######## design 1 ########
### Cell placement, design 1

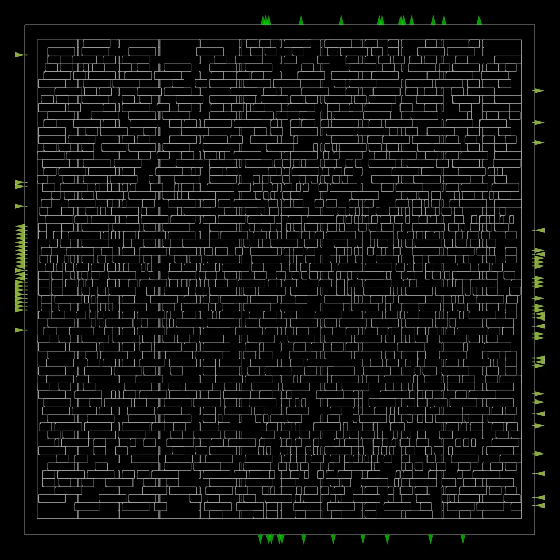
### Logic cells by family, design 1

The bar under the picture is 50 um long.
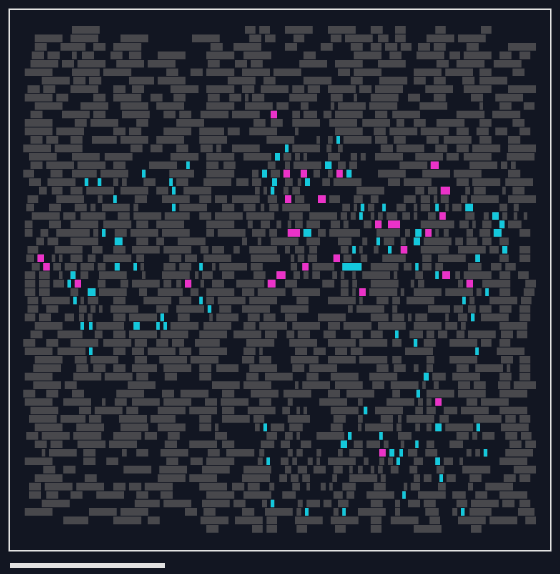
### Local utilization, design 1

The die is cut into 17 by 17 equal tiles; black is low, pale yellow is high, 0 to 100% covered.
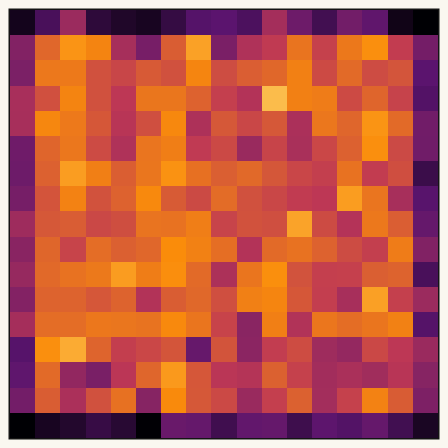
[config.mk]
export PLATFORM = sky130hd
export DESIGN_NAME = dds_sweep_ctrl_flat
export DESIGN_NICKNAME = d
export VERILOG_FILES = /design/src/rtl/dds_sweep_ctrl_if.sv /design/src/rtl/dds_sweep_ctrl.sv /design/src/flat_wrapper.sv
export SDC_FILE = /design/constraint.sdc
export NUM_CORES = 1
export LEC_CHECK = 0
export CELL_PAD_IN_SITES_DETAIL_PLACEMENT = 1
export CELL_PAD_IN_SITES_GLOBAL_PLACEMENT = 1
export CORE_MARGIN = 4
export CORE_UTILIZATION = 50
export CTS_BUF_LIST = sky130_fd_sc_hd__clkbuf_16
export DETAILED_ROUTE_END_ITERATION = 8
export GPL_ROUTABILITY_DRIVEN = 0
export PLACE_DENSITY_LB_ADDON = 0.1
export SLEW_MARGIN = 40
export SYNTH_ARGS = -nofsm -noshare
export SYNTH_HDL_FRONTEND = slang
export SYNTH_SLANG_ARGS = --single-unit
[constraint.sdc]
create_clock -name clk -period 3.2 [get_ports clk]
set_clock_uncertainty 0.1 [all_clocks]
set_input_delay 0.32 -clock clk [delete_from_list [all_inputs] [get_ports clk]]
set_output_delay 0.32 -clock clk [all_outputs]
set_load 0.05 [all_outputs]
[src/rtl/dds_sweep_ctrl_if.sv]
// Configuration/control bus between software-facing logic and the sweep sequencer.
// The master writes shadow registers and issues start/abort; the slave reports busy/done.
interface dds_sweep_ctrl_if #(
   parameter int PHASE_W = 16
);
   logic               cfg_we;
   logic [3:0]         cfg_addr;
   logic [PHASE_W-1:0] cfg_data;
   logic               start;
   logic               abort;
   logic               busy;
   logic               done;

   modport master (output cfg_we, cfg_addr, cfg_data, start, abort, input busy, done);
   modport slave  (input cfg_we, cfg_addr, cfg_data, start, abort, output busy, done);
endinterface

[src/rtl/dds_sweep_ctrl.sv]
// Sweep sequencer: loads FIR coefficients, flushes the filter with the DDS held
// in reset, then steps DDS1 through nsteps increments of dwell cycles each.
module dds_sweep_ctrl #(
   parameter int PHASE_W = 16,
   parameter int COEF_W  = 8,
   parameter int NTAPS   = 8
) (
   input  logic                     clk,
   input  logic                     rst,
   dds_sweep_ctrl_if.slave          bus,
   output logic                     dds_rst,
   output logic                     dds_en,
   output logic [PHASE_W-1:0]       dds1_inc,
   output logic [PHASE_W-1:0]       dds2_inc,
   output logic                     coef_we,
   output logic [$clog2(NTAPS)-1:0] coef_addr,
   output logic [COEF_W-1:0]        coef_data,
   output logic                     fir_flush,
   output logic [7:0]               step_idx
);
   localparam int         AW       = $clog2(NTAPS);
   localparam logic [7:0] TAP_LAST = 8'(NTAPS - 1);

   typedef enum logic [2:0] {IDLE, LOAD, FLUSH, RUN, DONE} state_t;

   state_t                      state, nxt;
   logic [7:0]                  cnt;
   logic [NTAPS-1:0][COEF_W-1:0] s_coef, w_coef;
   logic [PHASE_W-1:0]          s_start, s_step, s_dds2;
   logic [PHASE_W-1:0]          w_start, w_step, w_dds2;
   logic [7:0]                  s_nsteps, s_dwell, w_nsteps, w_dwell;
   logic                        last_tap, dwell_end, last_step;

   assign last_tap  = (cnt == TAP_LAST);
   assign dwell_end = (cnt == w_dwell - 8'd1);
   assign last_step = (step_idx == w_nsteps - 8'd1);

   always_ff @(posedge clk or negedge rst) begin
      if (!rst) state <= IDLE;
      else      state <= nxt;
   end

   always_comb begin
      nxt = state;
      case (state)
         IDLE:    if (bus.start) nxt = LOAD;
         LOAD:    if (last_tap) nxt = FLUSH;
         FLUSH:   if (last_tap) nxt = RUN;
         RUN:     if (dwell_end && last_step) nxt = DONE;
         DONE:    nxt = IDLE;
         default: nxt = IDLE;
      endcase
      // abort wins everywhere, including over a start seen in IDLE
      if (bus.abort) nxt = IDLE;
   end

   always_ff @(posedge clk or negedge rst) begin
      if (!rst) begin
         cnt      <= '0;
         s_coef   <= '0;
         w_coef   <= '0;
         s_start  <= '0;
         s_step   <= '0;
         s_dds2   <= '0;
         w_start  <= '0;
         w_step   <= '0;
         w_dds2   <= '0;
         s_nsteps <= '0;
         s_dwell  <= '0;
         w_nsteps <= '0;
         w_dwell  <= '0;
         dds1_inc <= '0;
         dds2_inc <= '0;
         step_idx <= '0;
      end else begin
         if (state == IDLE && bus.cfg_we) begin
            if (int'(bus.cfg_addr) < NTAPS)
               s_coef[bus.cfg_addr[AW-1:0]] <= bus.cfg_data[COEF_W-1:0];
            else begin
               case (bus.cfg_addr)
                  4'd12: s_start <= bus.cfg_data;
                  4'd13: s_step  <= bus.cfg_data;
                  4'd14: s_dds2  <= bus.cfg_data;
                  4'd15: {s_nsteps, s_dwell} <= bus.cfg_data[15:0];
                  default: ;
               endcase
            end
         end
         case (state)
            IDLE: if (nxt == LOAD) begin
               // zero-length fields run as a single cycle / single step
               w_coef   <= s_coef;
               w_start  <= s_start;
               w_step   <= s_step;
               w_dds2   <= s_dds2;
               w_nsteps <= (s_nsteps == 8'd0) ? 8'd1 : s_nsteps;
               w_dwell  <= (s_dwell == 8'd0) ? 8'd1 : s_dwell;
               cnt      <= '0;
            end
            LOAD: cnt <= last_tap ? 8'd0 : cnt + 8'd1;
            FLUSH: begin
               cnt <= last_tap ? 8'd0 : cnt + 8'd1;
               if (nxt == RUN) begin
                  dds1_inc <= w_start;
                  dds2_inc <= w_dds2;
                  step_idx <= '0;
               end
            end
            RUN: if (nxt == RUN) begin
               if (dwell_end) begin
                  cnt      <= '0;
                  step_idx <= step_idx + 8'd1;
                  dds1_inc <= dds1_inc + w_step;
               end else
                  cnt <= cnt + 8'd1;
            end
            default: ;
         endcase
      end
   end

   assign bus.busy  = (state != IDLE);
   assign bus.done  = (state == DONE);
   assign dds_rst   = (state != RUN);
   assign dds_en    = (state == RUN);
   assign fir_flush = (state == FLUSH);
   assign coef_we   = (state == LOAD);
   assign coef_addr = coef_we ? cnt[AW-1:0] : '0;
   assign coef_data = coef_we ? w_coef[cnt[AW-1:0]] : '0;
endmodule

[src/flat_wrapper.sv]
// flat-port wrapper written by rule: the top's interface ports become plain ports
module dds_sweep_ctrl_flat 
#(
   parameter int PHASE_W = 16,
   parameter int COEF_W  = 8,
   parameter int NTAPS   = 8
)
  (clk, rst, dds_rst, dds_en, dds1_inc, dds2_inc, coef_we, coef_addr, coef_data, fir_flush, step_idx, bus_cfg_we, bus_cfg_addr, bus_cfg_data, bus_start, bus_abort, bus_busy, bus_done);
  dds_sweep_ctrl_if #(.PHASE_W(PHASE_W)) bus_i ();
  input  logic clk;
  input  logic rst;
  output logic dds_rst;
  output logic dds_en;
  output logic [PHASE_W-1:0] dds1_inc;
  output logic [PHASE_W-1:0] dds2_inc;
  output logic coef_we;
  output logic [$clog2(NTAPS)-1:0] coef_addr;
  output logic [COEF_W-1:0] coef_data;
  output logic fir_flush;
  output logic [7:0] step_idx;
  input wire logic [$bits(bus_i.cfg_we)-1:0] bus_cfg_we;
  input wire logic [$bits(bus_i.cfg_addr)-1:0] bus_cfg_addr;
  input wire logic [$bits(bus_i.cfg_data)-1:0] bus_cfg_data;
  input wire logic [$bits(bus_i.start)-1:0] bus_start;
  input wire logic [$bits(bus_i.abort)-1:0] bus_abort;
  output wire logic [$bits(bus_i.busy)-1:0] bus_busy;
  output wire logic [$bits(bus_i.done)-1:0] bus_done;
  assign bus_i.cfg_we = bus_cfg_we;
  assign bus_i.cfg_addr = bus_cfg_addr;
  assign bus_i.cfg_data = bus_cfg_data;
  assign bus_i.start = bus_start;
  assign bus_i.abort = bus_abort;
  assign bus_busy = bus_i.busy;
  assign bus_done = bus_i.done;
  dds_sweep_ctrl #(.PHASE_W(PHASE_W), .COEF_W(COEF_W), .NTAPS(NTAPS)) u_core (.clk(clk), .rst(rst), .bus(bus_i), .dds_rst(dds_rst), .dds_en(dds_en), .dds1_inc(dds1_inc), .dds2_inc(dds2_inc), .coef_we(coef_we), .coef_addr(coef_addr), .coef_data(coef_data), .fir_flush(fir_flush), .step_idx(step_idx));
endmodule
==> GITHUB_STEP_SUMMARY <==
### Yosys + OpenROAD results

| Metric | Value |
|---|---|
| Most instantiated logic cell after routing | `dfrtp_1` |
| Crit path launch type | `flop` |
| Unrepaired setup endpoints after global routing | `false` |
| Status | `finished, final reports clean` |
| Post-route cell area | `~16000 um^2` |
| Max-cap viol count | `0` |
| Kind of cell adding the most delay to the critical path | `buffers and inverters` |
| Max incr delay on CP | `between 800 and 900 ps` |
| Width of the die | `approximately 170 um` |
| Share of layout cells above drive strength 1 | `about a third` |
| Largest net degree at the start of global routing | `just under 90` |
| Final Core Density | `around 60%` |
| Layout area overhead | `18.1%` |
| Met3 usage | `around 2.9%` |
| Slew HR | `around 52%` |
| Placed inst area | `around 15000 um^2` |
| First-pass GRT wire length | `around 52000 um` |
Notes on 'Cell placement' of design 1 above:
# rows: 60
CORE AREA: 27000 um^2
FILL cells: 2569

Notes on 'Logic cells by family' of design 1 above:
and/or cells -> magenta  # cells 27, most used and3_1
nand cells -> cyan  # cells 82, most used nand2_1

Notes on 'Local utilization' of design 1 above:
tiles over 75% full = 5.9%
fullest tile = 86%
nearly empty tiles = 1.0%
mean over tiles = 52%

-- layout make-up --
cell class,instances,area [um^2],share of cell area [%]
timing repair buffer,117,1170,7.19
inverter,22,82.6,0.509
clock inverter,26,186,1.15
sequential,307,7680,47.4
clock buffer,36,901,5.56
tap,341,427,2.63
multi-input combinational,645,5770,35.6
-- Yosys cell counts, drive strengths merged, types with 16 or more instances --
master,instances
dfrtp,307
mux2,270
nand2,56
clkbuf,37
a21oi,35
nor2,31
o21ai,29
inv,22
nor3,20
ha,19
mux4,16

######## design 2 ########
## config.mk

```make
export PLATFORM = sky130hd
export DESIGN_NAME = io_port_flat
export DESIGN_NICKNAME = d
export VERILOG_FILES = /design/src/rtl/io_port_pkg.sv /design/src/rtl/io_port_if.sv /design/src/rtl/io_fifo.sv /design/src/rtl/io_port.sv /design/src/flat_wrapper.sv
export SDC_FILE = /design/constraint.sdc
export NUM_CORES = 1
export LEC_CHECK = 0
export CORE_ASPECT_RATIO = 1.75
export CORE_UTILIZATION = 50
export CTS_BUF_LIST = sky130_fd_sc_hd__clkbuf_2
export CTS_CLUSTER_DIAMETER = 150
export DETAILED_ROUTE_END_ITERATION = 7
export PLACE_DENSITY = 0.78
export SKIP_CTS_REPAIR_TIMING = 1
export SLEW_MARGIN = 30
export SYNTH_ARGS = -nofsm -noshare
export SYNTH_HDL_FRONTEND = slang
export SYNTH_SLANG_ARGS = --single-unit
```

## constraint.sdc

```tcl
create_clock -name clk_i -period 4.55 [get_ports clk_i]
set_input_delay 0.91 -clock clk_i [delete_from_list [all_inputs] [get_ports clk_i]]
set_output_delay 0.91 -clock clk_i [all_outputs]
set_load 0.01 [all_outputs]
```

## src/rtl/io_port_pkg.sv

```systemverilog
// io_port_pkg: shared defaults and the RX holding-register state encoding
// for the io_port block.
package io_port_pkg;

    localparam int IO_WIDTH = 8;
    localparam int IO_DEPTH = 4;

    typedef enum logic [0:0] {
        R_EMPTY = 1'b0,
        R_FULL  = 1'b1
    } rx_state_t;

endpackage

```

## src/rtl/io_port_if.sv

```systemverilog
// io_port_if: external TX/RX stream channels of io_port.
//   tx_data/tx_valid : io_port -> sink, FIFO head and not-empty
//   tx_ready         : sink -> io_port, head accepted this cycle
//   rx_data/rx_valid : source -> io_port, word offered
//   rx_ready         : io_port -> source, holding register empty
// master = external peer, slave = io_port.
interface io_port_if
    import io_port_pkg::*;
#(
    parameter int WIDTH = IO_WIDTH
);

    logic [WIDTH-1:0] tx_data;
    logic             tx_valid;
    logic             tx_ready;
    logic [WIDTH-1:0] rx_data;
    logic             rx_valid;
    logic             rx_ready;

    modport master (
        input  tx_data, tx_valid, rx_ready,
        output tx_ready, rx_data, rx_valid
    );

    modport slave (
        output tx_data, tx_valid, rx_ready,
        input  tx_ready, rx_data, rx_valid
    );

endinterface

```

## src/rtl/io_fifo.sv

```systemverilog
// io_fifo: first-word fall-through FIFO used on the io_port TX path.
//   clk_i, rst_i : clock, synchronous active-high reset
//   push_i       : write wdata_i (ignored when full unless popping too)
//   pop_i        : advance head (ignored when empty)
//   wdata_i      : write data
//   rdata_o      : head word, 0 while empty
//   count_o      : stored entries, 0..DEPTH
//   full_o       : count_o == DEPTH
//   empty_o      : count_o == 0
module io_fifo
    import io_port_pkg::*;
#(
    parameter int WIDTH = IO_WIDTH,
    parameter int DEPTH = IO_DEPTH
) (
    input  logic                     clk_i,
    input  logic                     rst_i,
    input  logic                     push_i,
    input  logic                     pop_i,
    input  logic [WIDTH-1:0]         wdata_i,
    output logic [WIDTH-1:0]         rdata_o,
    output logic [$clog2(DEPTH):0]   count_o,
    output logic                     full_o,
    output logic                     empty_o
);

    localparam int AW = $clog2(DEPTH);
    localparam logic [AW:0] FULL_CNT = (AW+1)'(DEPTH);
    localparam logic [AW:0] ONE_CNT  = (AW+1)'(1);

    logic [WIDTH-1:0] mem_q [DEPTH];
    logic [AW-1:0]    wptr_q, wptr_d;
    logic [AW-1:0]    rptr_q, rptr_d;
    logic [AW:0]      count_q, count_d;
    logic             push_ok, pop_ok;

    assign empty_o = (count_q == '0);
    assign full_o  = (count_q == FULL_CNT);
    assign count_o = count_q;
    assign rdata_o = empty_o ? '0 : mem_q[rptr_q];

    // A push into a full FIFO is only taken when the head leaves in the
    // same cycle; popping requires the word to already be visible.
    assign pop_ok  = pop_i & ~empty_o;
    assign push_ok = push_i & (~full_o | pop_ok);

    always_comb begin
        wptr_d  = wptr_q;
        rptr_d  = rptr_q;
        count_d = count_q;
        if (push_ok) wptr_d = wptr_q + 1'b1;
        if (pop_ok)  rptr_d = rptr_q + 1'b1;
        case ({push_ok, pop_ok})
            2'b10:   count_d = count_q + ONE_CNT;
            2'b01:   count_d = count_q - ONE_CNT;
            default: count_d = count_q;
        endcase
    end

    always_ff @(posedge clk_i) begin
        if (rst_i) begin
            wptr_q  <= '0;
            rptr_q  <= '0;
            count_q <= '0;
        end else begin
            wptr_q  <= wptr_d;
            rptr_q  <= rptr_d;
            count_q <= count_d;
        end
    end

    // Storage needs no reset: the read port is masked while empty.
    always_ff @(posedge clk_i) begin
        if (push_ok && !rst_i) mem_q[wptr_q] <= wdata_i;
    end

endmodule

```

## src/rtl/io_port.sv

```systemverilog
// io_port: CPU OUT/INP port bridge to external TX/RX streams.
//   clk_i, rst_i : clock, synchronous active-high reset
//   out_stb_i    : CPU OUT strobe, writes aob_i into the TX FIFO
//   aob_i        : CPU accumulator output bus
//   inp_stb_i    : CPU INP strobe, consumes the RX holding word
//   aib_o        : RX holding word, 0 while empty
//   err_clr_i    : clears ovf_o/udf_o (a same-cycle set wins)
//   tx_full_o    : TX FIFO full
//   ovf_o        : sticky, an OUT write was dropped
//   udf_o        : sticky, an INP read hit an empty register
//   ext          : external TX/RX stream channels
//
// RX holding-register FSM:
//   state   | meaning
//   R_EMPTY | no word held, rx_ready asserted, aib_o = 0
//   R_FULL  | word held on aib_o until an INP strobe consumes it
module io_port
    import io_port_pkg::*;
#(
    parameter int WIDTH = IO_WIDTH,
    parameter int DEPTH = IO_DEPTH
) (
    input  logic             clk_i,
    input  logic             rst_i,
    input  logic             out_stb_i,
    input  logic [WIDTH-1:0] aob_i,
    input  logic             inp_stb_i,
    output logic [WIDTH-1:0] aib_o,
    input  logic             err_clr_i,
    output logic             tx_full_o,
    output logic             ovf_o,
    output logic             udf_o,
    io_port_if.slave         ext
);

    localparam int CW = $clog2(DEPTH) + 1;
    localparam logic [CW-1:0] FULL_CNT = CW'(DEPTH);

    logic            fifo_empty;
    logic            fifo_full;
    logic [CW-1:0]   fifo_count;
    logic            tx_pop;

    rx_state_t        state_q, state_d;
    logic [WIDTH-1:0] rx_data_q, rx_data_d;
    logic             ovf_q, ovf_d;
    logic             udf_q, udf_d;

    assign ext.tx_valid = ~fifo_empty;
    assign tx_pop       = ~fifo_empty & ext.tx_ready;
    assign tx_full_o    = fifo_full;

    io_fifo #(
        .WIDTH (WIDTH),
        .DEPTH (DEPTH)
    ) u_fifo (
        .clk_i   (clk_i),
        .rst_i   (rst_i),
        .push_i  (out_stb_i),
        .pop_i   (tx_pop),
        .wdata_i (aob_i),
        .rdata_o (ext.tx_data),
        .count_o (fifo_count),
        .full_o  (fifo_full),
        .empty_o (fifo_empty)
    );

    assign ext.rx_ready = (state_q == R_EMPTY);
    assign aib_o        = (state_q == R_FULL) ? rx_data_q : '0;
    assign ovf_o        = ovf_q;
    assign udf_o        = udf_q;

    always_comb begin
        state_d   = state_q;
        rx_data_d = rx_data_q;
        ovf_d     = ovf_q;
        udf_d     = udf_q;

        case (state_q)
            R_EMPTY: begin
                if (ext.rx_valid) begin
                    state_d   = R_FULL;
                    rx_data_d = ext.rx_data;
                end
            end
            R_FULL: begin
                if (inp_stb_i) state_d = R_EMPTY;
            end
            default: state_d = R_EMPTY;
        endcase

        if (err_clr_i) begin
            ovf_d = 1'b0;
            udf_d = 1'b0;
        end
        // Set events take priority over a same-cycle clear.
        if (out_stb_i && (fifo_count == FULL_CNT) && !tx_pop) ovf_d = 1'b1;
        if (inp_stb_i && (state_q == R_EMPTY))                udf_d = 1'b1;
    end

    always_ff @(posedge clk_i) begin
        if (rst_i) begin
            state_q   <= R_EMPTY;
            rx_data_q <= '0;
            ovf_q     <= 1'b0;
            udf_q     <= 1'b0;
        end else begin
            state_q   <= state_d;
            rx_data_q <= rx_data_d;
            ovf_q     <= ovf_d;
            udf_q     <= udf_d;
        end
    end

endmodule

```

## src/flat_wrapper.sv

```systemverilog
// flat-port wrapper written by rule: the top's interface ports become plain ports
module io_port_flat import io_port_pkg::*;
#(
    parameter int WIDTH = IO_WIDTH,
    parameter int DEPTH = IO_DEPTH
)
  (clk_i, rst_i, out_stb_i, aob_i, inp_stb_i, aib_o, err_clr_i, tx_full_o, ovf_o, udf_o, ext_tx_data, ext_tx_valid, ext_rx_ready, ext_tx_ready, ext_rx_data, ext_rx_valid);
  io_port_if #(.WIDTH(WIDTH)) ext_i ();
  input  logic clk_i;
  input  logic rst_i;
  input  logic out_stb_i;
  input  logic [WIDTH-1:0] aob_i;
  input  logic inp_stb_i;
  output logic [WIDTH-1:0] aib_o;
  input  logic err_clr_i;
  output logic tx_full_o;
  output logic ovf_o;
  output logic udf_o;
  output wire logic [$bits(ext_i.tx_data)-1:0] ext_tx_data;
  output wire logic [$bits(ext_i.tx_valid)-1:0] ext_tx_valid;
  output wire logic [$bits(ext_i.rx_ready)-1:0] ext_rx_ready;
  input wire logic [$bits(ext_i.tx_ready)-1:0] ext_tx_ready;
  input wire logic [$bits(ext_i.rx_data)-1:0] ext_rx_data;
  input wire logic [$bits(ext_i.rx_valid)-1:0] ext_rx_valid;
  assign ext_tx_data = ext_i.tx_data;
  assign ext_tx_valid = ext_i.tx_valid;
  assign ext_rx_ready = ext_i.rx_ready;
  assign ext_i.tx_ready = ext_tx_ready;
  assign ext_i.rx_data = ext_rx_data;
  assign ext_i.rx_valid = ext_rx_valid;
  io_port #(.WIDTH(WIDTH), .DEPTH(DEPTH)) u_core (.clk_i(clk_i), .rst_i(rst_i), .out_stb_i(out_stb_i), .aob_i(aob_i), .inp_stb_i(inp_stb_i), .aib_o(aib_o), .err_clr_i(err_clr_i), .tx_full_o(tx_full_o), .ovf_o(ovf_o), .udf_o(udf_o), .ext(ext_i));
endmodule
```

### Cell placement, design 2

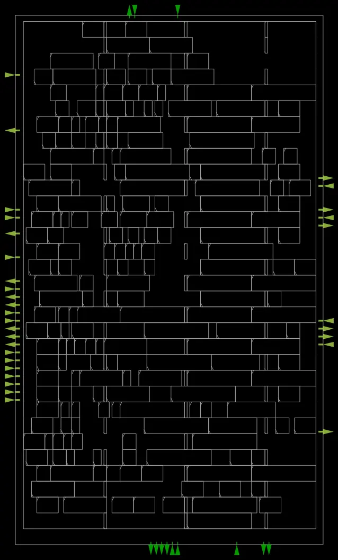
non-filler cells, final: 264
Final Core Density: 63.4%
FILL cells: 343
CORE AREA: 4360 um^2

### Local utilization, design 2

The die is cut into 5 by 9 equal tiles; black is low, pale yellow is high, 0 to 100% covered.
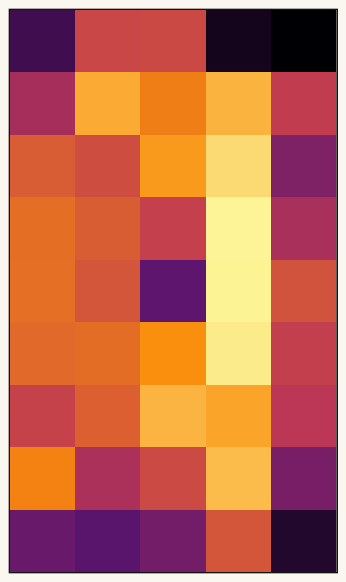
emptiest ninth of the die = top right
mean over tiles = 56%
tiles over 75% full = 24%
nearly empty tiles = 2.2%
fullest tile = 98%

==> GITHUB_STEP_SUMMARY <==
### Yosys + OpenROAD results

| Metric | Value |
|---|---|
| Width of the die | `52.7 um` |
| Min Tclk post-route | `about 3200 ps` |
| Unrepaired setup endpoints after global routing | `false` |
| Global routing usage on met2 | `around 36%` |
| Most common logic cells in the final layout | `clkdlybuf4s50_1, edfxtp_1, dfxtp_1` |
| Comb area share | `around 29%` |
| Cells after Synth | `~170` |
| Flop count | `about 52` |
| P_comb | `0.000181 W` |
| Part of the power in registers | `between 50% and 60%` |
| Max-cap viol count | `0` |
| Layout area overhead | `22.9%` |
| CTS Sinks | `about 52` |
| Cell Area, Synth | `between 2000 and 2500 um^2` |
| ClkCell Share | `about 3.3%` |
| Nets@finish | `between 200 and 250` |
| Via count of the first global-routing pass | `1462` |
| Status | `finished, final reports clean` |
| Final setup fails | `0` |
| Slew @ Worst Pin | `approximately 700 ps` |
| N_taps | `roughly 51` |
| CTS H-tree lvls | `2` |
| Net Sw Power | `about 0.00025 W` |
| TritonRoute pass-1 iters | `4` |
| M1 GR Usage | `roughly a fifth` |
| Sequential cell area | `between 1000 and 1500 um^2` |
| Detail Placement HPWL | `3160 um` |
| Async set or reset register ratio after synthesis | `0%` |
| NonClk Buf Share | `~16%` |
| Switching Share | `roughly 24%` |
==> state kept, by name, indices dropped and copies added (netlist names), named ones only <==
register / flops
u_core.state_q: 1
u_core.u_fifo.mem_q: 32
u_core.u_fifo.wptr_q: 2
u_core.u_fifo.rptr_q: 2
u_core.udf_o: 1
u_core.u_fifo.count_o: 3
u_core.rx_data_q: 8
u_core.ovf_o: 1
==> metrics by stage <==
step                total power, W  cell area, um^2  hold slack [ps]  cells
floorplan                 0.000665             2250              432    174
global placement          0.000735             2680              441    256
detailed placement        0.000744             2680              448    256
CTS                        0.00103             2770              476    264
global route               0.00106             2770              490    264
finish                     0.00102             2770              478    264

######## design 3 ########
### Logic cells by family, design 3

The bar under the picture is 20 um long.
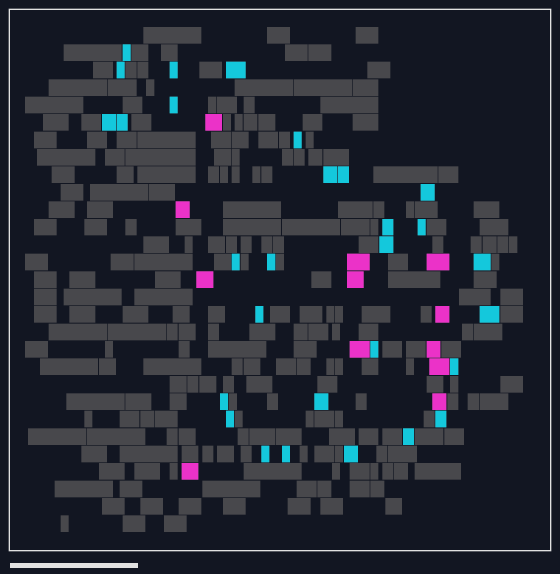
### Metal 3, design 3

The bar under the picture is 20 um long.
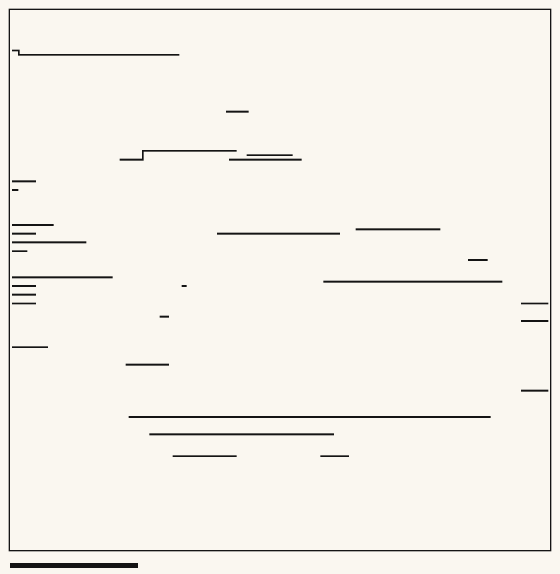
### Local utilization, design 3

The die is cut into 8 by 8 equal tiles; black is low, pale yellow is high, 0 to 100% covered.
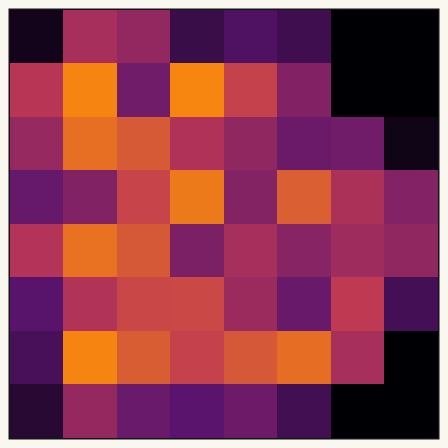
--- src/rtl/custom_ring_counter_param.sv ---
// Programmable ring/one-shot counter with prescaler, synchronous clear and busy flag.
// Optional wrap counter output is enabled by defining CUSTOM_RING_COUNTER_WRAP_CNT_EN.
module custom_ring_counter_param #(
    parameter int CNT_WIDTH = 8,
    parameter int PRE_WIDTH = 4
) (
    input  logic                 clk,
    input  logic                 rst,
    input  logic                 en,
    input  logic                 clear,
    input  logic [CNT_WIDTH-1:0] i_num_cnt,
    input  logic [1:0]           i_mode,
    input  logic [PRE_WIDTH-1:0] i_prescale,
    output logic [CNT_WIDTH-1:0] cnt_o,
    output logic                 done_o,
    output logic                 busy_o,
`ifdef CUSTOM_RING_COUNTER_WRAP_CNT_EN
    output logic [7:0]           wrap_cnt_o,
`endif
    output logic [1:0]           state_o
);

    // Handshake: en is a level request; the count runs while en stays high and
    // done_o reports completion (level in one-shot, 1-cycle pulse per lap in ring
    // mode). Dropping en returns the block to IDLE on the next edge.
    typedef enum logic [1:0] {
        IDLE = 2'd0,
        RUN  = 2'd1,
        DONE = 2'd2
    } state_e;

    state_e               state_q, state_d;
    logic [CNT_WIDTH-1:0] cnt_q, cnt_d;
    logic                 done_q, done_d;
    logic [PRE_WIDTH-1:0] pre_q, pre_d;
    logic [CNT_WIDTH-1:0] num_q, num_d;
    logic [1:0]           mode_q, mode_d;
    logic [PRE_WIDTH-1:0] psc_q, psc_d;
`ifdef CUSTOM_RING_COUNTER_WRAP_CNT_EN
    logic [7:0]           wrap_q, wrap_d;
`endif

    logic                 tick;
    logic [CNT_WIDTH-1:0] start_val;
    logic [CNT_WIDTH-1:0] term_val;
    logic [CNT_WIDTH-1:0] step_val;

    // mode bit 1 selects down counting, bit 0 selects auto-reload
    assign tick      = (pre_q == psc_q);
    assign start_val = mode_q[1] ? num_q : '0;
    assign term_val  = mode_q[1] ? '0 : num_q;
    assign step_val  = mode_q[1] ? (cnt_q - 1'b1) : (cnt_q + 1'b1);

    always_ff @(posedge clk or negedge rst) begin
        if (!rst) begin
            state_q <= IDLE;
            cnt_q   <= '0;
            done_q  <= 1'b0;
            pre_q   <= '0;
            num_q   <= '0;
            mode_q  <= '0;
            psc_q   <= '0;
`ifdef CUSTOM_RING_COUNTER_WRAP_CNT_EN
            wrap_q  <= '0;
`endif
        end else begin
            state_q <= state_d;
            cnt_q   <= cnt_d;
            done_q  <= done_d;
            pre_q   <= pre_d;
            num_q   <= num_d;
            mode_q  <= mode_d;
            psc_q   <= psc_d;
`ifdef CUSTOM_RING_COUNTER_WRAP_CNT_EN
            wrap_q  <= wrap_d;
`endif
        end
    end

    always_comb begin
        state_d = state_q;
        cnt_d   = cnt_q;
        done_d  = done_q;
        pre_d   = pre_q;
        num_d   = num_q;
        mode_d  = mode_q;
        psc_d   = psc_q;
`ifdef CUSTOM_RING_COUNTER_WRAP_CNT_EN
        wrap_d  = wrap_q;
`endif
        if (clear) begin
            state_d = IDLE;
            cnt_d   = '0;
            done_d  = 1'b0;
            pre_d   = '0;
`ifdef CUSTOM_RING_COUNTER_WRAP_CNT_EN
            wrap_d  = '0;
`endif
        end else begin
            case (state_q)
                IDLE: begin
                    if (en) begin
                        num_d  = i_num_cnt;
                        mode_d = i_mode;
                        psc_d  = i_prescale;
                        pre_d  = '0;
                        if (i_num_cnt != '0) begin
                            state_d = RUN;
                            cnt_d   = i_mode[1] ? i_num_cnt : '0;
                            done_d  = 1'b0;
`ifdef CUSTOM_RING_COUNTER_WRAP_CNT_EN
                            wrap_d  = '0;
`endif
                        end else begin
                            // zero-length count completes immediately
                            state_d = DONE;
                            cnt_d   = '0;
                            done_d  = 1'b1;
                        end
                    end
                end
                RUN: begin
                    if (!en) begin
                        state_d = IDLE;
                        cnt_d   = '0;
                        done_d  = 1'b0;
                        pre_d   = '0;
                    end else begin
                        done_d = 1'b0;
                        if (tick) begin
                            pre_d = '0;
                            if (cnt_q == term_val) begin
                                // only reachable in ring mode: reload step
                                cnt_d = start_val;
`ifdef CUSTOM_RING_COUNTER_WRAP_CNT_EN
                                if (wrap_q != 8'hFF) begin
                                    wrap_d = wrap_q + 8'd1;
                                end
`endif
                            end else begin
                                cnt_d = step_val;
                                if (step_val == term_val) begin
                                    done_d = 1'b1;
                                    if (!mode_q[0]) begin
                                        state_d = DONE;
                                    end
                                end
                            end
                        end else begin
                            pre_d = pre_q + 1'b1;
                        end
                    end
                end
                DONE: begin
                    if (!en) begin
                        state_d = IDLE;
                        cnt_d   = '0;
                        done_d  = 1'b0;
                    end
                end
                default: begin
                    state_d = IDLE;
                    cnt_d   = '0;
                    done_d  = 1'b0;
                    pre_d   = '0;
                end
            endcase
        end
    end

    always_comb begin
        cnt_o      = cnt_q;
        done_o     = done_q;
        busy_o     = (state_q == RUN);
        state_o    = state_q;
`ifdef CUSTOM_RING_COUNTER_WRAP_CNT_EN
        wrap_cnt_o = wrap_q;
`endif
    end

endmodule

--- config.mk ---
export PLATFORM = sky130hd
export DESIGN_NAME = custom_ring_counter_param
export DESIGN_NICKNAME = d
export VERILOG_FILES = /design/src/rtl/custom_ring_counter_param.sv
export SDC_FILE = /design/constraint.sdc
export NUM_CORES = 1
export LEC_CHECK = 0
export CAP_MARGIN = 20
export CORE_MARGIN = 2
export CORE_UTILIZATION = 35
export CTS_BUF_LIST = sky130_fd_sc_hd__clkbuf_4
export DETAILED_ROUTE_END_ITERATION = 8
export GPL_TIMING_DRIVEN = 0
export PLACE_DENSITY_LB_ADDON = 0.08
export RECOVER_POWER = 50
export SLEW_MARGIN = 15
export SYNTH_ARGS = -nofsm -noshare
export SYNTH_HDL_FRONTEND = slang
export SYNTH_SLANG_ARGS = --single-unit
--- constraint.sdc ---
create_clock -name clk -period 5.2 [get_ports clk]
set_input_delay 1.3 -clock clk [delete_from_list [all_inputs] [get_ports clk]]
set_output_delay 1.3 -clock clk [all_outputs]
set_load 0.02 [all_outputs]
==> GITHUB_STEP_SUMMARY <==
### Yosys + OpenROAD results

| Metric | Value |
|---|---|
| CTS tree | `yes` |
| CP Max Fanout | `8` |
| Synth warn | `0` |
| DRC violations left | `0` |
| Most common cell in the netlist | `dfrtp_1` |
| DR WL/cell | `around 15 um` |
| Net Sw Power | `approximately 0.00027 W` |
| Post-Syn Nets | `265` |
| Crit-path cells | `clkdlybuf4s50_1 -> nand2b_2 -> nor3_1 -> and2_1 -> clkbuf_1 -> a22oi_1 -> o21ai_1` |
| Fmax | `307 MHz` |
| Layout area overhead | `20.4%` |
| Failing checks | `max-capacitance violations, max-slew violations` |
| Logic area | `1400 um^2` |
| Status | `finished, violations left` |
| Comb pwr share | `between 30% and 40%` |
| Wire length on met1 | `between 2000 and 3000 um` |
| Reg2Reg Setup Slack | `2400 ps` |
| Placed inst area | `2630 um^2` |
| IO Pins | `30` |
| Max-cap viol count | `1` |
| Slew Viols, Final | `30` |
| Largest net degree at the start of global routing | `30` |
| Cells after Synth | `between 200 and 250` |
| Avg Vias per Cell | `about 5.5` |
About 'Logic cells by family' of design 3:
and/or cells -> magenta  # cells 12, most used or4_1
nand cells -> cyan  # cells 29, most used nand2_1

About 'Metal 3' of design 3:
nets with wire on the layer = 25
longest straight run = 56.1 um

About 'Local utilization' of design 3:
emptiest ninth of the die = top right
nearly empty tiles = 11%
mean over tiles = 37%

[cell families after synthesis]
group                      share of synthesized area, %
adders and majority gates                          4.78
DFF                                                32.3
buffers and inverters                              5.39
xor gates and xnor gates                           8.01
muxes                                              9.51
and+or+nand+nor                                    20.1
AOI/OAI and AO/OA                                  19.9
[area by class of cell]
class                           instances  share of cell area (%)
Buffer                                 16                    4.06
Clock buffer                            5                    1.39
Clock inverter                          3                    1.52
Inverter                                3                   0.416
Multi-Input combinational cell        191                    51.8
Sequential cell                        29                    26.8
Tap cell                               77                    3.56
Timing Repair Buffer                   29                    10.5

######## design 4 ########
**src/rtl/eth_rx_frame_check.sv**
```systemverilog
// -----------------------------------------------------------------------------
// eth_rx_frame_check
//
// Receive-side front end between the PHY byte interface and the frame parser.
// Removes the preamble/SFD, forwards frame bytes with the 4-byte FCS stripped,
// checks CRC-32 and frame length, and issues one good/bad verdict per frame.
// Keeps saturating good/bad frame counters for the status register block.
//
// Ports
//   clk          in   1   rx byte clock
//   rst          in   1   asynchronous, active-high reset
//   i_data       in   8   rx byte from PHY
//   i_data_vl    in   1   PHY data valid, high from preamble through FCS
//   o_data       out  8   frame byte (dst MAC .. last payload byte)
//   o_data_vl    out  1   o_data valid
//   o_sof        out  1   high with the first o_data_vl byte of a frame
//   o_eof        out  1   one-cycle pulse: frame ended, verdict valid
//   o_frame_ok   out  1   one-cycle pulse with o_eof, frame good
//   o_frame_err  out  1   one-cycle pulse with o_eof, frame bad
//   o_err_code   out  2   0 none, 1 CRC, 2 runt, 3 giant; held until next o_eof
//   o_good_cnt   out  16  good frames, saturating
//   o_bad_cnt    out  16  bad frames, saturating
// -----------------------------------------------------------------------------
module eth_rx_frame_check #(
   parameter int MIN_LEN = 64,
   parameter int MAX_LEN = 1518
) (
   input  logic        clk,
   input  logic        rst,
   input  logic [7:0]  i_data,
   input  logic        i_data_vl,
   output logic [7:0]  o_data,
   output logic        o_data_vl,
   output logic        o_sof,
   output logic        o_eof,
   output logic        o_frame_ok,
   output logic        o_frame_err,
   output logic [1:0]  o_err_code,
   output logic [15:0] o_good_cnt,
   output logic [15:0] o_bad_cnt
);

   localparam logic [10:0] LEN_MIN     = 11'(MIN_LEN);
   localparam logic [10:0] LEN_MAX     = 11'(MAX_LEN);
   localparam logic [10:0] LEN_SAT     = 11'h7FF;
   localparam logic [31:0] CRC_INIT    = 32'hFFFF_FFFF;
   // Register contents after a correct frame and its FCS have been shifted in
   // (no final inversion applied).
   localparam logic [31:0] CRC_RESIDUE = 32'hDEBB_20E3;

   typedef enum logic [2:0] {
      S_WAIT_IDLE,
      S_IDLE,
      S_PREAMBLE,
      S_DATA,
      S_END,
      S_DROP
   } state_t;

   state_t      r_state;
   logic [31:0] r_crc;
   logic [10:0] r_len;
   logic [2:0]  r_dly_cnt;
   logic        r_first;
   logic [7:0]  r_dly [0:3];

   logic [7:0]  r_data;
   logic        r_data_vl;
   logic        r_sof;
   logic        r_eof;
   logic        r_ok;
   logic        r_err;
   logic [1:0]  r_err_code;
   logic [15:0] r_good_cnt;
   logic [15:0] r_bad_cnt;

   logic        w_push;
   logic [31:0] w_crc_next;
   logic [1:0]  w_err_code;

   // Reflected CRC-32 (poly 0x04C11DB7 as 0xEDB88320), one byte, LSB first.
   function automatic logic [31:0] crc32_byte(input logic [31:0] c, input logic [7:0] d);
      logic [31:0] x;
      x = c ^ {24'h0, d};
      for (int k = 0; k < 8; k++) begin
         x = x[0] ? ((x >> 1) ^ 32'hEDB8_8320) : (x >> 1);
      end
      return x;
   endfunction

   assign w_push     = (r_state == S_DATA) && i_data_vl;
   assign w_crc_next = crc32_byte(r_crc, i_data);

   // Verdict priority: giant over runt over CRC.
   always_comb begin
      w_err_code = 2'd0;
      if (r_len > LEN_MAX) begin
         w_err_code = 2'd3;
      end else if (r_len < LEN_MIN) begin
         w_err_code = 2'd2;
      end else if (r_crc != CRC_RESIDUE) begin
         w_err_code = 2'd1;
      end
   end

   // Four-byte delay line: holding back the newest four bytes means the FCS
   // is never forwarded. Pure datapath, so it carries no reset; r_dly_cnt
   // tracks how many entries are meaningful.
   always_ff @(posedge clk) begin
      if (w_push) begin
         r_dly[0] <= i_data;
         for (int k = 1; k < 4; k++) begin
            r_dly[k] <= r_dly[k-1];
         end
      end
   end

   always_ff @(posedge clk or posedge rst) begin
      if (rst) begin
         r_state    <= S_WAIT_IDLE;
         r_crc      <= '0;
         r_len      <= '0;
         r_dly_cnt  <= '0;
         r_first    <= 1'b0;
         r_data     <= '0;
         r_data_vl  <= 1'b0;
         r_sof      <= 1'b0;
         r_eof      <= 1'b0;
         r_ok       <= 1'b0;
         r_err      <= 1'b0;
         r_err_code <= '0;
         r_good_cnt <= '0;
         r_bad_cnt  <= '0;
      end else begin
         r_data_vl <= 1'b0;
         r_sof     <= 1'b0;
         r_eof     <= 1'b0;
         r_ok      <= 1'b0;
         r_err     <= 1'b0;

         case (r_state)
            // Skip whatever was on the wire when reset was released.
            S_WAIT_IDLE: begin
               if (!i_data_vl) begin
                  r_state <= S_IDLE;
               end
            end

            S_IDLE: begin
               if (i_data_vl) begin
                  r_state <= (i_data == 8'h55) ? S_PREAMBLE : S_DROP;
               end
            end

            S_PREAMBLE: begin
               if (!i_data_vl) begin
                  r_state <= S_IDLE;
               end else if (i_data == 8'hD5) begin
                  r_state   <= S_DATA;
                  r_crc     <= CRC_INIT;
                  r_len     <= '0;
                  r_dly_cnt <= '0;
                  r_first   <= 1'b1;
               end else if (i_data != 8'h55) begin
                  r_state <= S_DROP;
               end
            end

            S_DATA: begin
               if (i_data_vl) begin
                  r_crc <= w_crc_next;
                  if (r_len != LEN_SAT) begin
                     r_len <= r_len + 11'd1;
                  end
                  // Line already full: this push evicts the oldest byte.
                  if (r_dly_cnt == 3'd4) begin
                     r_data    <= r_dly[3];
                     r_data_vl <= 1'b1;
                     r_sof     <= r_first;
                     r_first   <= 1'b0;
                  end else begin
                     r_dly_cnt <= r_dly_cnt + 3'd1;
                  end
               end else begin
                  // Verdict is registered on the way into END so the pulses
                  // are visible during the END cycle itself.
                  r_state    <= S_END;
                  r_eof      <= 1'b1;
                  r_err_code <= w_err_code;
                  if (w_err_code == 2'd0) begin
                     r_ok <= 1'b1;
                     if (r_good_cnt != 16'hFFFF) begin
                        r_good_cnt <= r_good_cnt + 16'd1;
                     end
                  end else begin
                     r_err <= 1'b1;
                     if (r_bad_cnt != 16'hFFFF) begin
                        r_bad_cnt <= r_bad_cnt + 16'd1;
                     end
                  end
               end
            end

            // The byte present during END is not examined; IDLE samples the next one.
            S_END: begin
               r_state <= S_IDLE;
            end

            S_DROP: begin
               if (!i_data_vl) begin
                  r_state <= S_IDLE;
               end
            end

            default: begin
               r_state <= S_WAIT_IDLE;
            end
         endcase
      end
   end

   assign o_data      = r_data;
   assign o_data_vl   = r_data_vl;
   assign o_sof       = r_sof;
   assign o_eof       = r_eof;
   assign o_frame_ok  = r_ok;
   assign o_frame_err = r_err;
   assign o_err_code  = r_err_code;
   assign o_good_cnt  = r_good_cnt;
   assign o_bad_cnt   = r_bad_cnt;

endmodule
```
**config.mk**
```make
export PLATFORM = sky130hd
export DESIGN_NAME = eth_rx_frame_check
export DESIGN_NICKNAME = d
export VERILOG_FILES = /design/src/rtl/eth_rx_frame_check.sv
export SDC_FILE = /design/constraint.sdc
export NUM_CORES = 1
export LEC_CHECK = 0
export CORE_ASPECT_RATIO = 1.25
export CORE_MARGIN = 1
export CORE_UTILIZATION = 57
export CTS_CLUSTER_DIAMETER = 50
export DETAILED_ROUTE_END_ITERATION = 10
export PLACE_DENSITY = 0.85
export SYNTH_ARGS = -nofsm -noshare
export SYNTH_HDL_FRONTEND = slang
export SYNTH_SLANG_ARGS = --single-unit
export TNS_END_PERCENT = 30
```
**constraint.sdc**
```tcl
create_clock -name clk -period 3.25 [get_ports clk]
set_input_delay 0.325 -clock clk [delete_from_list [all_inputs] [get_ports clk]]
set_output_delay 0.325 -clock clk [all_outputs]
set_load 0.005 [all_outputs]
```
### Logic cells by family, design 4

The bar under the picture is 20 um long.
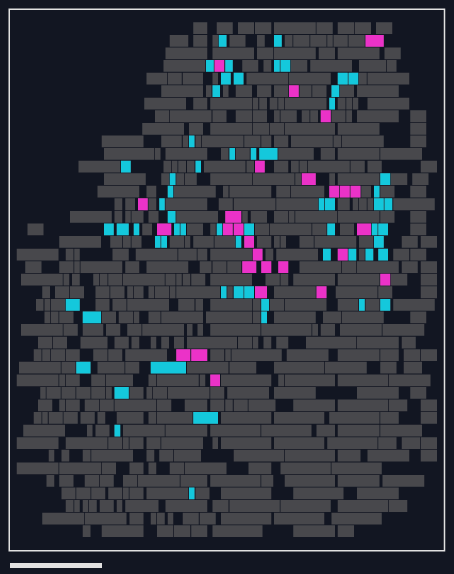
and/or cells -> magenta  # cells 27, most used and3_1
nand cells -> cyan  # cells 62, most used nand2_1

==> GITHUB_STEP_SUMMARY <==
### Yosys + OpenROAD results

| Metric | Value |
|---|---|
| Clkbuf count | `21` |
| Worst-path clk slew | `around 60 ps` |
| Setup WS pre-CTS | `601 ps` |
| Yosys aoi share | `under 10%` |
| Late-Pin Clk Latency | `roughly 420 ps` |
| Flop count | `129` |
| Routed wl met3 | `604 um` |
| Initial Utilization | `59.2%` |
| Worst Setup Path Type | `flop to flop` |
| Share of layout cells above drive strength 1 | `between 10% and 20%` |
| Non-filler cells, final | `between 700 and 800` |
| Status | `finished, final reports clean` |
| RD Place Congestion | `0.872` |
| Width of the die | `approximately 94 um` |
| Pwr Density | `roughly 530 nW/um^2` |
| Avg Vias per Cell | `between 5 and 6` |
| Post-route cell area | `between 7000 and 8000 um^2` |
| Area-dominant cell class after layout | `sequential cells` |
### Metal 3, design 4

The bar under the picture is 20 um long.
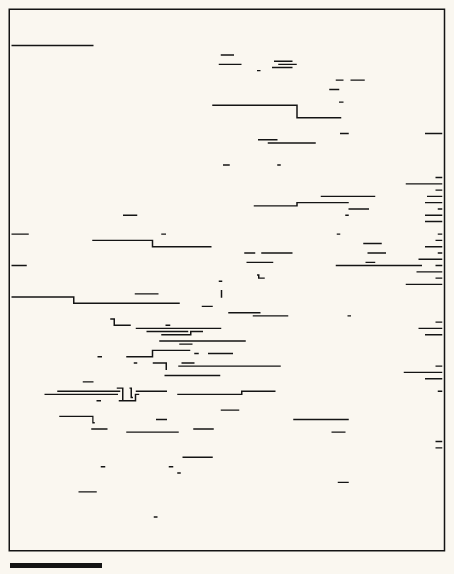
longest straight run = 22.8 um
wire length on this layer = 604 um
nets with wire on the layer = 78
share of all routed wire = 4.6%

## logic make-up after synthesis
kind of cell / Yosys count
AOI/OAI and AO/OA: 64
xor gates and xnor gates: 105
adders and majority gates: 7
buffers and inverters: 24
DFF: 129
muxes: 12
and+or+nand+nor: 160
## where the power goes
| group | total [W] | switching [W] | leakage, nW | internal [W] |
|---|---|---|---|---|
| registers | 0.00168 | 0.0000124 | 1.62 | 0.00167 |
| logic | 0.000242 | 0.000138 | 1.21 | 0.000104 |
| clock network | 0.00199 | 0.000713 | 0.304 | 0.00127 |
| total | 0.00391 | 0.000863 | 3.14 | 0.00304 |

######## design 5 ########
===== config.mk =====
export PLATFORM = sky130hd
export DESIGN_NAME = axis_quadrature_tracker
export DESIGN_NICKNAME = d
export VERILOG_FILES = /design/src/rtl/quad_tracker_pkg.sv /design/src/rtl/schmitt_trigger.sv /design/src/rtl/axis_quadrature_tracker.sv
export SDC_FILE = /design/constraint.sdc
export NUM_CORES = 1
export LEC_CHECK = 0
export ABC_AREA = 1
export CORE_AREA = 4 4 132 134
export CTS_BUF_LIST = sky130_fd_sc_hd__clkbuf_8
export DETAILED_ROUTE_END_ITERATION = 8
export DIE_AREA = 0 0 136 138
export PLACE_DENSITY = 0.85
export SYNTH_ARGS = -nofsm -noshare
export SYNTH_HDL_FRONTEND = slang
export SYNTH_SLANG_ARGS = --single-unit
export TNS_END_PERCENT = 100

===== constraint.sdc =====
create_clock -name aclk -period 4.4 [get_ports aclk]
set_input_delay 0.44 -clock aclk [delete_from_list [all_inputs] [get_ports aclk]]
set_output_delay 0.44 -clock aclk [all_outputs]
set_load 0.02 [all_outputs]

===== src/rtl/quad_tracker_pkg.sv =====
`default_nettype none
// ============================================================================
//  Module   : quad_tracker_pkg
//  Purpose  : Shared encodings for the AXI-Stream quadrature tracker:
//             Schmitt channel states, transition classes and the
//             quadrature transition classifier.
//  Revision : 1.0  initial release
// ============================================================================
package quad_tracker_pkg;

    localparam int ERROR_COUNT_WIDTH = 16;

    // Per-channel Schmitt-trigger state
    localparam logic [1:0] c_ST_UNKNOWN = 2'b00;
    localparam logic [1:0] c_ST_LOW     = 2'b01;
    localparam logic [1:0] c_ST_HIGH    = 2'b10;

    // Quadrature transition classes
    localparam logic [1:0] c_TR_NONE    = 2'b00;
    localparam logic [1:0] c_TR_FWD     = 2'b01;
    localparam logic [1:0] c_TR_REV     = 2'b10;
    localparam logic [1:0] c_TR_ILLEGAL = 2'b11;

    // Codes are {A,B}. Forward order is 00 -> 10 -> 11 -> 01 -> 00.
    function automatic logic [1:0] classify_transition(input logic [1:0] prev_code,
                                                       input logic [1:0] code);
        logic [1:0] tr;
        tr = c_TR_NONE;
        case ({prev_code, code})
            4'b00_10, 4'b10_11, 4'b11_01, 4'b01_00: tr = c_TR_FWD;
            4'b00_01, 4'b01_11, 4'b11_10, 4'b10_00: tr = c_TR_REV;
            4'b00_11, 4'b11_00, 4'b10_01, 4'b01_10: tr = c_TR_ILLEGAL;
            default:                                tr = c_TR_NONE;
        endcase
        return tr;
    endfunction

endpackage
`default_nettype wire


===== src/rtl/schmitt_trigger.sv =====
`default_nettype none
// ============================================================================
//  Module   : schmitt_trigger
//  Purpose  : Three-state (UNKNOWN/LOW/HIGH) hysteresis comparator for one
//             signed ADC channel. Below the low level goes LOW, otherwise
//             above the high level goes HIGH, otherwise holds. The LOW test
//             has priority so inverted thresholds still behave predictably.
//  Ports    : aclk, aresetn        clock, async active-low reset
//             i_sample             signed sample
//             i_lower_threshold    signed low level
//             i_upper_threshold    signed high level
//             i_update             load o_state_next into the state register
//             o_state              registered channel state
//             o_state_next         state this sample would produce
//  Revision : 1.0  initial release
// ============================================================================
module schmitt_trigger
    import quad_tracker_pkg::*;
#(
    parameter int WIDTH = 16
) (
    input  logic                    aclk,
    input  logic                    aresetn,
    input  logic signed [WIDTH-1:0] i_sample,
    input  logic signed [WIDTH-1:0] i_lower_threshold,
    input  logic signed [WIDTH-1:0] i_upper_threshold,
    input  logic                    i_update,
    output logic [1:0]              o_state,
    output logic [1:0]              o_state_next
);

    logic [1:0] r_state;
    logic [1:0] w_state_next;

    always_comb begin
        w_state_next = r_state;
        if (i_sample < i_lower_threshold) begin
            w_state_next = c_ST_LOW;
        end else if (i_sample > i_upper_threshold) begin
            w_state_next = c_ST_HIGH;
        end
    end

    always_ff @(posedge aclk or negedge aresetn) begin
        if (!aresetn) begin
            r_state <= c_ST_UNKNOWN;
        end else if (i_update) begin
            r_state <= w_state_next;
        end
    end

    assign o_state      = r_state;
    assign o_state_next = w_state_next;

endmodule
`default_nettype wire


===== src/rtl/axis_quadrature_tracker.sv =====
`default_nettype none
// ============================================================================
//  Module   : axis_quadrature_tracker
//  Purpose  : Streaming 4x quadrature position tracker. Each input beat
//             carries an A/B sample pair; each accepted beat produces one
//             output beat with the updated signed position one cycle later.
//  Config   : AXIS_QUADRATURE_TRACKER_SATURATE_EN - when defined, position
//             saturates at the signed limits; otherwise it wraps.
//  Ports    : aclk, aresetn              clock, async active-low reset
//             lower/upper_threshold      shared hysteresis levels
//             log_scale                  step = 2^log_scale per edge
//             clear                      sync clear of position/dir/errors
//             S_AXIS_*                   A (low half) / B (high half) input
//             M_AXIS_*                   signed position output
//             direction                  1 = forward (A leads B)
//             error_count                saturating illegal-transition count
//  Revision : 1.0  initial release
// ============================================================================
module axis_quadrature_tracker
    import quad_tracker_pkg::*;
#(
    parameter int S_AXIS_TDATA_WIDTH = 32,
    parameter int M_AXIS_TDATA_WIDTH = 32
) (
    input  logic                                 aclk,
    input  logic                                 aresetn,
    input  logic signed [S_AXIS_TDATA_WIDTH/2-1:0] lower_threshold,
    input  logic signed [S_AXIS_TDATA_WIDTH/2-1:0] upper_threshold,
    input  logic [4:0]                           log_scale,
    input  logic                                 clear,
    input  logic                                 S_AXIS_tvalid,
    input  logic [S_AXIS_TDATA_WIDTH-1:0]        S_AXIS_tdata,
    output logic                                 S_AXIS_tready,
    input  logic                                 M_AXIS_tready,
    output logic                                 M_AXIS_tvalid,
    output logic [M_AXIS_TDATA_WIDTH-1:0]        M_AXIS_tdata,
    output logic                                 direction,
    output logic [ERROR_COUNT_WIDTH-1:0]         error_count
);

    localparam int c_HALF = S_AXIS_TDATA_WIDTH / 2;
    localparam int c_MW   = M_AXIS_TDATA_WIDTH;
    localparam logic [4:0] c_MAX_SHIFT = (c_MW - 2 > 31) ? 5'd31 : 5'(c_MW - 2);
    localparam logic [c_MW-1:0] c_ONE     = c_MW'(1);
    localparam logic [c_MW-1:0] c_POS_MAX = {1'b0, {(c_MW-1){1'b1}}};
    localparam logic [c_MW-1:0] c_POS_MIN = {1'b1, {(c_MW-1){1'b0}}};
`ifdef AXIS_QUADRATURE_TRACKER_SATURATE_EN
    // One guard bit to detect signed overflow before clamping
    localparam int c_SUM_W = c_MW + 1;
`else
    localparam int c_SUM_W = c_MW;
`endif

    // ------------------------------------------------------------------
    // Registers
    // ------------------------------------------------------------------
    logic [c_MW-1:0]              r_position;
    logic                         r_direction;
    logic [ERROR_COUNT_WIDTH-1:0] r_error_count;
    logic                         r_active;
    logic [1:0]                   r_prev_code;
    logic                         r_m_tvalid;
    logic [c_MW-1:0]              r_m_tdata;

    // ------------------------------------------------------------------
    // Handshake
    // ------------------------------------------------------------------
    logic w_s_tready;
    logic w_accept;

    assign w_s_tready = aresetn & (~r_m_tvalid | M_AXIS_tready);
    assign w_accept   = S_AXIS_tvalid & w_s_tready;

    // ------------------------------------------------------------------
    // Schmitt triggers, one per channel
    // ------------------------------------------------------------------
    logic signed [c_HALF-1:0] w_sample_a;
    logic signed [c_HALF-1:0] w_sample_b;
    logic [1:0] w_state_a;
    logic [1:0] w_state_b;
    logic [1:0] w_state_a_next;
    logic [1:0] w_state_b_next;

    assign w_sample_a = S_AXIS_tdata[c_HALF-1:0];
    assign w_sample_b = S_AXIS_tdata[2*c_HALF-1:c_HALF];

    schmitt_trigger #(.WIDTH(c_HALF)) u_schmitt_a (
        .aclk              (aclk),
        .aresetn           (aresetn),
        .i_sample          (w_sample_a),
        .i_lower_threshold (lower_threshold),
        .i_upper_threshold (upper_threshold),
        .i_update          (w_accept),
        .o_state           (w_state_a),
        .o_state_next      (w_state_a_next)
    );

    schmitt_trigger #(.WIDTH(c_HALF)) u_schmitt_b (
        .aclk              (aclk),
        .aresetn           (aresetn),
        .i_sample          (w_sample_b),
        .i_lower_threshold (lower_threshold),
        .i_upper_threshold (upper_threshold),
        .i_update          (w_accept),
        .o_state           (w_state_b),
        .o_state_next      (w_state_b_next)
    );

    // ------------------------------------------------------------------
    // Decoder: works on the post-update channel states so the output beat
    // reflects the sample that produced it.
    // ------------------------------------------------------------------
    logic       w_known;
    logic [1:0] w_code;
    logic [1:0] w_transition;
    logic       w_decode;

    assign w_known      = (w_state_a_next != c_ST_UNKNOWN) && (w_state_b_next != c_ST_UNKNOWN);
    assign w_code       = {w_state_a_next == c_ST_HIGH, w_state_b_next == c_ST_HIGH};
    assign w_transition = classify_transition(r_prev_code, w_code);
    assign w_decode     = w_accept & w_known & r_active;

    // ------------------------------------------------------------------
    // Position accumulator
    // ------------------------------------------------------------------
    logic [4:0]         w_shift;
    logic [c_MW-1:0]    w_step;
    logic [c_SUM_W-1:0] w_pos_ext;
    logic [c_SUM_W-1:0] w_step_ext;
    logic [c_SUM_W-1:0] w_sum;
    logic [c_MW-1:0]    w_pos_stepped;

    assign w_shift    = (log_scale > c_MAX_SHIFT) ? c_MAX_SHIFT : log_scale;
    assign w_step     = c_ONE << w_shift;
    assign w_pos_ext  = c_SUM_W'($signed(r_position));
    assign w_step_ext = c_SUM_W'(w_step);
    assign w_sum      = (w_transition == c_TR_FWD) ? (w_pos_ext + w_step_ext)
                                                   : (w_pos_ext - w_step_ext);

    always_comb begin
`ifdef AXIS_QUADRATURE_TRACKER_SATURATE_EN
        // Guard bit disagreeing with the sign bit means the result left range
        if (w_sum[c_SUM_W-1] != w_sum[c_SUM_W-2]) begin
            w_pos_stepped = w_sum[c_SUM_W-1] ? c_POS_MIN : c_POS_MAX;
        end else begin
            w_pos_stepped = w_sum[c_MW-1:0];
        end
`else
        w_pos_stepped = w_sum;
`endif
    end

    logic [c_MW-1:0]              w_pos_next;
    logic                         w_dir_next;
    logic [ERROR_COUNT_WIDTH-1:0] w_err_next;

    always_comb begin
        w_pos_next = r_position;
        w_dir_next = r_direction;
        w_err_next = r_error_count;
        if (w_decode) begin
            case (w_transition)
                c_TR_FWD: begin
                    w_pos_next = w_pos_stepped;
                    w_dir_next = 1'b1;
                end
                c_TR_REV: begin
                    w_pos_next = w_pos_stepped;
                    w_dir_next = 1'b0;
                end
                c_TR_ILLEGAL: begin
                    if (r_error_count != '1) begin
                        w_err_next = r_error_count + ERROR_COUNT_WIDTH'(1);
                    end
                end
                default: ;
            endcase
        end
        // Clear overrides any update from a coincident beat
        if (clear) begin
            w_pos_next = '0;
            w_dir_next = 1'b0;
            w_err_next = '0;
        end
    end

    always_ff @(posedge aclk or negedge aresetn) begin
        if (!aresetn) begin
            r_position    <= '0;
            r_direction   <= 1'b0;
            r_error_count <= '0;
            r_active      <= 1'b0;
            r_prev_code   <= 2'b00;
        end else begin
            r_position    <= w_pos_next;
            r_direction   <= w_dir_next;
            r_error_count <= w_err_next;
            // First known pair seeds the previous code; later pairs
            // (including illegal ones) simply replace it.
            if (w_accept & w_known) begin
                r_active    <= 1'b1;
                r_prev_code <= w_code;
            end
        end
    end

    // ------------------------------------------------------------------
    // Output register
    // ------------------------------------------------------------------
    always_ff @(posedge aclk or negedge aresetn) begin
        if (!aresetn) begin
            r_m_tvalid <= 1'b0;
            r_m_tdata  <= '0;
        end else if (w_accept) begin
            r_m_tvalid <= 1'b1;
            r_m_tdata  <= w_pos_next;
        end else if (M_AXIS_tready) begin
            r_m_tvalid <= 1'b0;
        end
    end

    assign S_AXIS_tready = w_s_tready;
    assign M_AXIS_tvalid = r_m_tvalid;
    assign M_AXIS_tdata  = r_m_tdata;
    assign direction     = r_direction;
    assign error_count   = r_error_count;

    // The registered channel states are kept for observability only
    logic w_unused;
    assign w_unused = ^{w_state_a, w_state_b};

endmodule
`default_nettype wire

### Logic cells by family, design 5

The bar under the picture is 50 um long.
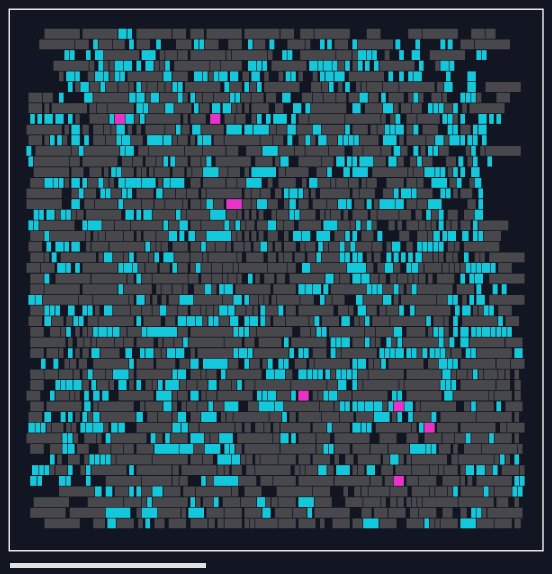
nand cells -> cyan  # cells 680, most used nand2_1, where spread over the die
non-inverting ao/oa cells -> magenta  # cells 7

### Cell placement, design 5

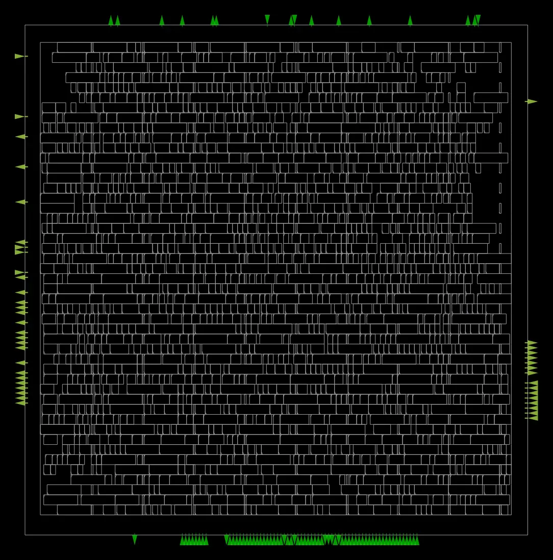
sequential portion of the cell area: 15.9%
FILL cells: 882
CORE AREA: 16300 um^2

==> GITHUB_STEP_SUMMARY <==
### Yosys + OpenROAD results

| Metric | Value |
|---|---|
| Post-synth EDFFs | `0` |
| Synth warn | `0` |
| Failing checks | `negative hold slack, negative setup slack` |
| Final Hold Fails | `1` |
| Post-CTS Setup Inserts | `12` |
| RD Place Congestion | `0.965` |
| Top post-synthesis cells by count | `nand2_1, inv_1, nor2_1` |
| Post-Syn Nets | `approximately 1600` |
| Late-Pin Clk Latency | `around 410 ps` |
| WL final | `about 41000 um` |
| Max incr delay on CP | `380 ps` |
| CP dominant cell by count | `nand2_1` |
| Final Hold Slack | `-5.65 ps` |
| Status | `finished, violations left` |
| Final worst slack | `-489 ps` |
| CTS Sinks | `just under 90` |
| Final setup fails | `between 40 and 50` |
| Clk pwr share | `between 10% and 20%` |
| Max-cap viol count | `0` |
[layer usage]
metal / wire length [um] / part of all wire (%) / track usage [%] / up-vias
li1: - / - / - / 5263
met4: 3160 / 7.7 / 11.4 / 0
met2: 19200 / 47 / 55.9 / 962
met3: 4560 / 11 / 6.54 / 342
met5: 0 / 0 / 0 / -
met1: 14300 / 35 / 43.4 / 5671
[area by class of cell]
type / count / area (um^2)
tap: 220 / 275
clock inverter: 7 / 82.6
sequential: 89 / 2230
fill: 882 / 2320
inverter: 195 / 744
clock buffer: 9 / 124
timing repair buffer: 291 / 2580
multi-input combinational: 1139 / 7940

######## design 6 ########
**src/rtl/imem_loader.sv**
```systemverilog
// imem_loader -- writes a byte-streamed program image into the instruction
// memory write port and holds the CPU in reset until the image is complete.
//
// Bytes arrive on a valid/ready stream. Each group of four bytes is packed
// little-endian (the first byte is the LSB) into a 32-bit word. Words are
// written at byte addresses 0, 4, 8, ... The last word may be short; its
// missing upper bytes are written as zero and 'partial' is raised.
//
// Ports
//   clk, rst_n        clock, asynchronous active-low reset
//   start             pulse; begins a load from IDLE or DONE
//   s_valid/s_data/s_last/s_ready   byte stream, s_last marks the final byte
//   mem_we/mem_a/mem_wd             memory write port (mem_a word aligned)
//   busy, done        load in progress / last load finished
//   word_count        words written by the current or last load
//   err_overflow      image was larger than DEPTH_WORDS; the excess is drained
//   partial           final word was zero padded
//   cpu_rst_n         CPU reset, released only in DONE
//
// Optional build macro IMEM_LOADER_CHECKSUM_EN adds csum_exp (sampled on
// start), csum (running sum of written words) and err_csum; a checksum
// mismatch keeps the CPU in reset after the load.
//
// Every output is a register loaded from the next-state decode, so the
// status outputs describe the state being entered at each clock edge.
module imem_loader #(
  parameter int ADDR_W      = 10,
  parameter int DEPTH_WORDS = 256
) (
  input  logic              clk,
  input  logic              rst_n,
  input  logic              start,
  input  logic              s_valid,
  input  logic [7:0]        s_data,
  input  logic              s_last,
`ifdef IMEM_LOADER_CHECKSUM_EN
  input  logic [31:0]       csum_exp,
  output logic [31:0]       csum,
  output logic              err_csum,
`endif
  output logic              s_ready,
  output logic              mem_we,
  output logic [ADDR_W-1:0] mem_a,
  output logic [31:0]       mem_wd,
  output logic              busy,
  output logic              done,
  output logic [8:0]        word_count,
  output logic              err_overflow,
  output logic              partial,
  output logic              cpu_rst_n
);

  typedef enum logic [2:0] {IDLE, COLLECT, WRITE, DRAIN, DONE} state_t;

  localparam logic [8:0] DEPTH_WC = 9'(DEPTH_WORDS);

  state_t      state, nxt;
  logic [31:0] wbuf, wbuf_n;       // word under assembly
  logic [1:0]  bidx, bidx_n;       // next byte lane within the word
  logic        last_seen, last_n;  // word in WRITE is the final one
  logic [8:0]  wc_n;
  logic        part_n, ovf_n;
  logic        ld;                 // entering WRITE: capture address/data
  logic        xfer;
  logic        rel_n;              // cpu_rst_n value for the next cycle

`ifdef IMEM_LOADER_CHECKSUM_EN
  logic [31:0] cexp, cexp_n, csum_n;
  logic        errc_n;
`endif

  // s_ready is registered and is high exactly in COLLECT and DRAIN
  assign xfer = s_valid & s_ready;

  always_ff @(posedge clk or negedge rst_n) begin
    if (!rst_n) state <= IDLE;
    else        state <= nxt;
  end

  always_comb begin
    nxt    = state;
    wbuf_n = wbuf;
    bidx_n = bidx;
    last_n = last_seen;
    wc_n   = word_count;
    part_n = partial;
    ovf_n  = err_overflow;
    ld     = 1'b0;
    case (state)
      IDLE, DONE: begin
        if (start) begin
          nxt    = COLLECT;
          wbuf_n = '0;
          bidx_n = '0;
          last_n = 1'b0;
          wc_n   = '0;
          part_n = 1'b0;
          ovf_n  = 1'b0;
        end
      end
      COLLECT: begin
        if (xfer) begin
          if (word_count == DEPTH_WC) begin
            // memory full: drop the byte and swallow the rest of the image
            ovf_n = 1'b1;
            nxt   = s_last ? DONE : DRAIN;
          end else begin
            wbuf_n[{bidx, 3'b000} +: 8] = s_data;
            if (bidx == 2'd3 || s_last) begin
              nxt    = WRITE;
              ld     = 1'b1;
              last_n = s_last;
              part_n = s_last && (bidx != 2'd3);
              bidx_n = '0;
            end else begin
              bidx_n = bidx + 2'd1;
            end
          end
        end
      end
      WRITE: begin
        wc_n   = word_count + 9'd1;
        wbuf_n = '0;
        nxt    = last_seen ? DONE : COLLECT;
      end
      DRAIN: begin
        if (xfer && s_last) nxt = DONE;
      end
      default: nxt = IDLE;
    endcase
  end

`ifdef IMEM_LOADER_CHECKSUM_EN
  always_comb begin
    csum_n = csum;
    cexp_n = cexp;
    errc_n = err_csum;
    if ((state == IDLE || state == DONE) && start) begin
      csum_n = '0;
      cexp_n = csum_exp;
      errc_n = 1'b0;
    end
    if (ld) csum_n = csum + wbuf_n;
    // a word is always summed on WRITE entry, so csum is final here
    if (nxt == DONE && state != DONE) errc_n = (csum_n != cexp_n);
    rel_n = (nxt == DONE) && !errc_n;
  end

  always_ff @(posedge clk or negedge rst_n) begin
    if (!rst_n) begin
      csum     <= '0;
      cexp     <= '0;
      err_csum <= 1'b0;
    end else begin
      csum     <= csum_n;
      cexp     <= cexp_n;
      err_csum <= errc_n;
    end
  end
`else
  assign rel_n = (nxt == DONE);
`endif

  always_ff @(posedge clk or negedge rst_n) begin
    if (!rst_n) begin
      wbuf         <= '0;
      bidx         <= '0;
      last_seen    <= 1'b0;
      word_count   <= '0;
      partial      <= 1'b0;
      err_overflow <= 1'b0;
      s_ready      <= 1'b0;
      mem_we       <= 1'b0;
      mem_a        <= '0;
      mem_wd       <= '0;
      busy         <= 1'b0;
      done         <= 1'b0;
      cpu_rst_n    <= 1'b0;
    end else begin
      wbuf         <= wbuf_n;
      bidx         <= bidx_n;
      last_seen    <= last_n;
      word_count   <= wc_n;
      partial      <= part_n;
      err_overflow <= ovf_n;
      s_ready      <= (nxt == COLLECT) || (nxt == DRAIN);
      mem_we       <= (nxt == WRITE);
      busy         <= (nxt == COLLECT) || (nxt == WRITE) || (nxt == DRAIN);
      done         <= (nxt == DONE);
      cpu_rst_n    <= rel_n;
      if (ld) begin
        mem_a  <= ADDR_W'({word_count, 2'b00});
        mem_wd <= wbuf_n;
      end
    end
  end

endmodule

```
**config.mk**
```make
export PLATFORM = sky130hd
export DESIGN_NAME = imem_loader
export DESIGN_NICKNAME = d
export VERILOG_FILES = /design/src/rtl/imem_loader.sv
export SDC_FILE = /design/constraint.sdc
export NUM_CORES = 1
export LEC_CHECK = 0
export CAP_MARGIN = 20
export CORE_MARGIN = 2
export CORE_UTILIZATION = 45
export DETAILED_ROUTE_END_ITERATION = 6
export DONT_BUFFER_PORTS = 1
export GPL_TIMING_DRIVEN = 1
export PLACE_DENSITY_LB_ADDON = 0.3
export SETUP_SLACK_MARGIN = 0.1
export SYNTH_ARGS = -nofsm -noshare
export SYNTH_HDL_FRONTEND = slang
export SYNTH_SLANG_ARGS = --single-unit
```
**constraint.sdc**
```tcl
create_clock -name clk -period 2.3 [get_ports clk]
set_input_delay 0.345 -clock clk [delete_from_list [all_inputs] [get_ports clk]]
set_output_delay 0.345 -clock clk [all_outputs]
set_load 0.02 [all_outputs]
```
### Local utilization, design 6

The die is cut into 10 by 10 equal tiles; black is low, pale yellow is high, 0 to 100% covered.
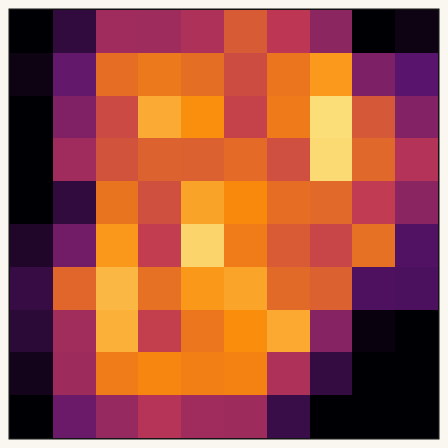
densest ninth of the die = middle
tiles over 75% full = 14%
mean over tiles = 46%
nearly empty tiles = 12%
fullest tile = 93%

### Cell placement, design 6

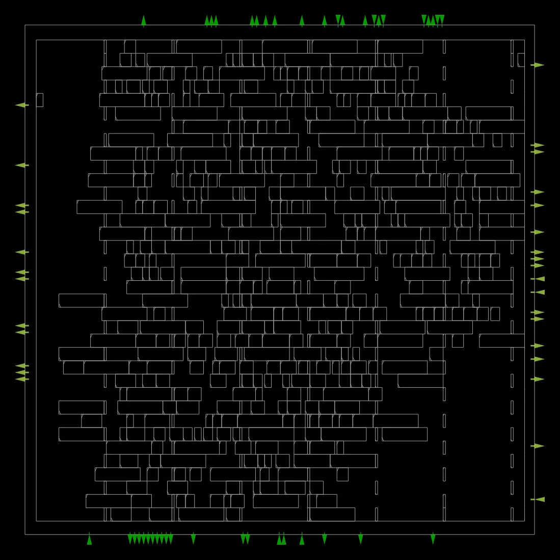
non-filler cells, final: 585
sequential portion of the cell area: 45.8%
# rows: 36

stage by stage:
step           hold slack (ps)  instances  cell area [um^2]
6_report                  -338        585              5080
3_5_place_dp              55.2        568              4810
5_1_grt                   -359        585              5080
2_1_floorplan             49.4        427              4480
4_1_cts                   -350        584              5040
3_3_place_gp              55.0        568              4810
power breakdown:
part | internal (W) | leakage, nW | switching [W]
clock network | 0.000649 | 0.110 | 0.000596
logic | 0.000793 | 1.00 | 0.00135
registers | 0.00207 | 1.22 | 0.000735
per-layer routing:
layer	GRT usage [%]	routed length, um
met1	29.4	4970
met2	32.5	5160
met3	5.41	829
met4	7.53	182
met5	0	0
==> GITHUB_STEP_SUMMARY <==
### Yosys + OpenROAD results

| Metric | Value |
|---|---|
| DR WL/cell | `19.0 um` |
| Final worst slack | `around 160 ps` |
| Leak pwr | `roughly 2.3 nW` |
| Syn Area/Cell | `between 10 and 15 um^2` |
| Most common cell in the netlist | `dfrtp_1` |
| Worst EP arrival | `~2400 ps` |
| Final Hold Fails | `~93` |
| Final Hold Slack | `-338 ps` |
| Post-CTS Setup Inserts | `0` |
| Failing checks | `negative hold slack` |
| # Cells Yosys | `roughly 430` |
| Setup crit end | `mem_wd[19]$_DFFE_PN0P_` |
| DR vias | `~3400` |
| Pwr Density | `1220 nW/um^2` |
| Fmax | `~470 MHz` |
| Hold/Removal Path Class | `input pin to asynchronous set/reset pin` |
| Top post-synthesis cells by count | `dfrtp_1, nand2_1, a21oi_1, and2_1` |
| TritonRoute pass-1 iters | `5` |
| Kind of cell adding the most delay to the critical path | `AND-OR/OR-AND gates` |
| Max incr delay on CP | `550 ps` |
| Status | `finished, violations left` |
| Post-synth EDFFs | `0` |

######## design 7 ########
### config.mk
export PLATFORM = sky130hd
export DESIGN_NAME = flash_read_arbiter
export DESIGN_NICKNAME = d
export VERILOG_FILES = /design/src/rtl/flash_read_arbiter.sv
export SDC_FILE = /design/constraint.sdc
export NUM_CORES = 1
export LEC_CHECK = 0
export CAP_MARGIN = 40
export CORE_MARGIN = 2
export CORE_UTILIZATION = 38
export DETAILED_ROUTE_END_ITERATION = 7
export DONT_BUFFER_PORTS = 1
export PLACE_DENSITY_LB_ADDON = 0.3
export SLEW_MARGIN = 15
export SYNTH_ARGS = -nofsm -noshare
export SYNTH_HDL_FRONTEND = slang
export SYNTH_SLANG_ARGS = --single-unit
### constraint.sdc
create_clock -name clk -period 6.4 [get_ports clk]
set_input_delay 1.28 -clock clk [delete_from_list [all_inputs] [get_ports clk]]
set_output_delay 1.28 -clock clk [all_outputs]
set_load 0.1 [all_outputs]
### src/rtl/flash_read_arbiter.sv
// -----------------------------------------------------------------------------
// flash_read_arbiter
//
// Shares one 16-bit flash read controller between the instruction-fetch bus
// (ibus) and the data bus (dbus). Each bus issues 32-bit word reads. A granted
// read is split into two halfword strobes (low address first, then high), the
// halfwords are assembled little-endian and the word is returned with a
// one-cycle ack. Ties between the buses are broken round-robin.
//
// Parameters
//   FC_LAT      cycles from the fc_read cycle to the cycle fc_rdata is valid (>= 2)
//
// Ports
//   clk, rst            clock; asynchronous active-high reset
//   i_req_i, i_addr_i   ibus word read request (level) and byte address
//   i_ack_o, i_rdata_o  ibus one-cycle ack and read word
//   d_req_i, d_addr_i   dbus word read request (level) and byte address
//   d_ack_o, d_rdata_o  dbus one-cycle ack and read word
//   fc_read_o           one-cycle read strobe to the flash controller
//   fc_addr_o           flash byte address (bit 0 always 0), held between strobes
//   fc_rdata_i          halfword returned by the flash controller
//   busy_o              high whenever a transaction is in progress
// -----------------------------------------------------------------------------
module flash_read_arbiter #(
    parameter int FC_LAT = 2
) (
    input  logic        clk,
    input  logic        rst,
    input  logic        i_req_i,
    input  logic [31:0] i_addr_i,
    output logic        i_ack_o,
    output logic [31:0] i_rdata_o,
    input  logic        d_req_i,
    input  logic [31:0] d_addr_i,
    output logic        d_ack_o,
    output logic [31:0] d_rdata_o,
    output logic        fc_read_o,
    output logic [22:0] fc_addr_o,
    input  logic [15:0] fc_rdata_i,
    output logic        busy_o
);

    localparam int CW = $clog2(FC_LAT + 1);

    typedef enum logic [2:0] {
        IDLE,
        LO_WAIT,
        HI_ISSUE,
        HI_WAIT,
        DONE
    } state_e;

    typedef enum logic {
        GNT_IBUS,
        GNT_DBUS
    } grant_e;

    state_e          state_q, state_d;
    grant_e          last_q, last_d;
    grant_e          grant_q, grant_d;
    logic [20:0]     addr_q, addr_d;     // word address bits [22:2] of the granted read
    logic [CW-1:0]   cnt_q, cnt_d;
    logic [15:0]     lo_q, lo_d;
    logic            fc_read_q, fc_read_d;
    logic [22:0]     fc_addr_q, fc_addr_d;
    logic            i_ack_q, i_ack_d;
    logic            d_ack_q, d_ack_d;
    logic [31:0]     i_rdata_q, i_rdata_d;
    logic [31:0]     d_rdata_q, d_rdata_d;

    // Arbitration decision, only acted on in IDLE.
    grant_e          pick;
    logic [20:0]     pick_addr;

    // Byte-lane and upper address bits never reach flash.
    logic            unused_addr_bits;
    assign unused_addr_bits = ^{i_addr_i[31:23], i_addr_i[1:0], d_addr_i[31:23], d_addr_i[1:0]};

    always_comb begin
        pick = d_req_i ? GNT_DBUS : GNT_IBUS;
        if (i_req_i && d_req_i) begin
            // Tie: the bus that did not win last time goes first.
            pick = (last_q == GNT_IBUS) ? GNT_DBUS : GNT_IBUS;
        end
        pick_addr = (pick == GNT_DBUS) ? d_addr_i[22:2] : i_addr_i[22:2];
    end

    always_comb begin
        // NOTE: every next-state signal gets a default before the case so no path
        // leaves one unassigned, which would otherwise infer a latch.
        state_d   = state_q;
        last_d    = last_q;
        grant_d   = grant_q;
        addr_d    = addr_q;
        cnt_d     = cnt_q;
        lo_d      = lo_q;
        fc_read_d = 1'b0;       // strobe and acks are single-cycle pulses
        fc_addr_d = fc_addr_q;
        i_ack_d   = 1'b0;
        d_ack_d   = 1'b0;
        i_rdata_d = i_rdata_q;
        d_rdata_d = d_rdata_q;

        unique case (state_q)
            IDLE: begin
                if (i_req_i || d_req_i) begin
                    grant_d   = pick;
                    last_d    = pick;
                    addr_d    = pick_addr;
                    fc_read_d = 1'b1;
                    fc_addr_d = {pick_addr, 2'b00};
                    cnt_d     = CW'(FC_LAT);
                    state_d   = LO_WAIT;
                end
            end

            LO_WAIT: begin
                // The low halfword is valid FC_LAT cycles after the strobe; the
                // high strobe is registered here so it appears in HI_ISSUE.
                if (cnt_q == '0) begin
                    lo_d      = fc_rdata_i;
                    fc_read_d = 1'b1;
                    fc_addr_d = {addr_q, 2'b10};
                    state_d   = HI_ISSUE;
                end else begin
                    cnt_d = cnt_q - 1'b1;
                end
            end

            HI_ISSUE: begin
                // HI_WAIT lasts FC_LAT cycles, ending on the fc_rdata cycle.
                cnt_d   = CW'(FC_LAT - 1);
                state_d = HI_WAIT;
            end

            HI_WAIT: begin
                if (cnt_q == '0) begin
                    if (grant_q == GNT_DBUS) begin
                        d_ack_d   = 1'b1;
                        d_rdata_d = {fc_rdata_i, lo_q};
                    end else begin
                        i_ack_d   = 1'b1;
                        i_rdata_d = {fc_rdata_i, lo_q};
                    end
                    state_d = DONE;
                end else begin
                    cnt_d = cnt_q - 1'b1;
                end
            end

            DONE: begin
                state_d = IDLE;
            end

            default: begin
                state_d = IDLE;
            end
        endcase
    end

    // NOTE: sequential state uses non-blocking assignments so every register
    // samples the pre-edge values regardless of process ordering.
    always_ff @(posedge clk or posedge rst) begin
        if (rst) begin
            state_q   <= IDLE;
            last_q    <= GNT_IBUS;
            grant_q   <= GNT_IBUS;
            addr_q    <= '0;
            cnt_q     <= '0;
            lo_q      <= '0;
            fc_read_q <= 1'b0;
            fc_addr_q <= '0;
            i_ack_q   <= 1'b0;
            d_ack_q   <= 1'b0;
            i_rdata_q <= '0;
            d_rdata_q <= '0;
        end else begin
            state_q   <= state_d;
            last_q    <= last_d;
            grant_q   <= grant_d;
            addr_q    <= addr_d;
            cnt_q     <= cnt_d;
            lo_q      <= lo_d;
            fc_read_q <= fc_read_d;
            fc_addr_q <= fc_addr_d;
            i_ack_q   <= i_ack_d;
            d_ack_q   <= d_ack_d;
            i_rdata_q <= i_rdata_d;
            d_rdata_q <= d_rdata_d;
        end
    end

    assign fc_read_o = fc_read_q;
    assign fc_addr_o = fc_addr_q;
    assign i_ack_o   = i_ack_q;
    assign d_ack_o   = d_ack_q;
    assign i_rdata_o = i_rdata_q;
    assign d_rdata_o = d_rdata_q;
    assign busy_o    = (state_q != IDLE);

endmodule
==> GITHUB_STEP_SUMMARY <==
### Yosys + OpenROAD results

| Metric | Value |
|---|---|
| Routed wl met3 | `roughly 640 um` |
| Die footprint | `16700 um^2` |
| CTS Sinks | `about 130` |
| Hold EP | `addr_q[16]$_DFFE_PP0P_` |
| Kind of cell adding the most delay to the critical path | `buffers and inverters` |
| Largest net degree at the start of global routing | `between 60 and 70` |
| FF-to-FF End | `i_rdata_o[29]$_DFFE_PP0P_` |
| Final period util | `a little under half` |
| Crit. path cell count | `2` |
| First DRT Iteration DRCs | `202` |
| DR vias | `slightly above 4000` |
| Slew Viols, Final | `0` |
| Distinct cell type count after synthesis | `37` |
| Routed Antenna Nets | `0` |
| Initial Utilization | `39.0%` |
| DRC violations left | `0` |
| CP max stage cell | `inv_1` |
| Status | `finished, final reports clean` |
| Post-synth EDFFs | `0` |
| Total grt overflow | `0` |
## through the flow
step	instances	util [%]	setup WS, ps	cell area (um^2)
global route	771	58.0	3280	8850
detailed placement	708	52.2	3370	7970
global placement	591	39.2	3020	5980
floorplan	413	-	1590	5940
CTS	738	55.8	3330	8520
finish	771	58.0	3350	8850
## area by class of cell
type	count	area share, %
Clock buffer	21	5.31
Clock inverter	9	0.918
Inverter	7	0.353
Multi-Input combinational cell	236	26.5
Sequential cell	132	37.3
Tap cell	211	2.98
Timing Repair Buffer	155	26.7
### Local utilization, design 7

The die is cut into 13 by 13 equal tiles; black is low, pale yellow is high, 0 to 100% covered.
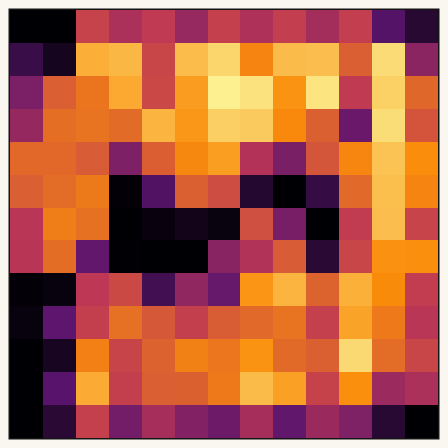
nearly empty tiles = 8.3%
fullest tile = 97%
mean over tiles = 52%
tiles over 75% full = 21%

### Metal 3, design 7

The bar under the picture is 50 um long.
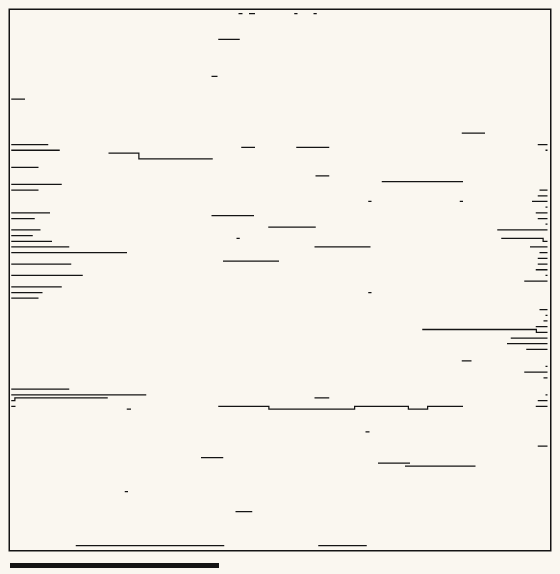
wire length on this layer = 643 um
main direction = horizontal
nets with wire on the layer = 67
share of all routed wire = 4.2%


######## design 8 ########
===== src/rtl/rf_read_port_if.sv =====
// rf_read_port_if: read request / response handshake between decode and the read port
interface rf_read_port_if #(
  parameter int ADDR_W = 4,
  parameter int DATA_W = 16
);
  logic              rd_req;
  logic [ADDR_W-1:0] rd_addr;
  logic              rd_ready;
  logic              rd_valid;
  logic [DATA_W-1:0] rd_data;
  logic              rd_ack;
  modport slave  (input rd_req, rd_addr, rd_ack, output rd_ready, rd_valid, rd_data);
  modport master (output rd_req, rd_addr, rd_ack, input rd_ready, rd_valid, rd_data);
endinterface


===== src/rtl/rf_read_port.sv =====
// rf_read_port: one-hot bitline read of the register array with write bypass and R0-reads-zero
module rf_read_port #(
  parameter int NUM_REGS = 16,
  parameter int ADDR_W   = $clog2(NUM_REGS),
  parameter int DATA_W   = 16
) (
  input  logic                clk,
  input  logic                rst,
  rf_read_port_if.slave       rd,
  output logic [NUM_REGS-1:0] read_en,
  input  logic [DATA_W-1:0]   bitline,
  input  logic                wr_en,
  input  logic [ADDR_W-1:0]   wr_addr,
  input  logic [DATA_W-1:0]   wr_data
);
  typedef enum logic [1:0] {IDLE, DRIVE, VALID} state_t;
  state_t state, next;
  logic [ADDR_W-1:0] addr_q;
  logic [DATA_W-1:0] data_q;
  logic accept, hit, zero;
  assign zero        = addr_q == '0;
  assign hit         = wr_en && wr_addr == addr_q;
  assign rd.rd_ready = state == IDLE || (state == VALID && rd.rd_ack);
  assign rd.rd_valid = state == VALID;
  assign rd.rd_data  = data_q;
  assign accept      = rd.rd_ready && rd.rd_req;
  // Decoded from state so an async reset removes the bitline driver immediately.
  assign read_en = (state == DRIVE && !zero) ? NUM_REGS'(1) << addr_q : '0;
  always_comb begin
    next = state;
    case (state)
      IDLE:    next = accept ? DRIVE : IDLE;
      DRIVE:   next = VALID;
      VALID:   next = rd.rd_ack ? (rd.rd_req ? DRIVE : IDLE) : VALID;
      default: next = IDLE;
    endcase
  end
  always_ff @(posedge clk or negedge rst) begin
    if (!rst) begin
      state  <= IDLE;
      addr_q <= '0;
      data_q <= '0;
    end else begin
      state <= next;
      if (accept) addr_q <= rd.rd_addr;
      if (state == DRIVE) data_q <= zero ? '0 : hit ? wr_data : bitline;
      else if (state == VALID && !rd.rd_ack && hit && !zero) data_q <= wr_data;
    end
  end
endmodule

===== src/flat_wrapper.sv =====
// flat-port wrapper written by rule: the top's interface ports become plain ports
module rf_read_port_flat 
#(
  parameter int NUM_REGS = 16,
  parameter int ADDR_W   = $clog2(NUM_REGS),
  parameter int DATA_W   = 16
)
  (clk, rst, read_en, bitline, wr_en, wr_addr, wr_data, rd_rd_req, rd_rd_addr, rd_rd_ack, rd_rd_ready, rd_rd_valid, rd_rd_data);
  rf_read_port_if #(.ADDR_W(ADDR_W), .DATA_W(DATA_W)) rd_i ();
  input  logic clk;
  input  logic rst;
  output logic [NUM_REGS-1:0] read_en;
  input  logic [DATA_W-1:0] bitline;
  input  logic wr_en;
  input  logic [ADDR_W-1:0] wr_addr;
  input  logic [DATA_W-1:0] wr_data;
  input wire logic [$bits(rd_i.rd_req)-1:0] rd_rd_req;
  input wire logic [$bits(rd_i.rd_addr)-1:0] rd_rd_addr;
  input wire logic [$bits(rd_i.rd_ack)-1:0] rd_rd_ack;
  output wire logic [$bits(rd_i.rd_ready)-1:0] rd_rd_ready;
  output wire logic [$bits(rd_i.rd_valid)-1:0] rd_rd_valid;
  output wire logic [$bits(rd_i.rd_data)-1:0] rd_rd_data;
  assign rd_i.rd_req = rd_rd_req;
  assign rd_i.rd_addr = rd_rd_addr;
  assign rd_i.rd_ack = rd_rd_ack;
  assign rd_rd_ready = rd_i.rd_ready;
  assign rd_rd_valid = rd_i.rd_valid;
  assign rd_rd_data = rd_i.rd_data;
  rf_read_port #(.NUM_REGS(NUM_REGS), .ADDR_W(ADDR_W), .DATA_W(DATA_W)) u_core (.clk(clk), .rst(rst), .rd(rd_i), .read_en(read_en), .bitline(bitline), .wr_en(wr_en), .wr_addr(wr_addr), .wr_data(wr_data));
endmodule

===== config.mk =====
export PLATFORM = sky130hd
export DESIGN_NAME = rf_read_port_flat
export DESIGN_NICKNAME = d
export VERILOG_FILES = /design/src/rtl/rf_read_port_if.sv /design/src/rtl/rf_read_port.sv /design/src/flat_wrapper.sv
export SDC_FILE = /design/constraint.sdc
export NUM_CORES = 1
export LEC_CHECK = 0
export CORE_MARGIN = 5
export CORE_UTILIZATION = 39
export DETAILED_ROUTE_END_ITERATION = 6
export PLACE_DENSITY = 0.8
export SETUP_SLACK_MARGIN = 0.2
export SKIP_LAST_GASP = 1
export SYNTH_ARGS = -nofsm -noshare
export SYNTH_HDL_FRONTEND = slang
export SYNTH_SLANG_ARGS = --single-unit

===== constraint.sdc =====
create_clock -name clk -period 2.3 [get_ports clk]
set_input_delay 0.345 -clock clk [delete_from_list [all_inputs] [get_ports clk]]
set_output_delay 0.345 -clock clk [all_outputs]
set_load 0.005 [all_outputs]

### Wires at chosen ports, followed through buffers, design 8

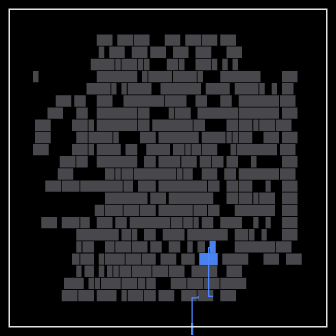
`rd_rd_ack` -> blue  # direction input, edge bottom, end cells 2, buffers 1, wire 21.0 um

==> GITHUB_STEP_SUMMARY <==
### Yosys + OpenROAD results

| Metric | Value |
|---|---|
| Status | `finished, final reports clean` |
| Nature of the critical path endpoint | `output pin` |
| N_taps | `48` |
| Met3 usage | `3.84%` |
| DRC violations left | `0` |
| Area leader share | `between 30% and 40%` |
| CTS tree | `yes` |
| Max-cap viol count | `0` |
| Detail Placement HPWL | `3080 um` |
| Worst Setup Path Type | `flop to output pin` |
| RD Place Congestion | `approximately 0.75` |
| Placed cell count | `about 260` |
| TritonRoute pass-1 iters | `4` |
| Placed inst area | `~2200 um^2` |
| Crit path required time | `just under 2000 ps` |
| Logic inverters | `17` |
| Post-route cell area | `2400 um^2` |
| Reg2Reg Setup Slack | `roughly 510 ps` |
| Post-Syn Nets | `around 190` |
| Die H | `a little over 70 um` |
| DR top layer | `met4` |
| Mux cell area share after synthesis | `3.14%` |
| Slew Viols, Final | `0` |
| Routed length on met2 | `2050 um` |
| First DRT Iteration DRCs | `approximately 140` |
| Port bufs | `~77` |
| Final period util | `about nine tenths` |
| # Cells Yosys | `146` |
| Cts bufs inserted | `3` |
### Metal 3, design 8

The bar under the picture is 20 um long.
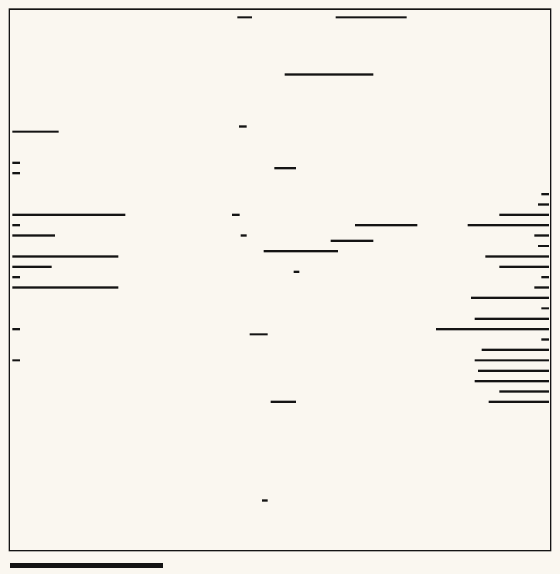
nets with wire on the layer = 40
share of all routed wire = 5.7%
wire length on this layer = 239 um

## what timing repair did
item	in CTS	in global routing
resized	9	9
cloned	0	0
pin swaps	1	5
setup endpoints to repair	9	22
buffers inserted	3	5
hold buffers	0	0
## worst register-to-register path: stages (launching register included)
cell      delay [ps]
dfrtp_1          460
or3b_4           460
o41ai_4          390
buf_4            250
o221ai_2         110
## state kept, by name, indices dropped and copies added, names as in the netlist
register and cells:
u_core.addr_q 4, u_core.rd.rd_data 16, u_core.state 2

######## design 9 ########
### Logic cells by family, design 9

The bar under the picture is 100 um long.
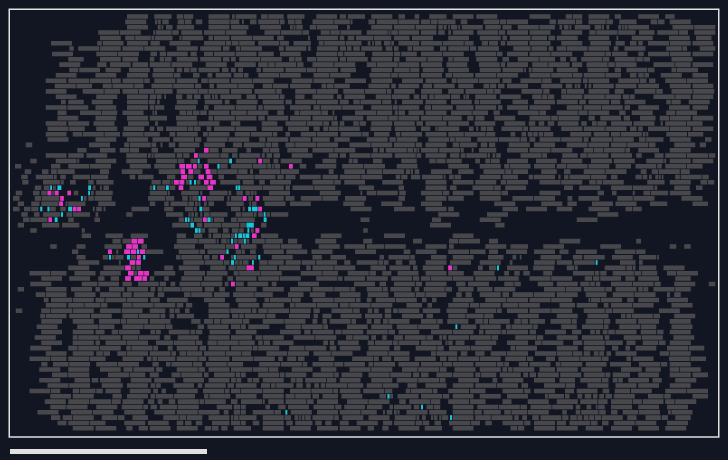
### config.mk
export PLATFORM = sky130hd
export DESIGN_NAME = hdr_pair_aligner
export DESIGN_NICKNAME = d
export VERILOG_FILES = /design/src/rtl/hdr_pair_aligner.sv
export SDC_FILE = /design/constraint.sdc
export NUM_CORES = 1
export LEC_CHECK = 0
export ABC_AREA = 0
export CAP_MARGIN = 30
export CORE_ASPECT_RATIO = 0.6
export CORE_UTILIZATION = 60
export CTS_BUF_LIST = sky130_fd_sc_hd__clkbuf_2 sky130_fd_sc_hd__clkbuf_4 sky130_fd_sc_hd__clkbuf_8
export CTS_CLUSTER_SIZE = 10
export DETAILED_ROUTE_END_ITERATION = 6
export PLACE_DENSITY = 0.78
export SLEW_MARGIN = 40
export SYNTH_ARGS = -nofsm -noshare
export SYNTH_HDL_FRONTEND = slang
export SYNTH_SLANG_ARGS = --single-unit
### constraint.sdc
create_clock -name clk -period 5.5 [get_ports clk]
set_input_delay 1.1 -clock clk [delete_from_list [all_inputs] [get_ports clk]]
set_output_delay 1.1 -clock clk [all_outputs]
set_load 0.005 [all_outputs]
### src/rtl/hdr_pair_aligner.sv
// Aligns short/long exposure pixel streams into frame-locked word pairs.
// Each channel is buffered in its own FIFO; pairs leave once both heads agree.
module hdr_pair_fifo #(
    parameter int W     = 34,
    parameter int DEPTH = 16
) (
    input  logic         clk,
    input  logic         reset_n,
    input  logic         push,
    input  logic [W-1:0] wdata,
    input  logic         pop,
    output logic [W-1:0] rdata,
    output logic         not_empty,
    output logic         ready
);
    localparam int AW = $clog2(DEPTH);
    localparam logic [AW:0]   CNT_ONE = (AW+1)'(1);
    localparam logic [AW:0]   FULL    = (AW+1)'(DEPTH);
    localparam logic [AW-1:0] PTR_ONE = AW'(1);

    logic [W-1:0]  mem [DEPTH];
    logic [AW-1:0] wr_ptr;
    logic [AW-1:0] rd_ptr;
    logic [AW:0]   count;
    logic [AW:0]   count_nxt;
    logic          do_push;

    assign do_push   = push && ready;
    assign rdata     = mem[rd_ptr];
    assign not_empty = (count != '0);

    always_comb begin
        count_nxt = count;
        if (do_push && !pop)
            count_nxt = count + CNT_ONE;
        else if (!do_push && pop)
            count_nxt = count - CNT_ONE;
    end

    always_ff @(posedge clk) begin
        if (do_push)
            mem[wr_ptr] <= wdata;
    end

    // ready is registered so it stays low throughout reset
    always_ff @(posedge clk or negedge reset_n) begin
        if (!reset_n) begin
            wr_ptr <= '0;
            rd_ptr <= '0;
            count  <= '0;
            ready  <= 1'b0;
        end else begin
            if (do_push)
                wr_ptr <= wr_ptr + PTR_ONE;
            if (pop)
                rd_ptr <= rd_ptr + PTR_ONE;
            count <= count_nxt;
            ready <= (count_nxt != FULL);
        end
    end
endmodule

module hdr_pair_aligner #(
    parameter int DATA_WIDTH = 32,
    parameter int FIFO_DEPTH = 16
) (
    input  logic                  clk,
    input  logic                  reset_n,
    input  logic                  asi_snk_0_valid_i,
    input  logic [DATA_WIDTH-1:0] asi_snk_0_data_i,
    input  logic                  asi_snk_0_startofpacket_i,
    input  logic                  asi_snk_0_endofpacket_i,
    output logic                  asi_snk_0_ready_o,
    input  logic                  asi_snk_1_valid_i,
    input  logic [DATA_WIDTH-1:0] asi_snk_1_data_i,
    input  logic                  asi_snk_1_startofpacket_i,
    input  logic                  asi_snk_1_endofpacket_i,
    output logic                  asi_snk_1_ready_o,
    output logic                  aso_src_valid_o,
    output logic [DATA_WIDTH-1:0] aso_src_0_data_o,
    output logic [DATA_WIDTH-1:0] aso_src_1_data_o,
    output logic                  aso_src_startofpacket_o,
    output logic                  aso_src_endofpacket_o,
    output logic                  err_misalign_o,
    output logic [15:0]           frame_cnt_o
);
    localparam int EW = DATA_WIDTH + 2;

    typedef enum logic {SYNC, RUN} state_t;

    state_t        state;
    logic [EW-1:0] h0;
    logic [EW-1:0] h1;
    logic          ne0;
    logic          ne1;
    logic          pop0;
    logic          pop1;
    logic          emit;
    logic          mis;
    logic          sop0;
    logic          sop1;
    logic          eop0;
    logic          eop1;

    hdr_pair_fifo #(.W(EW), .DEPTH(FIFO_DEPTH)) u_fifo0 (
        .clk       (clk),
        .reset_n   (reset_n),
        .push      (asi_snk_0_valid_i),
        .wdata     ({asi_snk_0_startofpacket_i,
                     asi_snk_0_endofpacket_i,
                     asi_snk_0_data_i}),
        .pop       (pop0),
        .rdata     (h0),
        .not_empty (ne0),
        .ready     (asi_snk_0_ready_o)
    );

    hdr_pair_fifo #(.W(EW), .DEPTH(FIFO_DEPTH)) u_fifo1 (
        .clk       (clk),
        .reset_n   (reset_n),
        .push      (asi_snk_1_valid_i),
        .wdata     ({asi_snk_1_startofpacket_i,
                     asi_snk_1_endofpacket_i,
                     asi_snk_1_data_i}),
        .pop       (pop1),
        .rdata     (h1),
        .not_empty (ne1),
        .ready     (asi_snk_1_ready_o)
    );

    assign sop0 = h0[EW-1];
    assign eop0 = h0[EW-2];
    assign sop1 = h1[EW-1];
    assign eop1 = h1[EW-2];

    always_comb begin
        pop0 = 1'b0;
        pop1 = 1'b0;
        emit = 1'b0;
        mis  = 1'b0;
        unique case (state)
            SYNC: begin
                if (ne0 && ne1 && sop0 && sop1) begin
                    pop0 = 1'b1;
                    pop1 = 1'b1;
                    emit = 1'b1;
                end else begin
                    // drop mid-frame words until each head is a frame start
                    pop0 = ne0 && !sop0;
                    pop1 = ne1 && !sop1;
                end
            end
            RUN: begin
                if (ne0 && ne1) begin
                    if (sop0 == sop1 && eop0 == eop1) begin
                        pop0 = 1'b1;
                        pop1 = 1'b1;
                        emit = 1'b1;
                    end else begin
                        mis = 1'b1;
                    end
                end
            end
            default: ;
        endcase
    end

    always_ff @(posedge clk or negedge reset_n) begin
        if (!reset_n) begin
            state                   <= SYNC;
            aso_src_valid_o         <= 1'b0;
            aso_src_0_data_o        <= '0;
            aso_src_1_data_o        <= '0;
            aso_src_startofpacket_o <= 1'b0;
            aso_src_endofpacket_o   <= 1'b0;
            err_misalign_o          <= 1'b0;
            frame_cnt_o             <= '0;
        end else begin
            if (emit)
                state <= RUN;
            else if (mis)
                state <= SYNC;
            aso_src_valid_o         <= emit;
            aso_src_startofpacket_o <= emit && sop0;
            aso_src_endofpacket_o   <= emit && eop0;
            err_misalign_o          <= mis;
            if (emit) begin
                aso_src_0_data_o <= h0[DATA_WIDTH-1:0];
                aso_src_1_data_o <= h1[DATA_WIDTH-1:0];
            end
            if (emit && eop0)
                frame_cnt_o <= frame_cnt_o + 16'd1;
        end
    end
endmodule

==> GITHUB_STEP_SUMMARY <==
### Yosys + OpenROAD results

| Metric | Value |
|---|---|
| DR vias | `approximately 23000` |
| IO Pins | `around 160` |
| Yosys aoi share | `4.76%` |
| Die footprint | `slightly below 80000 um^2` |
| TritonRoute pass-1 iters | `7` |
| Worst EP arrival | `between 4000 and 5000 ps` |
| CP max stage cell | `dfrtp_2` |
| Worst-path clk slew | `around 60 ps` |
| Post-cts hold buffer count | `0` |
| Crit-path cells | `and2_1 -> a221oi_1 -> a22oi_1 -> a21oi_1 -> a21boi_4 -> nand2_4 -> or4_4 -> mux4_2 -> or4_1` |
| Main power group | `registers` |
| Final setup fails | `0` |
| AND/OR/NAND/NOR Cells, Area Fraction | `2.08%` |
| Hold/Removal Path Class | `input pin to asynchronous set/reset pin` |
| ClkCell Share | `~6.5%` |
| Clkbuf count | `approximately 270` |
| Max-cap viol count | `0` |
| Min Tclk post-route | `4100 ps` |
| Switching Share | `between 30% and 40%` |
| Logic area | `between 10000 and 15000 um^2` |
| Slew HR | `a little over two fifths` |
| Layout area overhead | `13.7%` |
| Status | `finished, final reports clean` |
About 'Logic cells by family' of design 9:
nand cells -> cyan  # cells 55, most used nand2_1
and/or cells -> magenta  # cells 58, most used and2_4, where left middle

## per-stage QoR
step | power [W] | hold slack (ps)
5_1_grt | 0.0293 | 272
4_1_cts | 0.0282 | 254
6_report | 0.0281 | 235
3_3_place_gp | 0.0208 | 472
2_1_floorplan | 0.0181 | 465
3_5_place_dp | 0.0212 | 458
## layer usage
| layer | up-vias | track usage (%) | share of wire (%) |
|---|---|---|---|
| met3 | 170 | 5.30 | 9.3 |
| li1 | 9821 | - | - |
| met1 | 12195 | 40.4 | 42 |
| met5 | - | 0 | 0 |
| met2 | 1271 | 39.1 | 46 |
| met4 | 0 | 8.11 | 2.1 |

######## design 10 ########
File: src/rtl/word_align_pkg.sv
// word_align_pkg: shared types and constants for the lane word aligner.
// Holds the aligner state enum, field widths and the default training byte.
package word_align_pkg;

  typedef enum logic [1:0] {
    IDLE   = 2'd0,
    SEARCH = 2'd1,
    LOCKED = 2'd2
  } align_state_e;

  localparam int OFFSET_W = 3;
  localparam int ERRCNT_W = 16;

  localparam logic [7:0] SYNC_WORD_DEF = 8'hAC;

endpackage

File: src/rtl/word_align_shift.sv
// word_align_shift: combinational 16->8 window select for byte alignment.
// Ports: prev_word/data_in (8b, bit 7 earliest), offset (3b) -> window (8b).
module word_align_shift
  import word_align_pkg::*;
(
  input  logic [7:0]          prev_word,
  input  logic [7:0]          data_in,
  input  logic [OFFSET_W-1:0] offset,
  output logic [7:0]          window
);

  logic [15:0] cat;

  assign cat    = {prev_word, data_in};
  assign window = cat[{1'b0, offset} +: 8];

endmodule

File: src/rtl/word_aligner.sv
// word_aligner: finds the bit offset recovering SYNC_WORD and realigns words.
// Inputs: clk160, rst (async, high), data_in, data_valid, align_mode,
//   manual_offset, train_en, reset_counters.
// Outputs: data_out, data_out_valid, offset, locked, align_timeout, err_cnt.
// Build option: WORD_ALIGN_ERRCNT_EN enables the err_cnt counter,
//   otherwise err_cnt is tied to zero.
module word_aligner
  import word_align_pkg::*;
#(
  parameter logic [7:0] SYNC_WORD = SYNC_WORD_DEF,
  parameter int         MATCH_N   = 16,
  parameter int         MISS_N    = 4
) (
  input  logic                clk160,
  input  logic                rst,
  input  logic [7:0]          data_in,
  input  logic                data_valid,
  input  logic                align_mode,
  input  logic [OFFSET_W-1:0] manual_offset,
  input  logic                train_en,
  input  logic                reset_counters,
  output logic [7:0]          data_out,
  output logic                data_out_valid,
  output logic [OFFSET_W-1:0] offset,
  output logic                locked,
  output logic                align_timeout,
  output logic [ERRCNT_W-1:0] err_cnt
);

  localparam int MC_W = $clog2(MATCH_N + 1);
  localparam int XC_W = $clog2(MISS_N + 1);
  localparam logic [MC_W-1:0] MATCH_LAST = MC_W'(MATCH_N);
  localparam logic [XC_W-1:0] MISS_LAST  = XC_W'(MISS_N);

  align_state_e        state_q, state_d;
  logic [OFFSET_W-1:0] offset_q, offset_d;
  logic [MC_W-1:0]     match_cnt_q, match_cnt_d, match_inc;
  logic [XC_W-1:0]     miss_cnt_q, miss_cnt_d, miss_inc;
  logic                locked_q, locked_d;
  logic                timeout_q, timeout_d;
  logic [7:0]          prev_q, prev_d;
  logic [7:0]          dout_q, dout_d;
  logic                dval_q, dval_d;
  logic [7:0]          window;
  logic                hit;
  logic                err_inc;

  word_align_shift u_shift (
    .prev_word (prev_q),
    .data_in   (data_in),
    .offset    (offset_q),
    .window    (window)
  );

  assign hit       = (window == SYNC_WORD);
  assign match_inc = match_cnt_q + 1'b1;
  assign miss_inc  = miss_cnt_q + 1'b1;

  always_comb begin
    state_d     = state_q;
    offset_d    = offset_q;
    match_cnt_d = match_cnt_q;
    miss_cnt_d  = miss_cnt_q;
    locked_d    = locked_q;
    timeout_d   = timeout_q;
    err_inc     = 1'b0;
    prev_d      = data_valid ? data_in : prev_q;
    dout_d      = data_valid ? window : dout_q;
    dval_d      = data_valid;
    if (!align_mode) begin
      // Manual mode overrides everything, valid or not.
      state_d     = IDLE;
      offset_d    = manual_offset;
      match_cnt_d = '0;
      miss_cnt_d  = '0;
      locked_d    = 1'b0;
      timeout_d   = 1'b0;
    end else begin
      unique case (state_q)
        IDLE: begin
          // Current offset is kept as the search start.
          state_d     = SEARCH;
          match_cnt_d = '0;
        end
        SEARCH: begin
          if (data_valid) begin
            if (hit) begin
              if (match_inc == MATCH_LAST) begin
                state_d     = LOCKED;
                locked_d    = 1'b1;
                timeout_d   = 1'b0;
                match_cnt_d = '0;
              end else begin
                match_cnt_d = match_inc;
              end
            end else begin
              match_cnt_d = '0;
              offset_d    = offset_q + 1'b1;
              if (offset_q == '1) timeout_d = 1'b1;
            end
          end
        end
        LOCKED: begin
          if (data_valid) begin
            if (!train_en || hit) begin
              miss_cnt_d = '0;
            end else begin
              err_inc = 1'b1;
              if (miss_inc == MISS_LAST) begin
                state_d     = SEARCH;
                offset_d    = offset_q + 1'b1;
                locked_d    = 1'b0;
                match_cnt_d = '0;
                miss_cnt_d  = '0;
              end else begin
                miss_cnt_d = miss_inc;
              end
            end
          end
        end
        default: state_d = IDLE;
      endcase
    end
  end

  always_ff @(posedge clk160 or posedge rst) begin
    if (rst) begin
      state_q     <= IDLE;
      offset_q    <= '0;
      match_cnt_q <= '0;
      miss_cnt_q  <= '0;
      locked_q    <= 1'b0;
      timeout_q   <= 1'b0;
      prev_q      <= '0;
      dout_q      <= '0;
      dval_q      <= 1'b0;
    end else begin
      state_q     <= state_d;
      offset_q    <= offset_d;
      match_cnt_q <= match_cnt_d;
      miss_cnt_q  <= miss_cnt_d;
      locked_q    <= locked_d;
      timeout_q   <= timeout_d;
      prev_q      <= prev_d;
      dout_q      <= dout_d;
      dval_q      <= dval_d;
    end
  end

`ifdef WORD_ALIGN_ERRCNT_EN
  logic [ERRCNT_W-1:0] err_q, err_d;

  // A clear in the same cycle as a miss wins over the increment.
  always_comb begin
    err_d = err_q;
    if (reset_counters) err_d = '0;
    else if (err_inc && (err_q != '1)) err_d = err_q + 1'b1;
  end

  always_ff @(posedge clk160 or posedge rst) begin
    if (rst) err_q <= '0;
    else     err_q <= err_d;
  end

  assign err_cnt = err_q;
`else
  logic unused_err;
  assign unused_err = err_inc ^ reset_counters;
  assign err_cnt    = '0;
`endif

  assign data_out       = dout_q;
  assign data_out_valid = dval_q;
  assign offset         = offset_q;
  assign locked         = locked_q;
  assign align_timeout  = timeout_q;

endmodule

File: config.mk
export PLATFORM = sky130hd
export DESIGN_NAME = word_aligner
export DESIGN_NICKNAME = d
export VERILOG_FILES = /design/src/rtl/word_align_pkg.sv /design/src/rtl/word_align_shift.sv /design/src/rtl/word_aligner.sv
export SDC_FILE = /design/constraint.sdc
export NUM_CORES = 1
export LEC_CHECK = 0
export CORE_MARGIN = 2
export CORE_UTILIZATION = 25
export CTS_BUF_LIST = sky130_fd_sc_hd__clkbuf_8
export CTS_CLUSTER_DIAMETER = 200
export DETAILED_ROUTE_END_ITERATION = 8
export PLACE_DENSITY = 0.42
export SKIP_CTS_REPAIR_TIMING = 1
export SYNTH_ARGS = -nofsm -noshare
export SYNTH_HDL_FRONTEND = slang
export SYNTH_SLANG_ARGS = --single-unit
File: constraint.sdc
create_clock -name clk160 -period 6.63 [get_ports clk160]
set_input_delay 1.6575 -clock clk160 [delete_from_list [all_inputs] [get_ports clk160]]
set_output_delay 1.6575 -clock clk160 [all_outputs]
set_load 0.01 [all_outputs]
### Cell placement, design 10

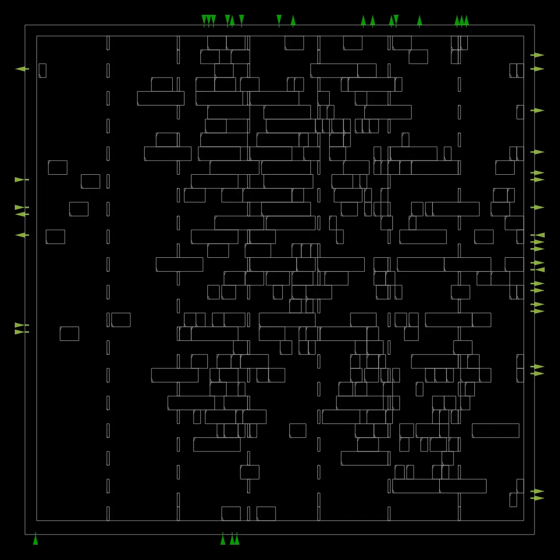
CORE AREA: 9110 um^2
# rows: 35
sequential portion of the cell area: 28.7%

==> GITHUB_STEP_SUMMARY <==
### Yosys + OpenROAD results

| Metric | Value |
|---|---|
| Status | `finished, final reports clean` |
| Final Core Density | `roughly 30%` |
| Synth warn | `0` |
| Routed Antenna Nets | `0` |
| Setup tns final | `0 ps` |
| Worst-path clk slew | `70 ps` |
| TritonRoute pass-1 iters | `5` |
| NonClk Buf Share | `11.3%` |
| Final period util | `between 60% and 70%` |
| # Cells Yosys | `224` |
| Post-synth EDFFs | `0` |
| First-pass GRT wire length | `9160 um` |
| ClkCell Share | `4.35%` |
| Width of the die | `100 um` |
| FF-to-FF End | `offset[2]$_DFFE_PP0P_` |
| Share of layout cells above drive strength 1 | `12.9%` |
| DR WL/cell | `14.9 um` |
| DR vias | `approximately 1800` |
| Logic inverters | `8` |
| Cts bufs inserted | `5` |
| Clkbuf count | `6` |
| Layout area overhead | `17.2%` |
| CTS root buf | `clkbuf_8` |
| Total GRT Usage | `between 10% and 20%` |
| Diode count | `0` |
==> critical path: stages <==
cell and delay, ps:
clkdlybuf4s50_1 520, mux4_1 560, nor4b_1 270, o221a_1 790, nand3_1 220, o221a_2 320
==> per-layer routing <==
layer	wire length [um]	up-vias	global-route usage, %
met5	0	-	0
met4	91	0	4.43
met3	170	7	1.32
met2	2380	42	16.8
met1	2710	888	17.0
li1	-	854	-
==> state kept, by name, indices dropped and copies added (netlist names) <==
register / flops
prev_q: 7
data_out: 8
align_timeout: 1
data_out_valid: 1
offset: 3
locked: 1
miss_cnt_q: 3
state_q: 2
match_cnt_q: 5

######## design 11 ########
### Logic cells by family, design 11

The bar under the picture is 50 um long.
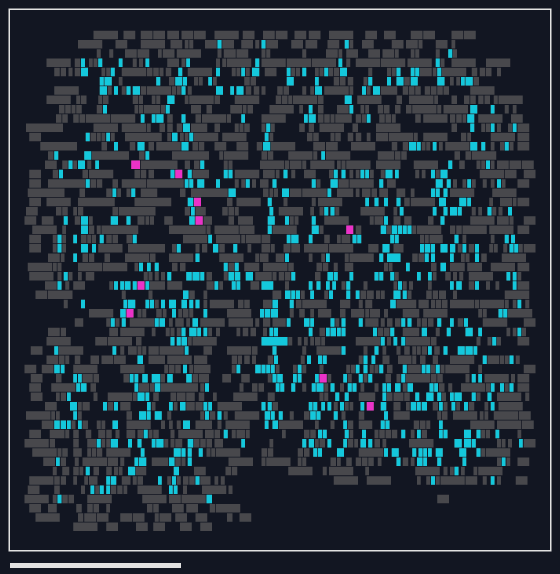
`config.mk`:
```
export PLATFORM = sky130hd
export DESIGN_NAME = cpu_txn_gen
export DESIGN_NICKNAME = d
export VERILOG_FILES = /design/src/rtl/cpu_txn_pkg.sv /design/src/rtl/cpu_txn_lfsr.sv /design/src/rtl/cpu_txn_gen.sv
export SDC_FILE = /design/constraint.sdc
export NUM_CORES = 1
export LEC_CHECK = 0
export ABC_AREA = 1
export CORE_MARGIN = 4
export CORE_UTILIZATION = 46
export CTS_BUF_LIST = sky130_fd_sc_hd__clkbuf_8
export CTS_CLUSTER_SIZE = 12
export DETAILED_ROUTE_END_ITERATION = 8
export PLACE_DENSITY = 0.67
export SYNTH_ARGS = -nofsm -noshare
export SYNTH_HDL_FRONTEND = slang
export SYNTH_SLANG_ARGS = --single-unit
```
`constraint.sdc`:
```
create_clock -name clk -period 3.3 [get_ports clk]
set_input_delay 0.33 -clock clk [delete_from_list [all_inputs] [get_ports clk]]
set_output_delay 0.33 -clock clk [all_outputs]
set_load 0.03 [all_outputs]
```
`src/rtl/cpu_txn_pkg.sv`:
```
// Shared types and constants for the per-CPU transaction generator.
// The LFSR step lives here so the generator and the LFSR agree on one polynomial.
package cpu_txn_pkg;

    typedef enum logic [1:0] {
        IDLE = 2'd0,
        SEND = 2'd1,
        GAP  = 2'd2,
        DONE = 2'd3
    } cpu_txn_state_e;

    typedef struct packed {
        logic [31:0] cpu_index;
        logic [31:0] seq;
    } cpu_txn_word_t;

    localparam logic [15:0] LFSR_POLY    = 16'hB400;
    localparam logic [31:0] CHECKSUM_TAG = 32'hC5C5C5C5;

    // One Galois shift: shift right, fold the polynomial in when a one falls out.
    function automatic logic [15:0] lfsr_advance(input logic [15:0] v);
        return v[0] ? ((v >> 1) ^ LFSR_POLY) : (v >> 1);
    endfunction

endpackage

```
`src/rtl/cpu_txn_lfsr.sv`:
```
// 16-bit Galois LFSR used to pick idle-gap lengths.
// rst loads the seed; a zero seed is replaced by 1 so the register never locks up.
module cpu_txn_lfsr
    import cpu_txn_pkg::*;
(
    input  logic        clk,
    input  logic        rst,
    input  logic [15:0] seed,
    input  logic        step,
    output logic [15:0] value
);

    always_ff @(posedge clk) begin
        if (rst) begin
            value <= (seed == 16'h0000) ? 16'h0001 : seed;
        end else if (step) begin
            value <= lfsr_advance(value);
        end
    end

endmodule

```
`src/rtl/cpu_txn_gen.sv`:
```
// Per-CPU transaction source: NB_TRANSACTIONS words on valid/ready with LFSR-driven idle gaps.
// Define CPU_TXN_GEN_CHECKSUM_EN to append a {CHECKSUM_TAG, xor-of-seq} word before done.
//
// state | meaning
// IDLE  | first cycle out of reset: latch cpu_index, seed the LFSR
// SEND  | word presented, held stable until data_rdy
// GAP   | idle cycles between words, gap_cnt counts down
// DONE  | all words accepted, transactions_done held until reset
module cpu_txn_gen
    import cpu_txn_pkg::*;
#(
    parameter int unsigned NB_TRANSACTIONS = 100,
    parameter int unsigned GAP_MAX         = 3,
    parameter logic [15:0] LFSR_SEED       = 16'hACE1
) (
    input  logic        clk,
    input  logic        rst,
    input  logic [31:0] cpu_index,
    input  logic        data_rdy,
    output logic        data_vld,
    output logic [63:0] data,
    output logic        transactions_done,
    output logic [31:0] sent_count
);

    localparam logic [31:0] NB_W    = 32'(NB_TRANSACTIONS);
    localparam logic [31:0] GAP_DIV = 32'(GAP_MAX) + 32'd1;

    cpu_txn_state_e state;
    cpu_txn_word_t  word_q;
    cpu_txn_word_t  word_first;
    cpu_txn_word_t  word_cur;
    cpu_txn_word_t  word_inc;
    logic [31:0]    cpu_q;
    logic [31:0]    seq;
    logic [31:0]    seq_inc;
    logic [7:0]     gap_cnt;
    logic [7:0]     gap_next;
    logic           is_last;
    logic           lfsr_rst;
    logic           lfsr_step;
    logic [15:0]    lfsr_value;
    logic [7:0]     lfsr_unused;

    assign data      = word_q;
    assign seq_inc   = seq + 32'd1;
    assign lfsr_rst  = rst || (state == IDLE);
    assign lfsr_step = (state == SEND) && data_rdy;

    // Gap length comes from the LFSR value held at the accept, before it steps.
    assign gap_next    = 8'({24'd0, lfsr_value[7:0]} % GAP_DIV);
    assign lfsr_unused = lfsr_value[15:8];

`ifdef CPU_TXN_GEN_CHECKSUM_EN
    logic [31:0] csum;

    assign is_last    = (seq == NB_W);
    assign word_first = (NB_W == 32'd0) ? '{cpu_index: CHECKSUM_TAG, seq: 32'd0}
                                        : '{cpu_index: cpu_index, seq: 32'd0};
    assign word_cur   = (seq == NB_W) ? '{cpu_index: CHECKSUM_TAG, seq: csum}
                                      : '{cpu_index: cpu_q, seq: seq};
    assign word_inc   = (seq_inc == NB_W) ? '{cpu_index: CHECKSUM_TAG, seq: csum ^ seq}
                                          : '{cpu_index: cpu_q, seq: seq_inc};

    always_ff @(posedge clk) begin
        if (rst || (state == IDLE)) begin
            csum <= 32'd0;
        end else if ((state == SEND) && data_rdy) begin
            csum <= csum ^ seq;
        end
    end
`else
    assign is_last    = (seq_inc == NB_W);
    assign word_first = '{cpu_index: cpu_index, seq: 32'd0};
    assign word_cur   = '{cpu_index: cpu_q, seq: seq};
    assign word_inc   = '{cpu_index: cpu_q, seq: seq_inc};
`endif

    cpu_txn_lfsr u_lfsr (
        .clk   (clk),
        .rst   (lfsr_rst),
        .seed  (LFSR_SEED ^ cpu_index[15:0]),
        .step  (lfsr_step),
        .value (lfsr_value)
    );

    always_ff @(posedge clk) begin
        if (rst) begin
            state             <= IDLE;
            word_q            <= '0;
            data_vld          <= 1'b0;
            transactions_done <= 1'b0;
            sent_count        <= 32'd0;
            seq               <= 32'd0;
            gap_cnt           <= 8'd0;
            cpu_q             <= 32'd0;
        end else begin
            case (state)
                IDLE: begin
                    cpu_q <= cpu_index;
`ifdef CPU_TXN_GEN_CHECKSUM_EN
                    state    <= SEND;
                    data_vld <= 1'b1;
                    word_q   <= word_first;
`else
                    if (NB_W == 32'd0) begin
                        state             <= DONE;
                        transactions_done <= 1'b1;
                    end else begin
                        state    <= SEND;
                        data_vld <= 1'b1;
                        word_q   <= word_first;
                    end
`endif
                end
                SEND: begin
                    if (data_rdy) begin
                        sent_count <= (sent_count == '1) ? sent_count : sent_count + 32'd1;
                        seq        <= seq_inc;
                        if (is_last) begin
                            state             <= DONE;
                            data_vld          <= 1'b0;
                            transactions_done <= 1'b1;
                        end else if (gap_next == 8'd0) begin
                            word_q <= word_inc;
                        end else begin
                            state    <= GAP;
                            data_vld <= 1'b0;
                            gap_cnt  <= gap_next;
                        end
                    end
                end
                GAP: begin
                    gap_cnt <= gap_cnt - 8'd1;
                    if (gap_cnt == 8'd1) begin
                        state    <= SEND;
                        data_vld <= 1'b1;
                        word_q   <= word_cur;
                    end
                end
                DONE: begin
                    transactions_done <= 1'b1;
                end
                default: begin
                    state <= IDLE;
                end
            endcase
        end
    end

endmodule

```
==> GITHUB_STEP_SUMMARY <==
### Yosys + OpenROAD results

| Metric | Value |
|---|---|
| Status | `finished, final reports clean` |
| DR WL/cell | `14.2 um` |
| CTS H-tree lvls | `4` |
| Reg2Reg Setup Slack | `roughly 380 ps` |
| Post-route cell area | `roughly 12000 um^2` |
| Fmax | `343 MHz` |
| Seq group | `roughly 0.0034 W` |
| Largest cells by area | `dfxtp_1, nand2_1, inv_1` |
| Crit path required time | `between 3000 and 4000 ps` |
| Port bufs | `132` |
| Most common cell in the netlist | `nand2_1` |
| Total power | `between 0.01 and 0.015 W` |
| TritonRoute pass-1 iters | `6` |
| Async set or reset register ratio after synthesis | `0%` |
| Comb pwr share | `53.0%` |
| Yosys aoi share | `about an eighth` |
| Most common logic cells in the final layout | `nand2_1, inv_1, nor2_1` |
| DR top layer | `met4` |
| Slew HR | `46.2%` |
| Worst-path clk slew | `about 100 ps` |
| WL final | `~29000 um` |
| Pint | `0.00547 W` |
| AND/OR/NAND/NOR Cells, Area Fraction | `approximately a third` |
| Post-CTS Setup Inserts | `0` |
| Final worst slack | `384 ps` |
| Worst Setup Path Type | `flop to flop` |
| Met3 usage | `approximately 4%` |
Notes on 'Logic cells by family' of design 11 above:
and/or cells -> magenta  # cells 9, most used or2_2
nand cells -> cyan  # cells 550, most used nand2_1, where spread over the die

[area by class of cell]
| type | instances | area, um^2 |
|---|---|---|
| fillers | 2204 | 9720 |
| flip-flops and latches | 188 | 3920 |
| clock inverters | 15 | 154 |
| multi-input cells | 1092 | 5070 |
| repair buffers | 155 | 1530 |
| well taps | 280 | 350 |
| clock buffers | 17 | 234 |
| inverters | 276 | 1040 |
[critical path, delay by kind of cell, from the launching register on]
kind / cells / cell delay, ps
flops: 1 / 440
fa+ha+maj: 1 / 240
simple gates: 14 / 1720
buf+inv: 2 / 410


==> screenshots <==
Cell placement.
(a)
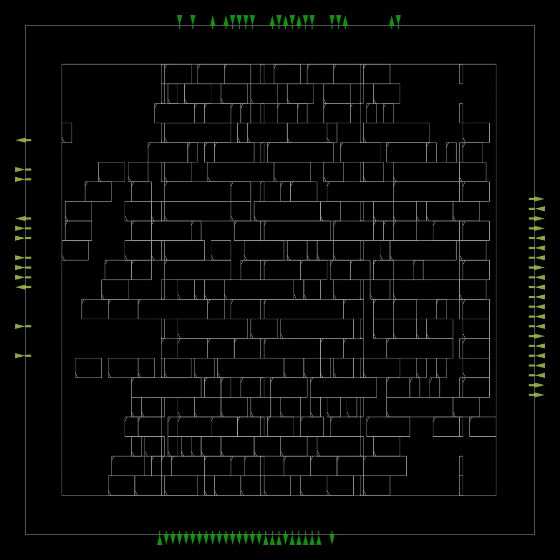
(b)
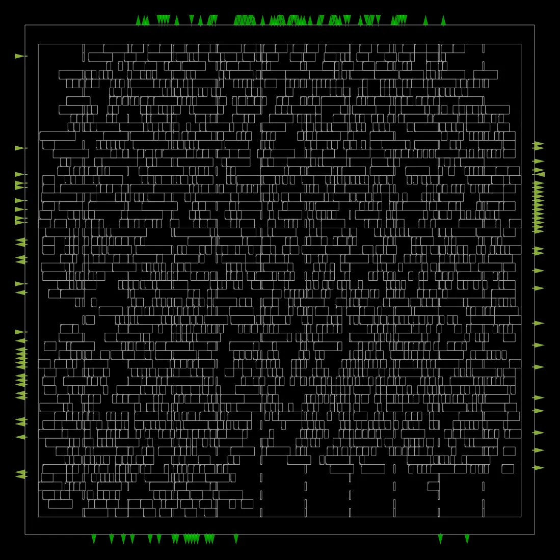
(c)
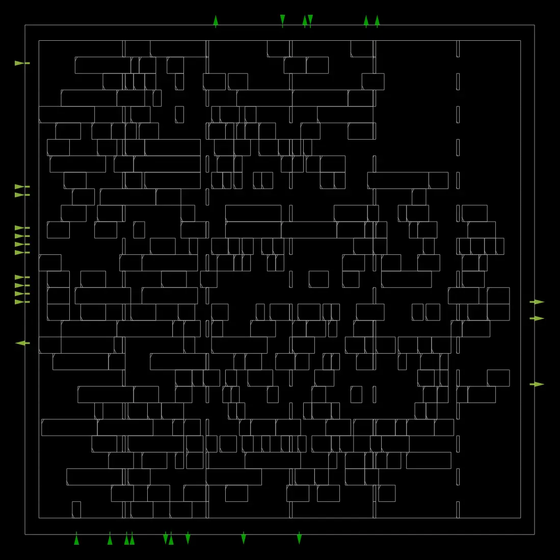
(d)
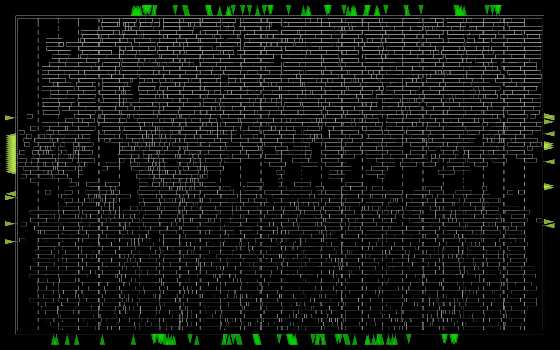
(e)
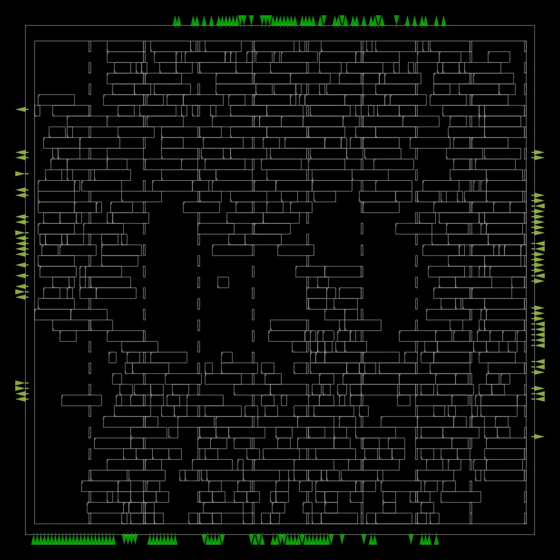
(f)
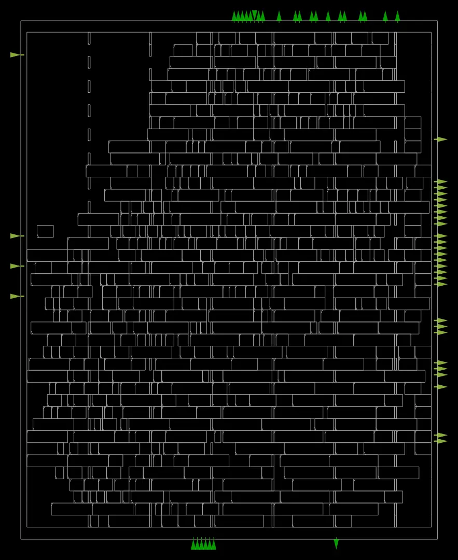
The one with the fewest cells is (a).
The one with the most cells is (d).
| from | picture |
|---|---|
| design 9 | (d) |
| design 4 | (f) |
| design 3 | (c) |
| design 7 | (e) |
| design 8 | (a) |
| design 11 | (b) |


==> gallery <==
Logic cells by family.
shot_01.png
The bar under the picture is 20 um long.
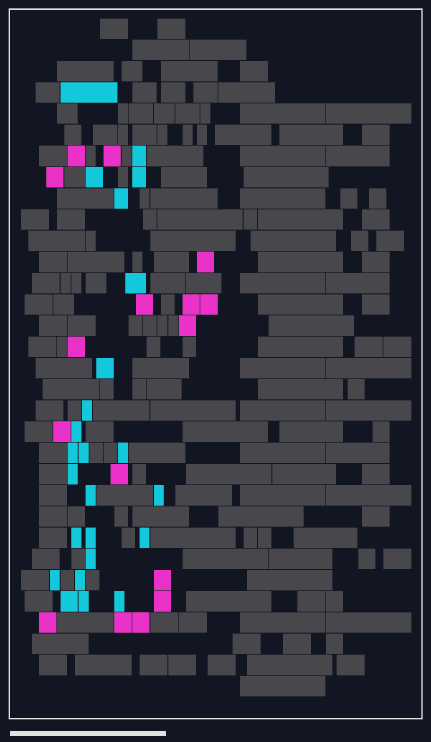
shot_02.png
The bar under the picture is 20 um long.
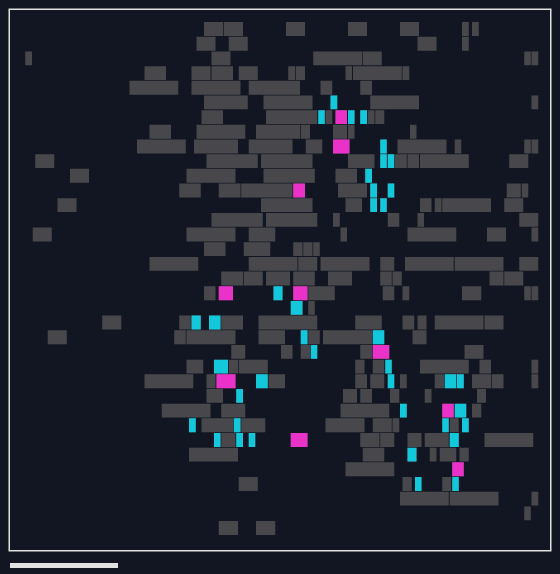
shot_03.png
The bar under the picture is 20 um long.
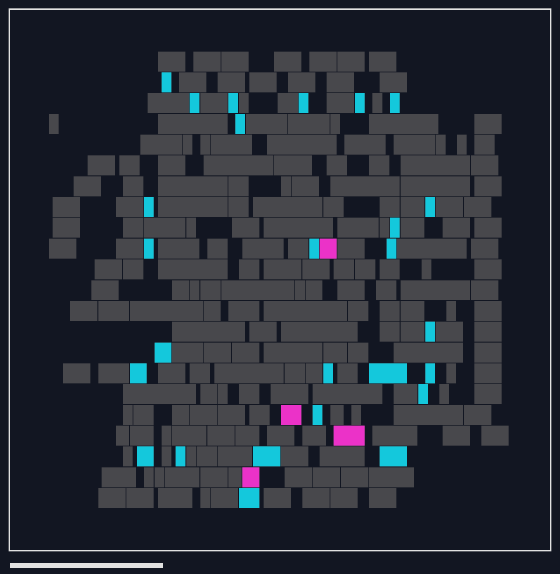
shot_04.png
The bar under the picture is 50 um long.
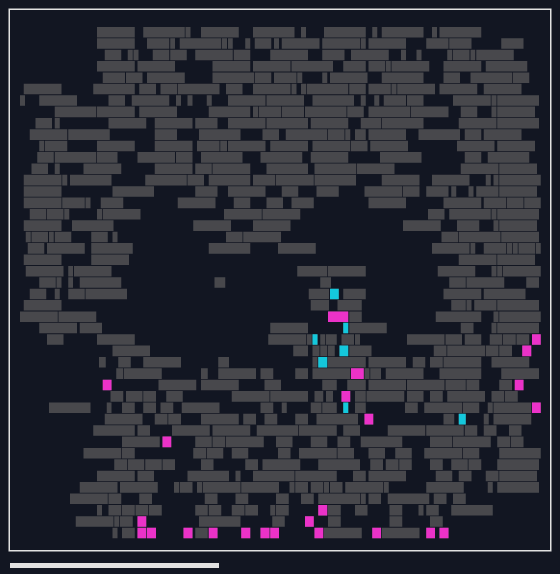
shot_05.png
The bar under the picture is 20 um long.
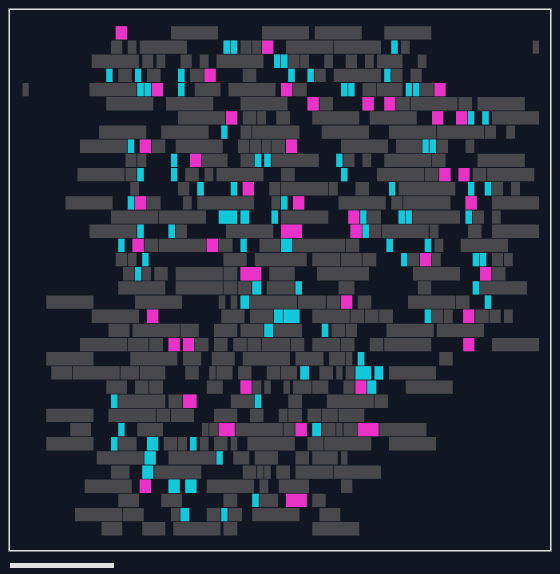
design 8: shot_03.png
design 6: shot_05.png
design 2: shot_01.png
design 7: shot_04.png
design 10: shot_02.png

Key to shot_03.png:
nand cells -> cyan  # cells 26, most used nand2_1
and/or cells -> magenta  # cells 4, where bottom middle

Power is estimated from default activity; no workload was simulated.
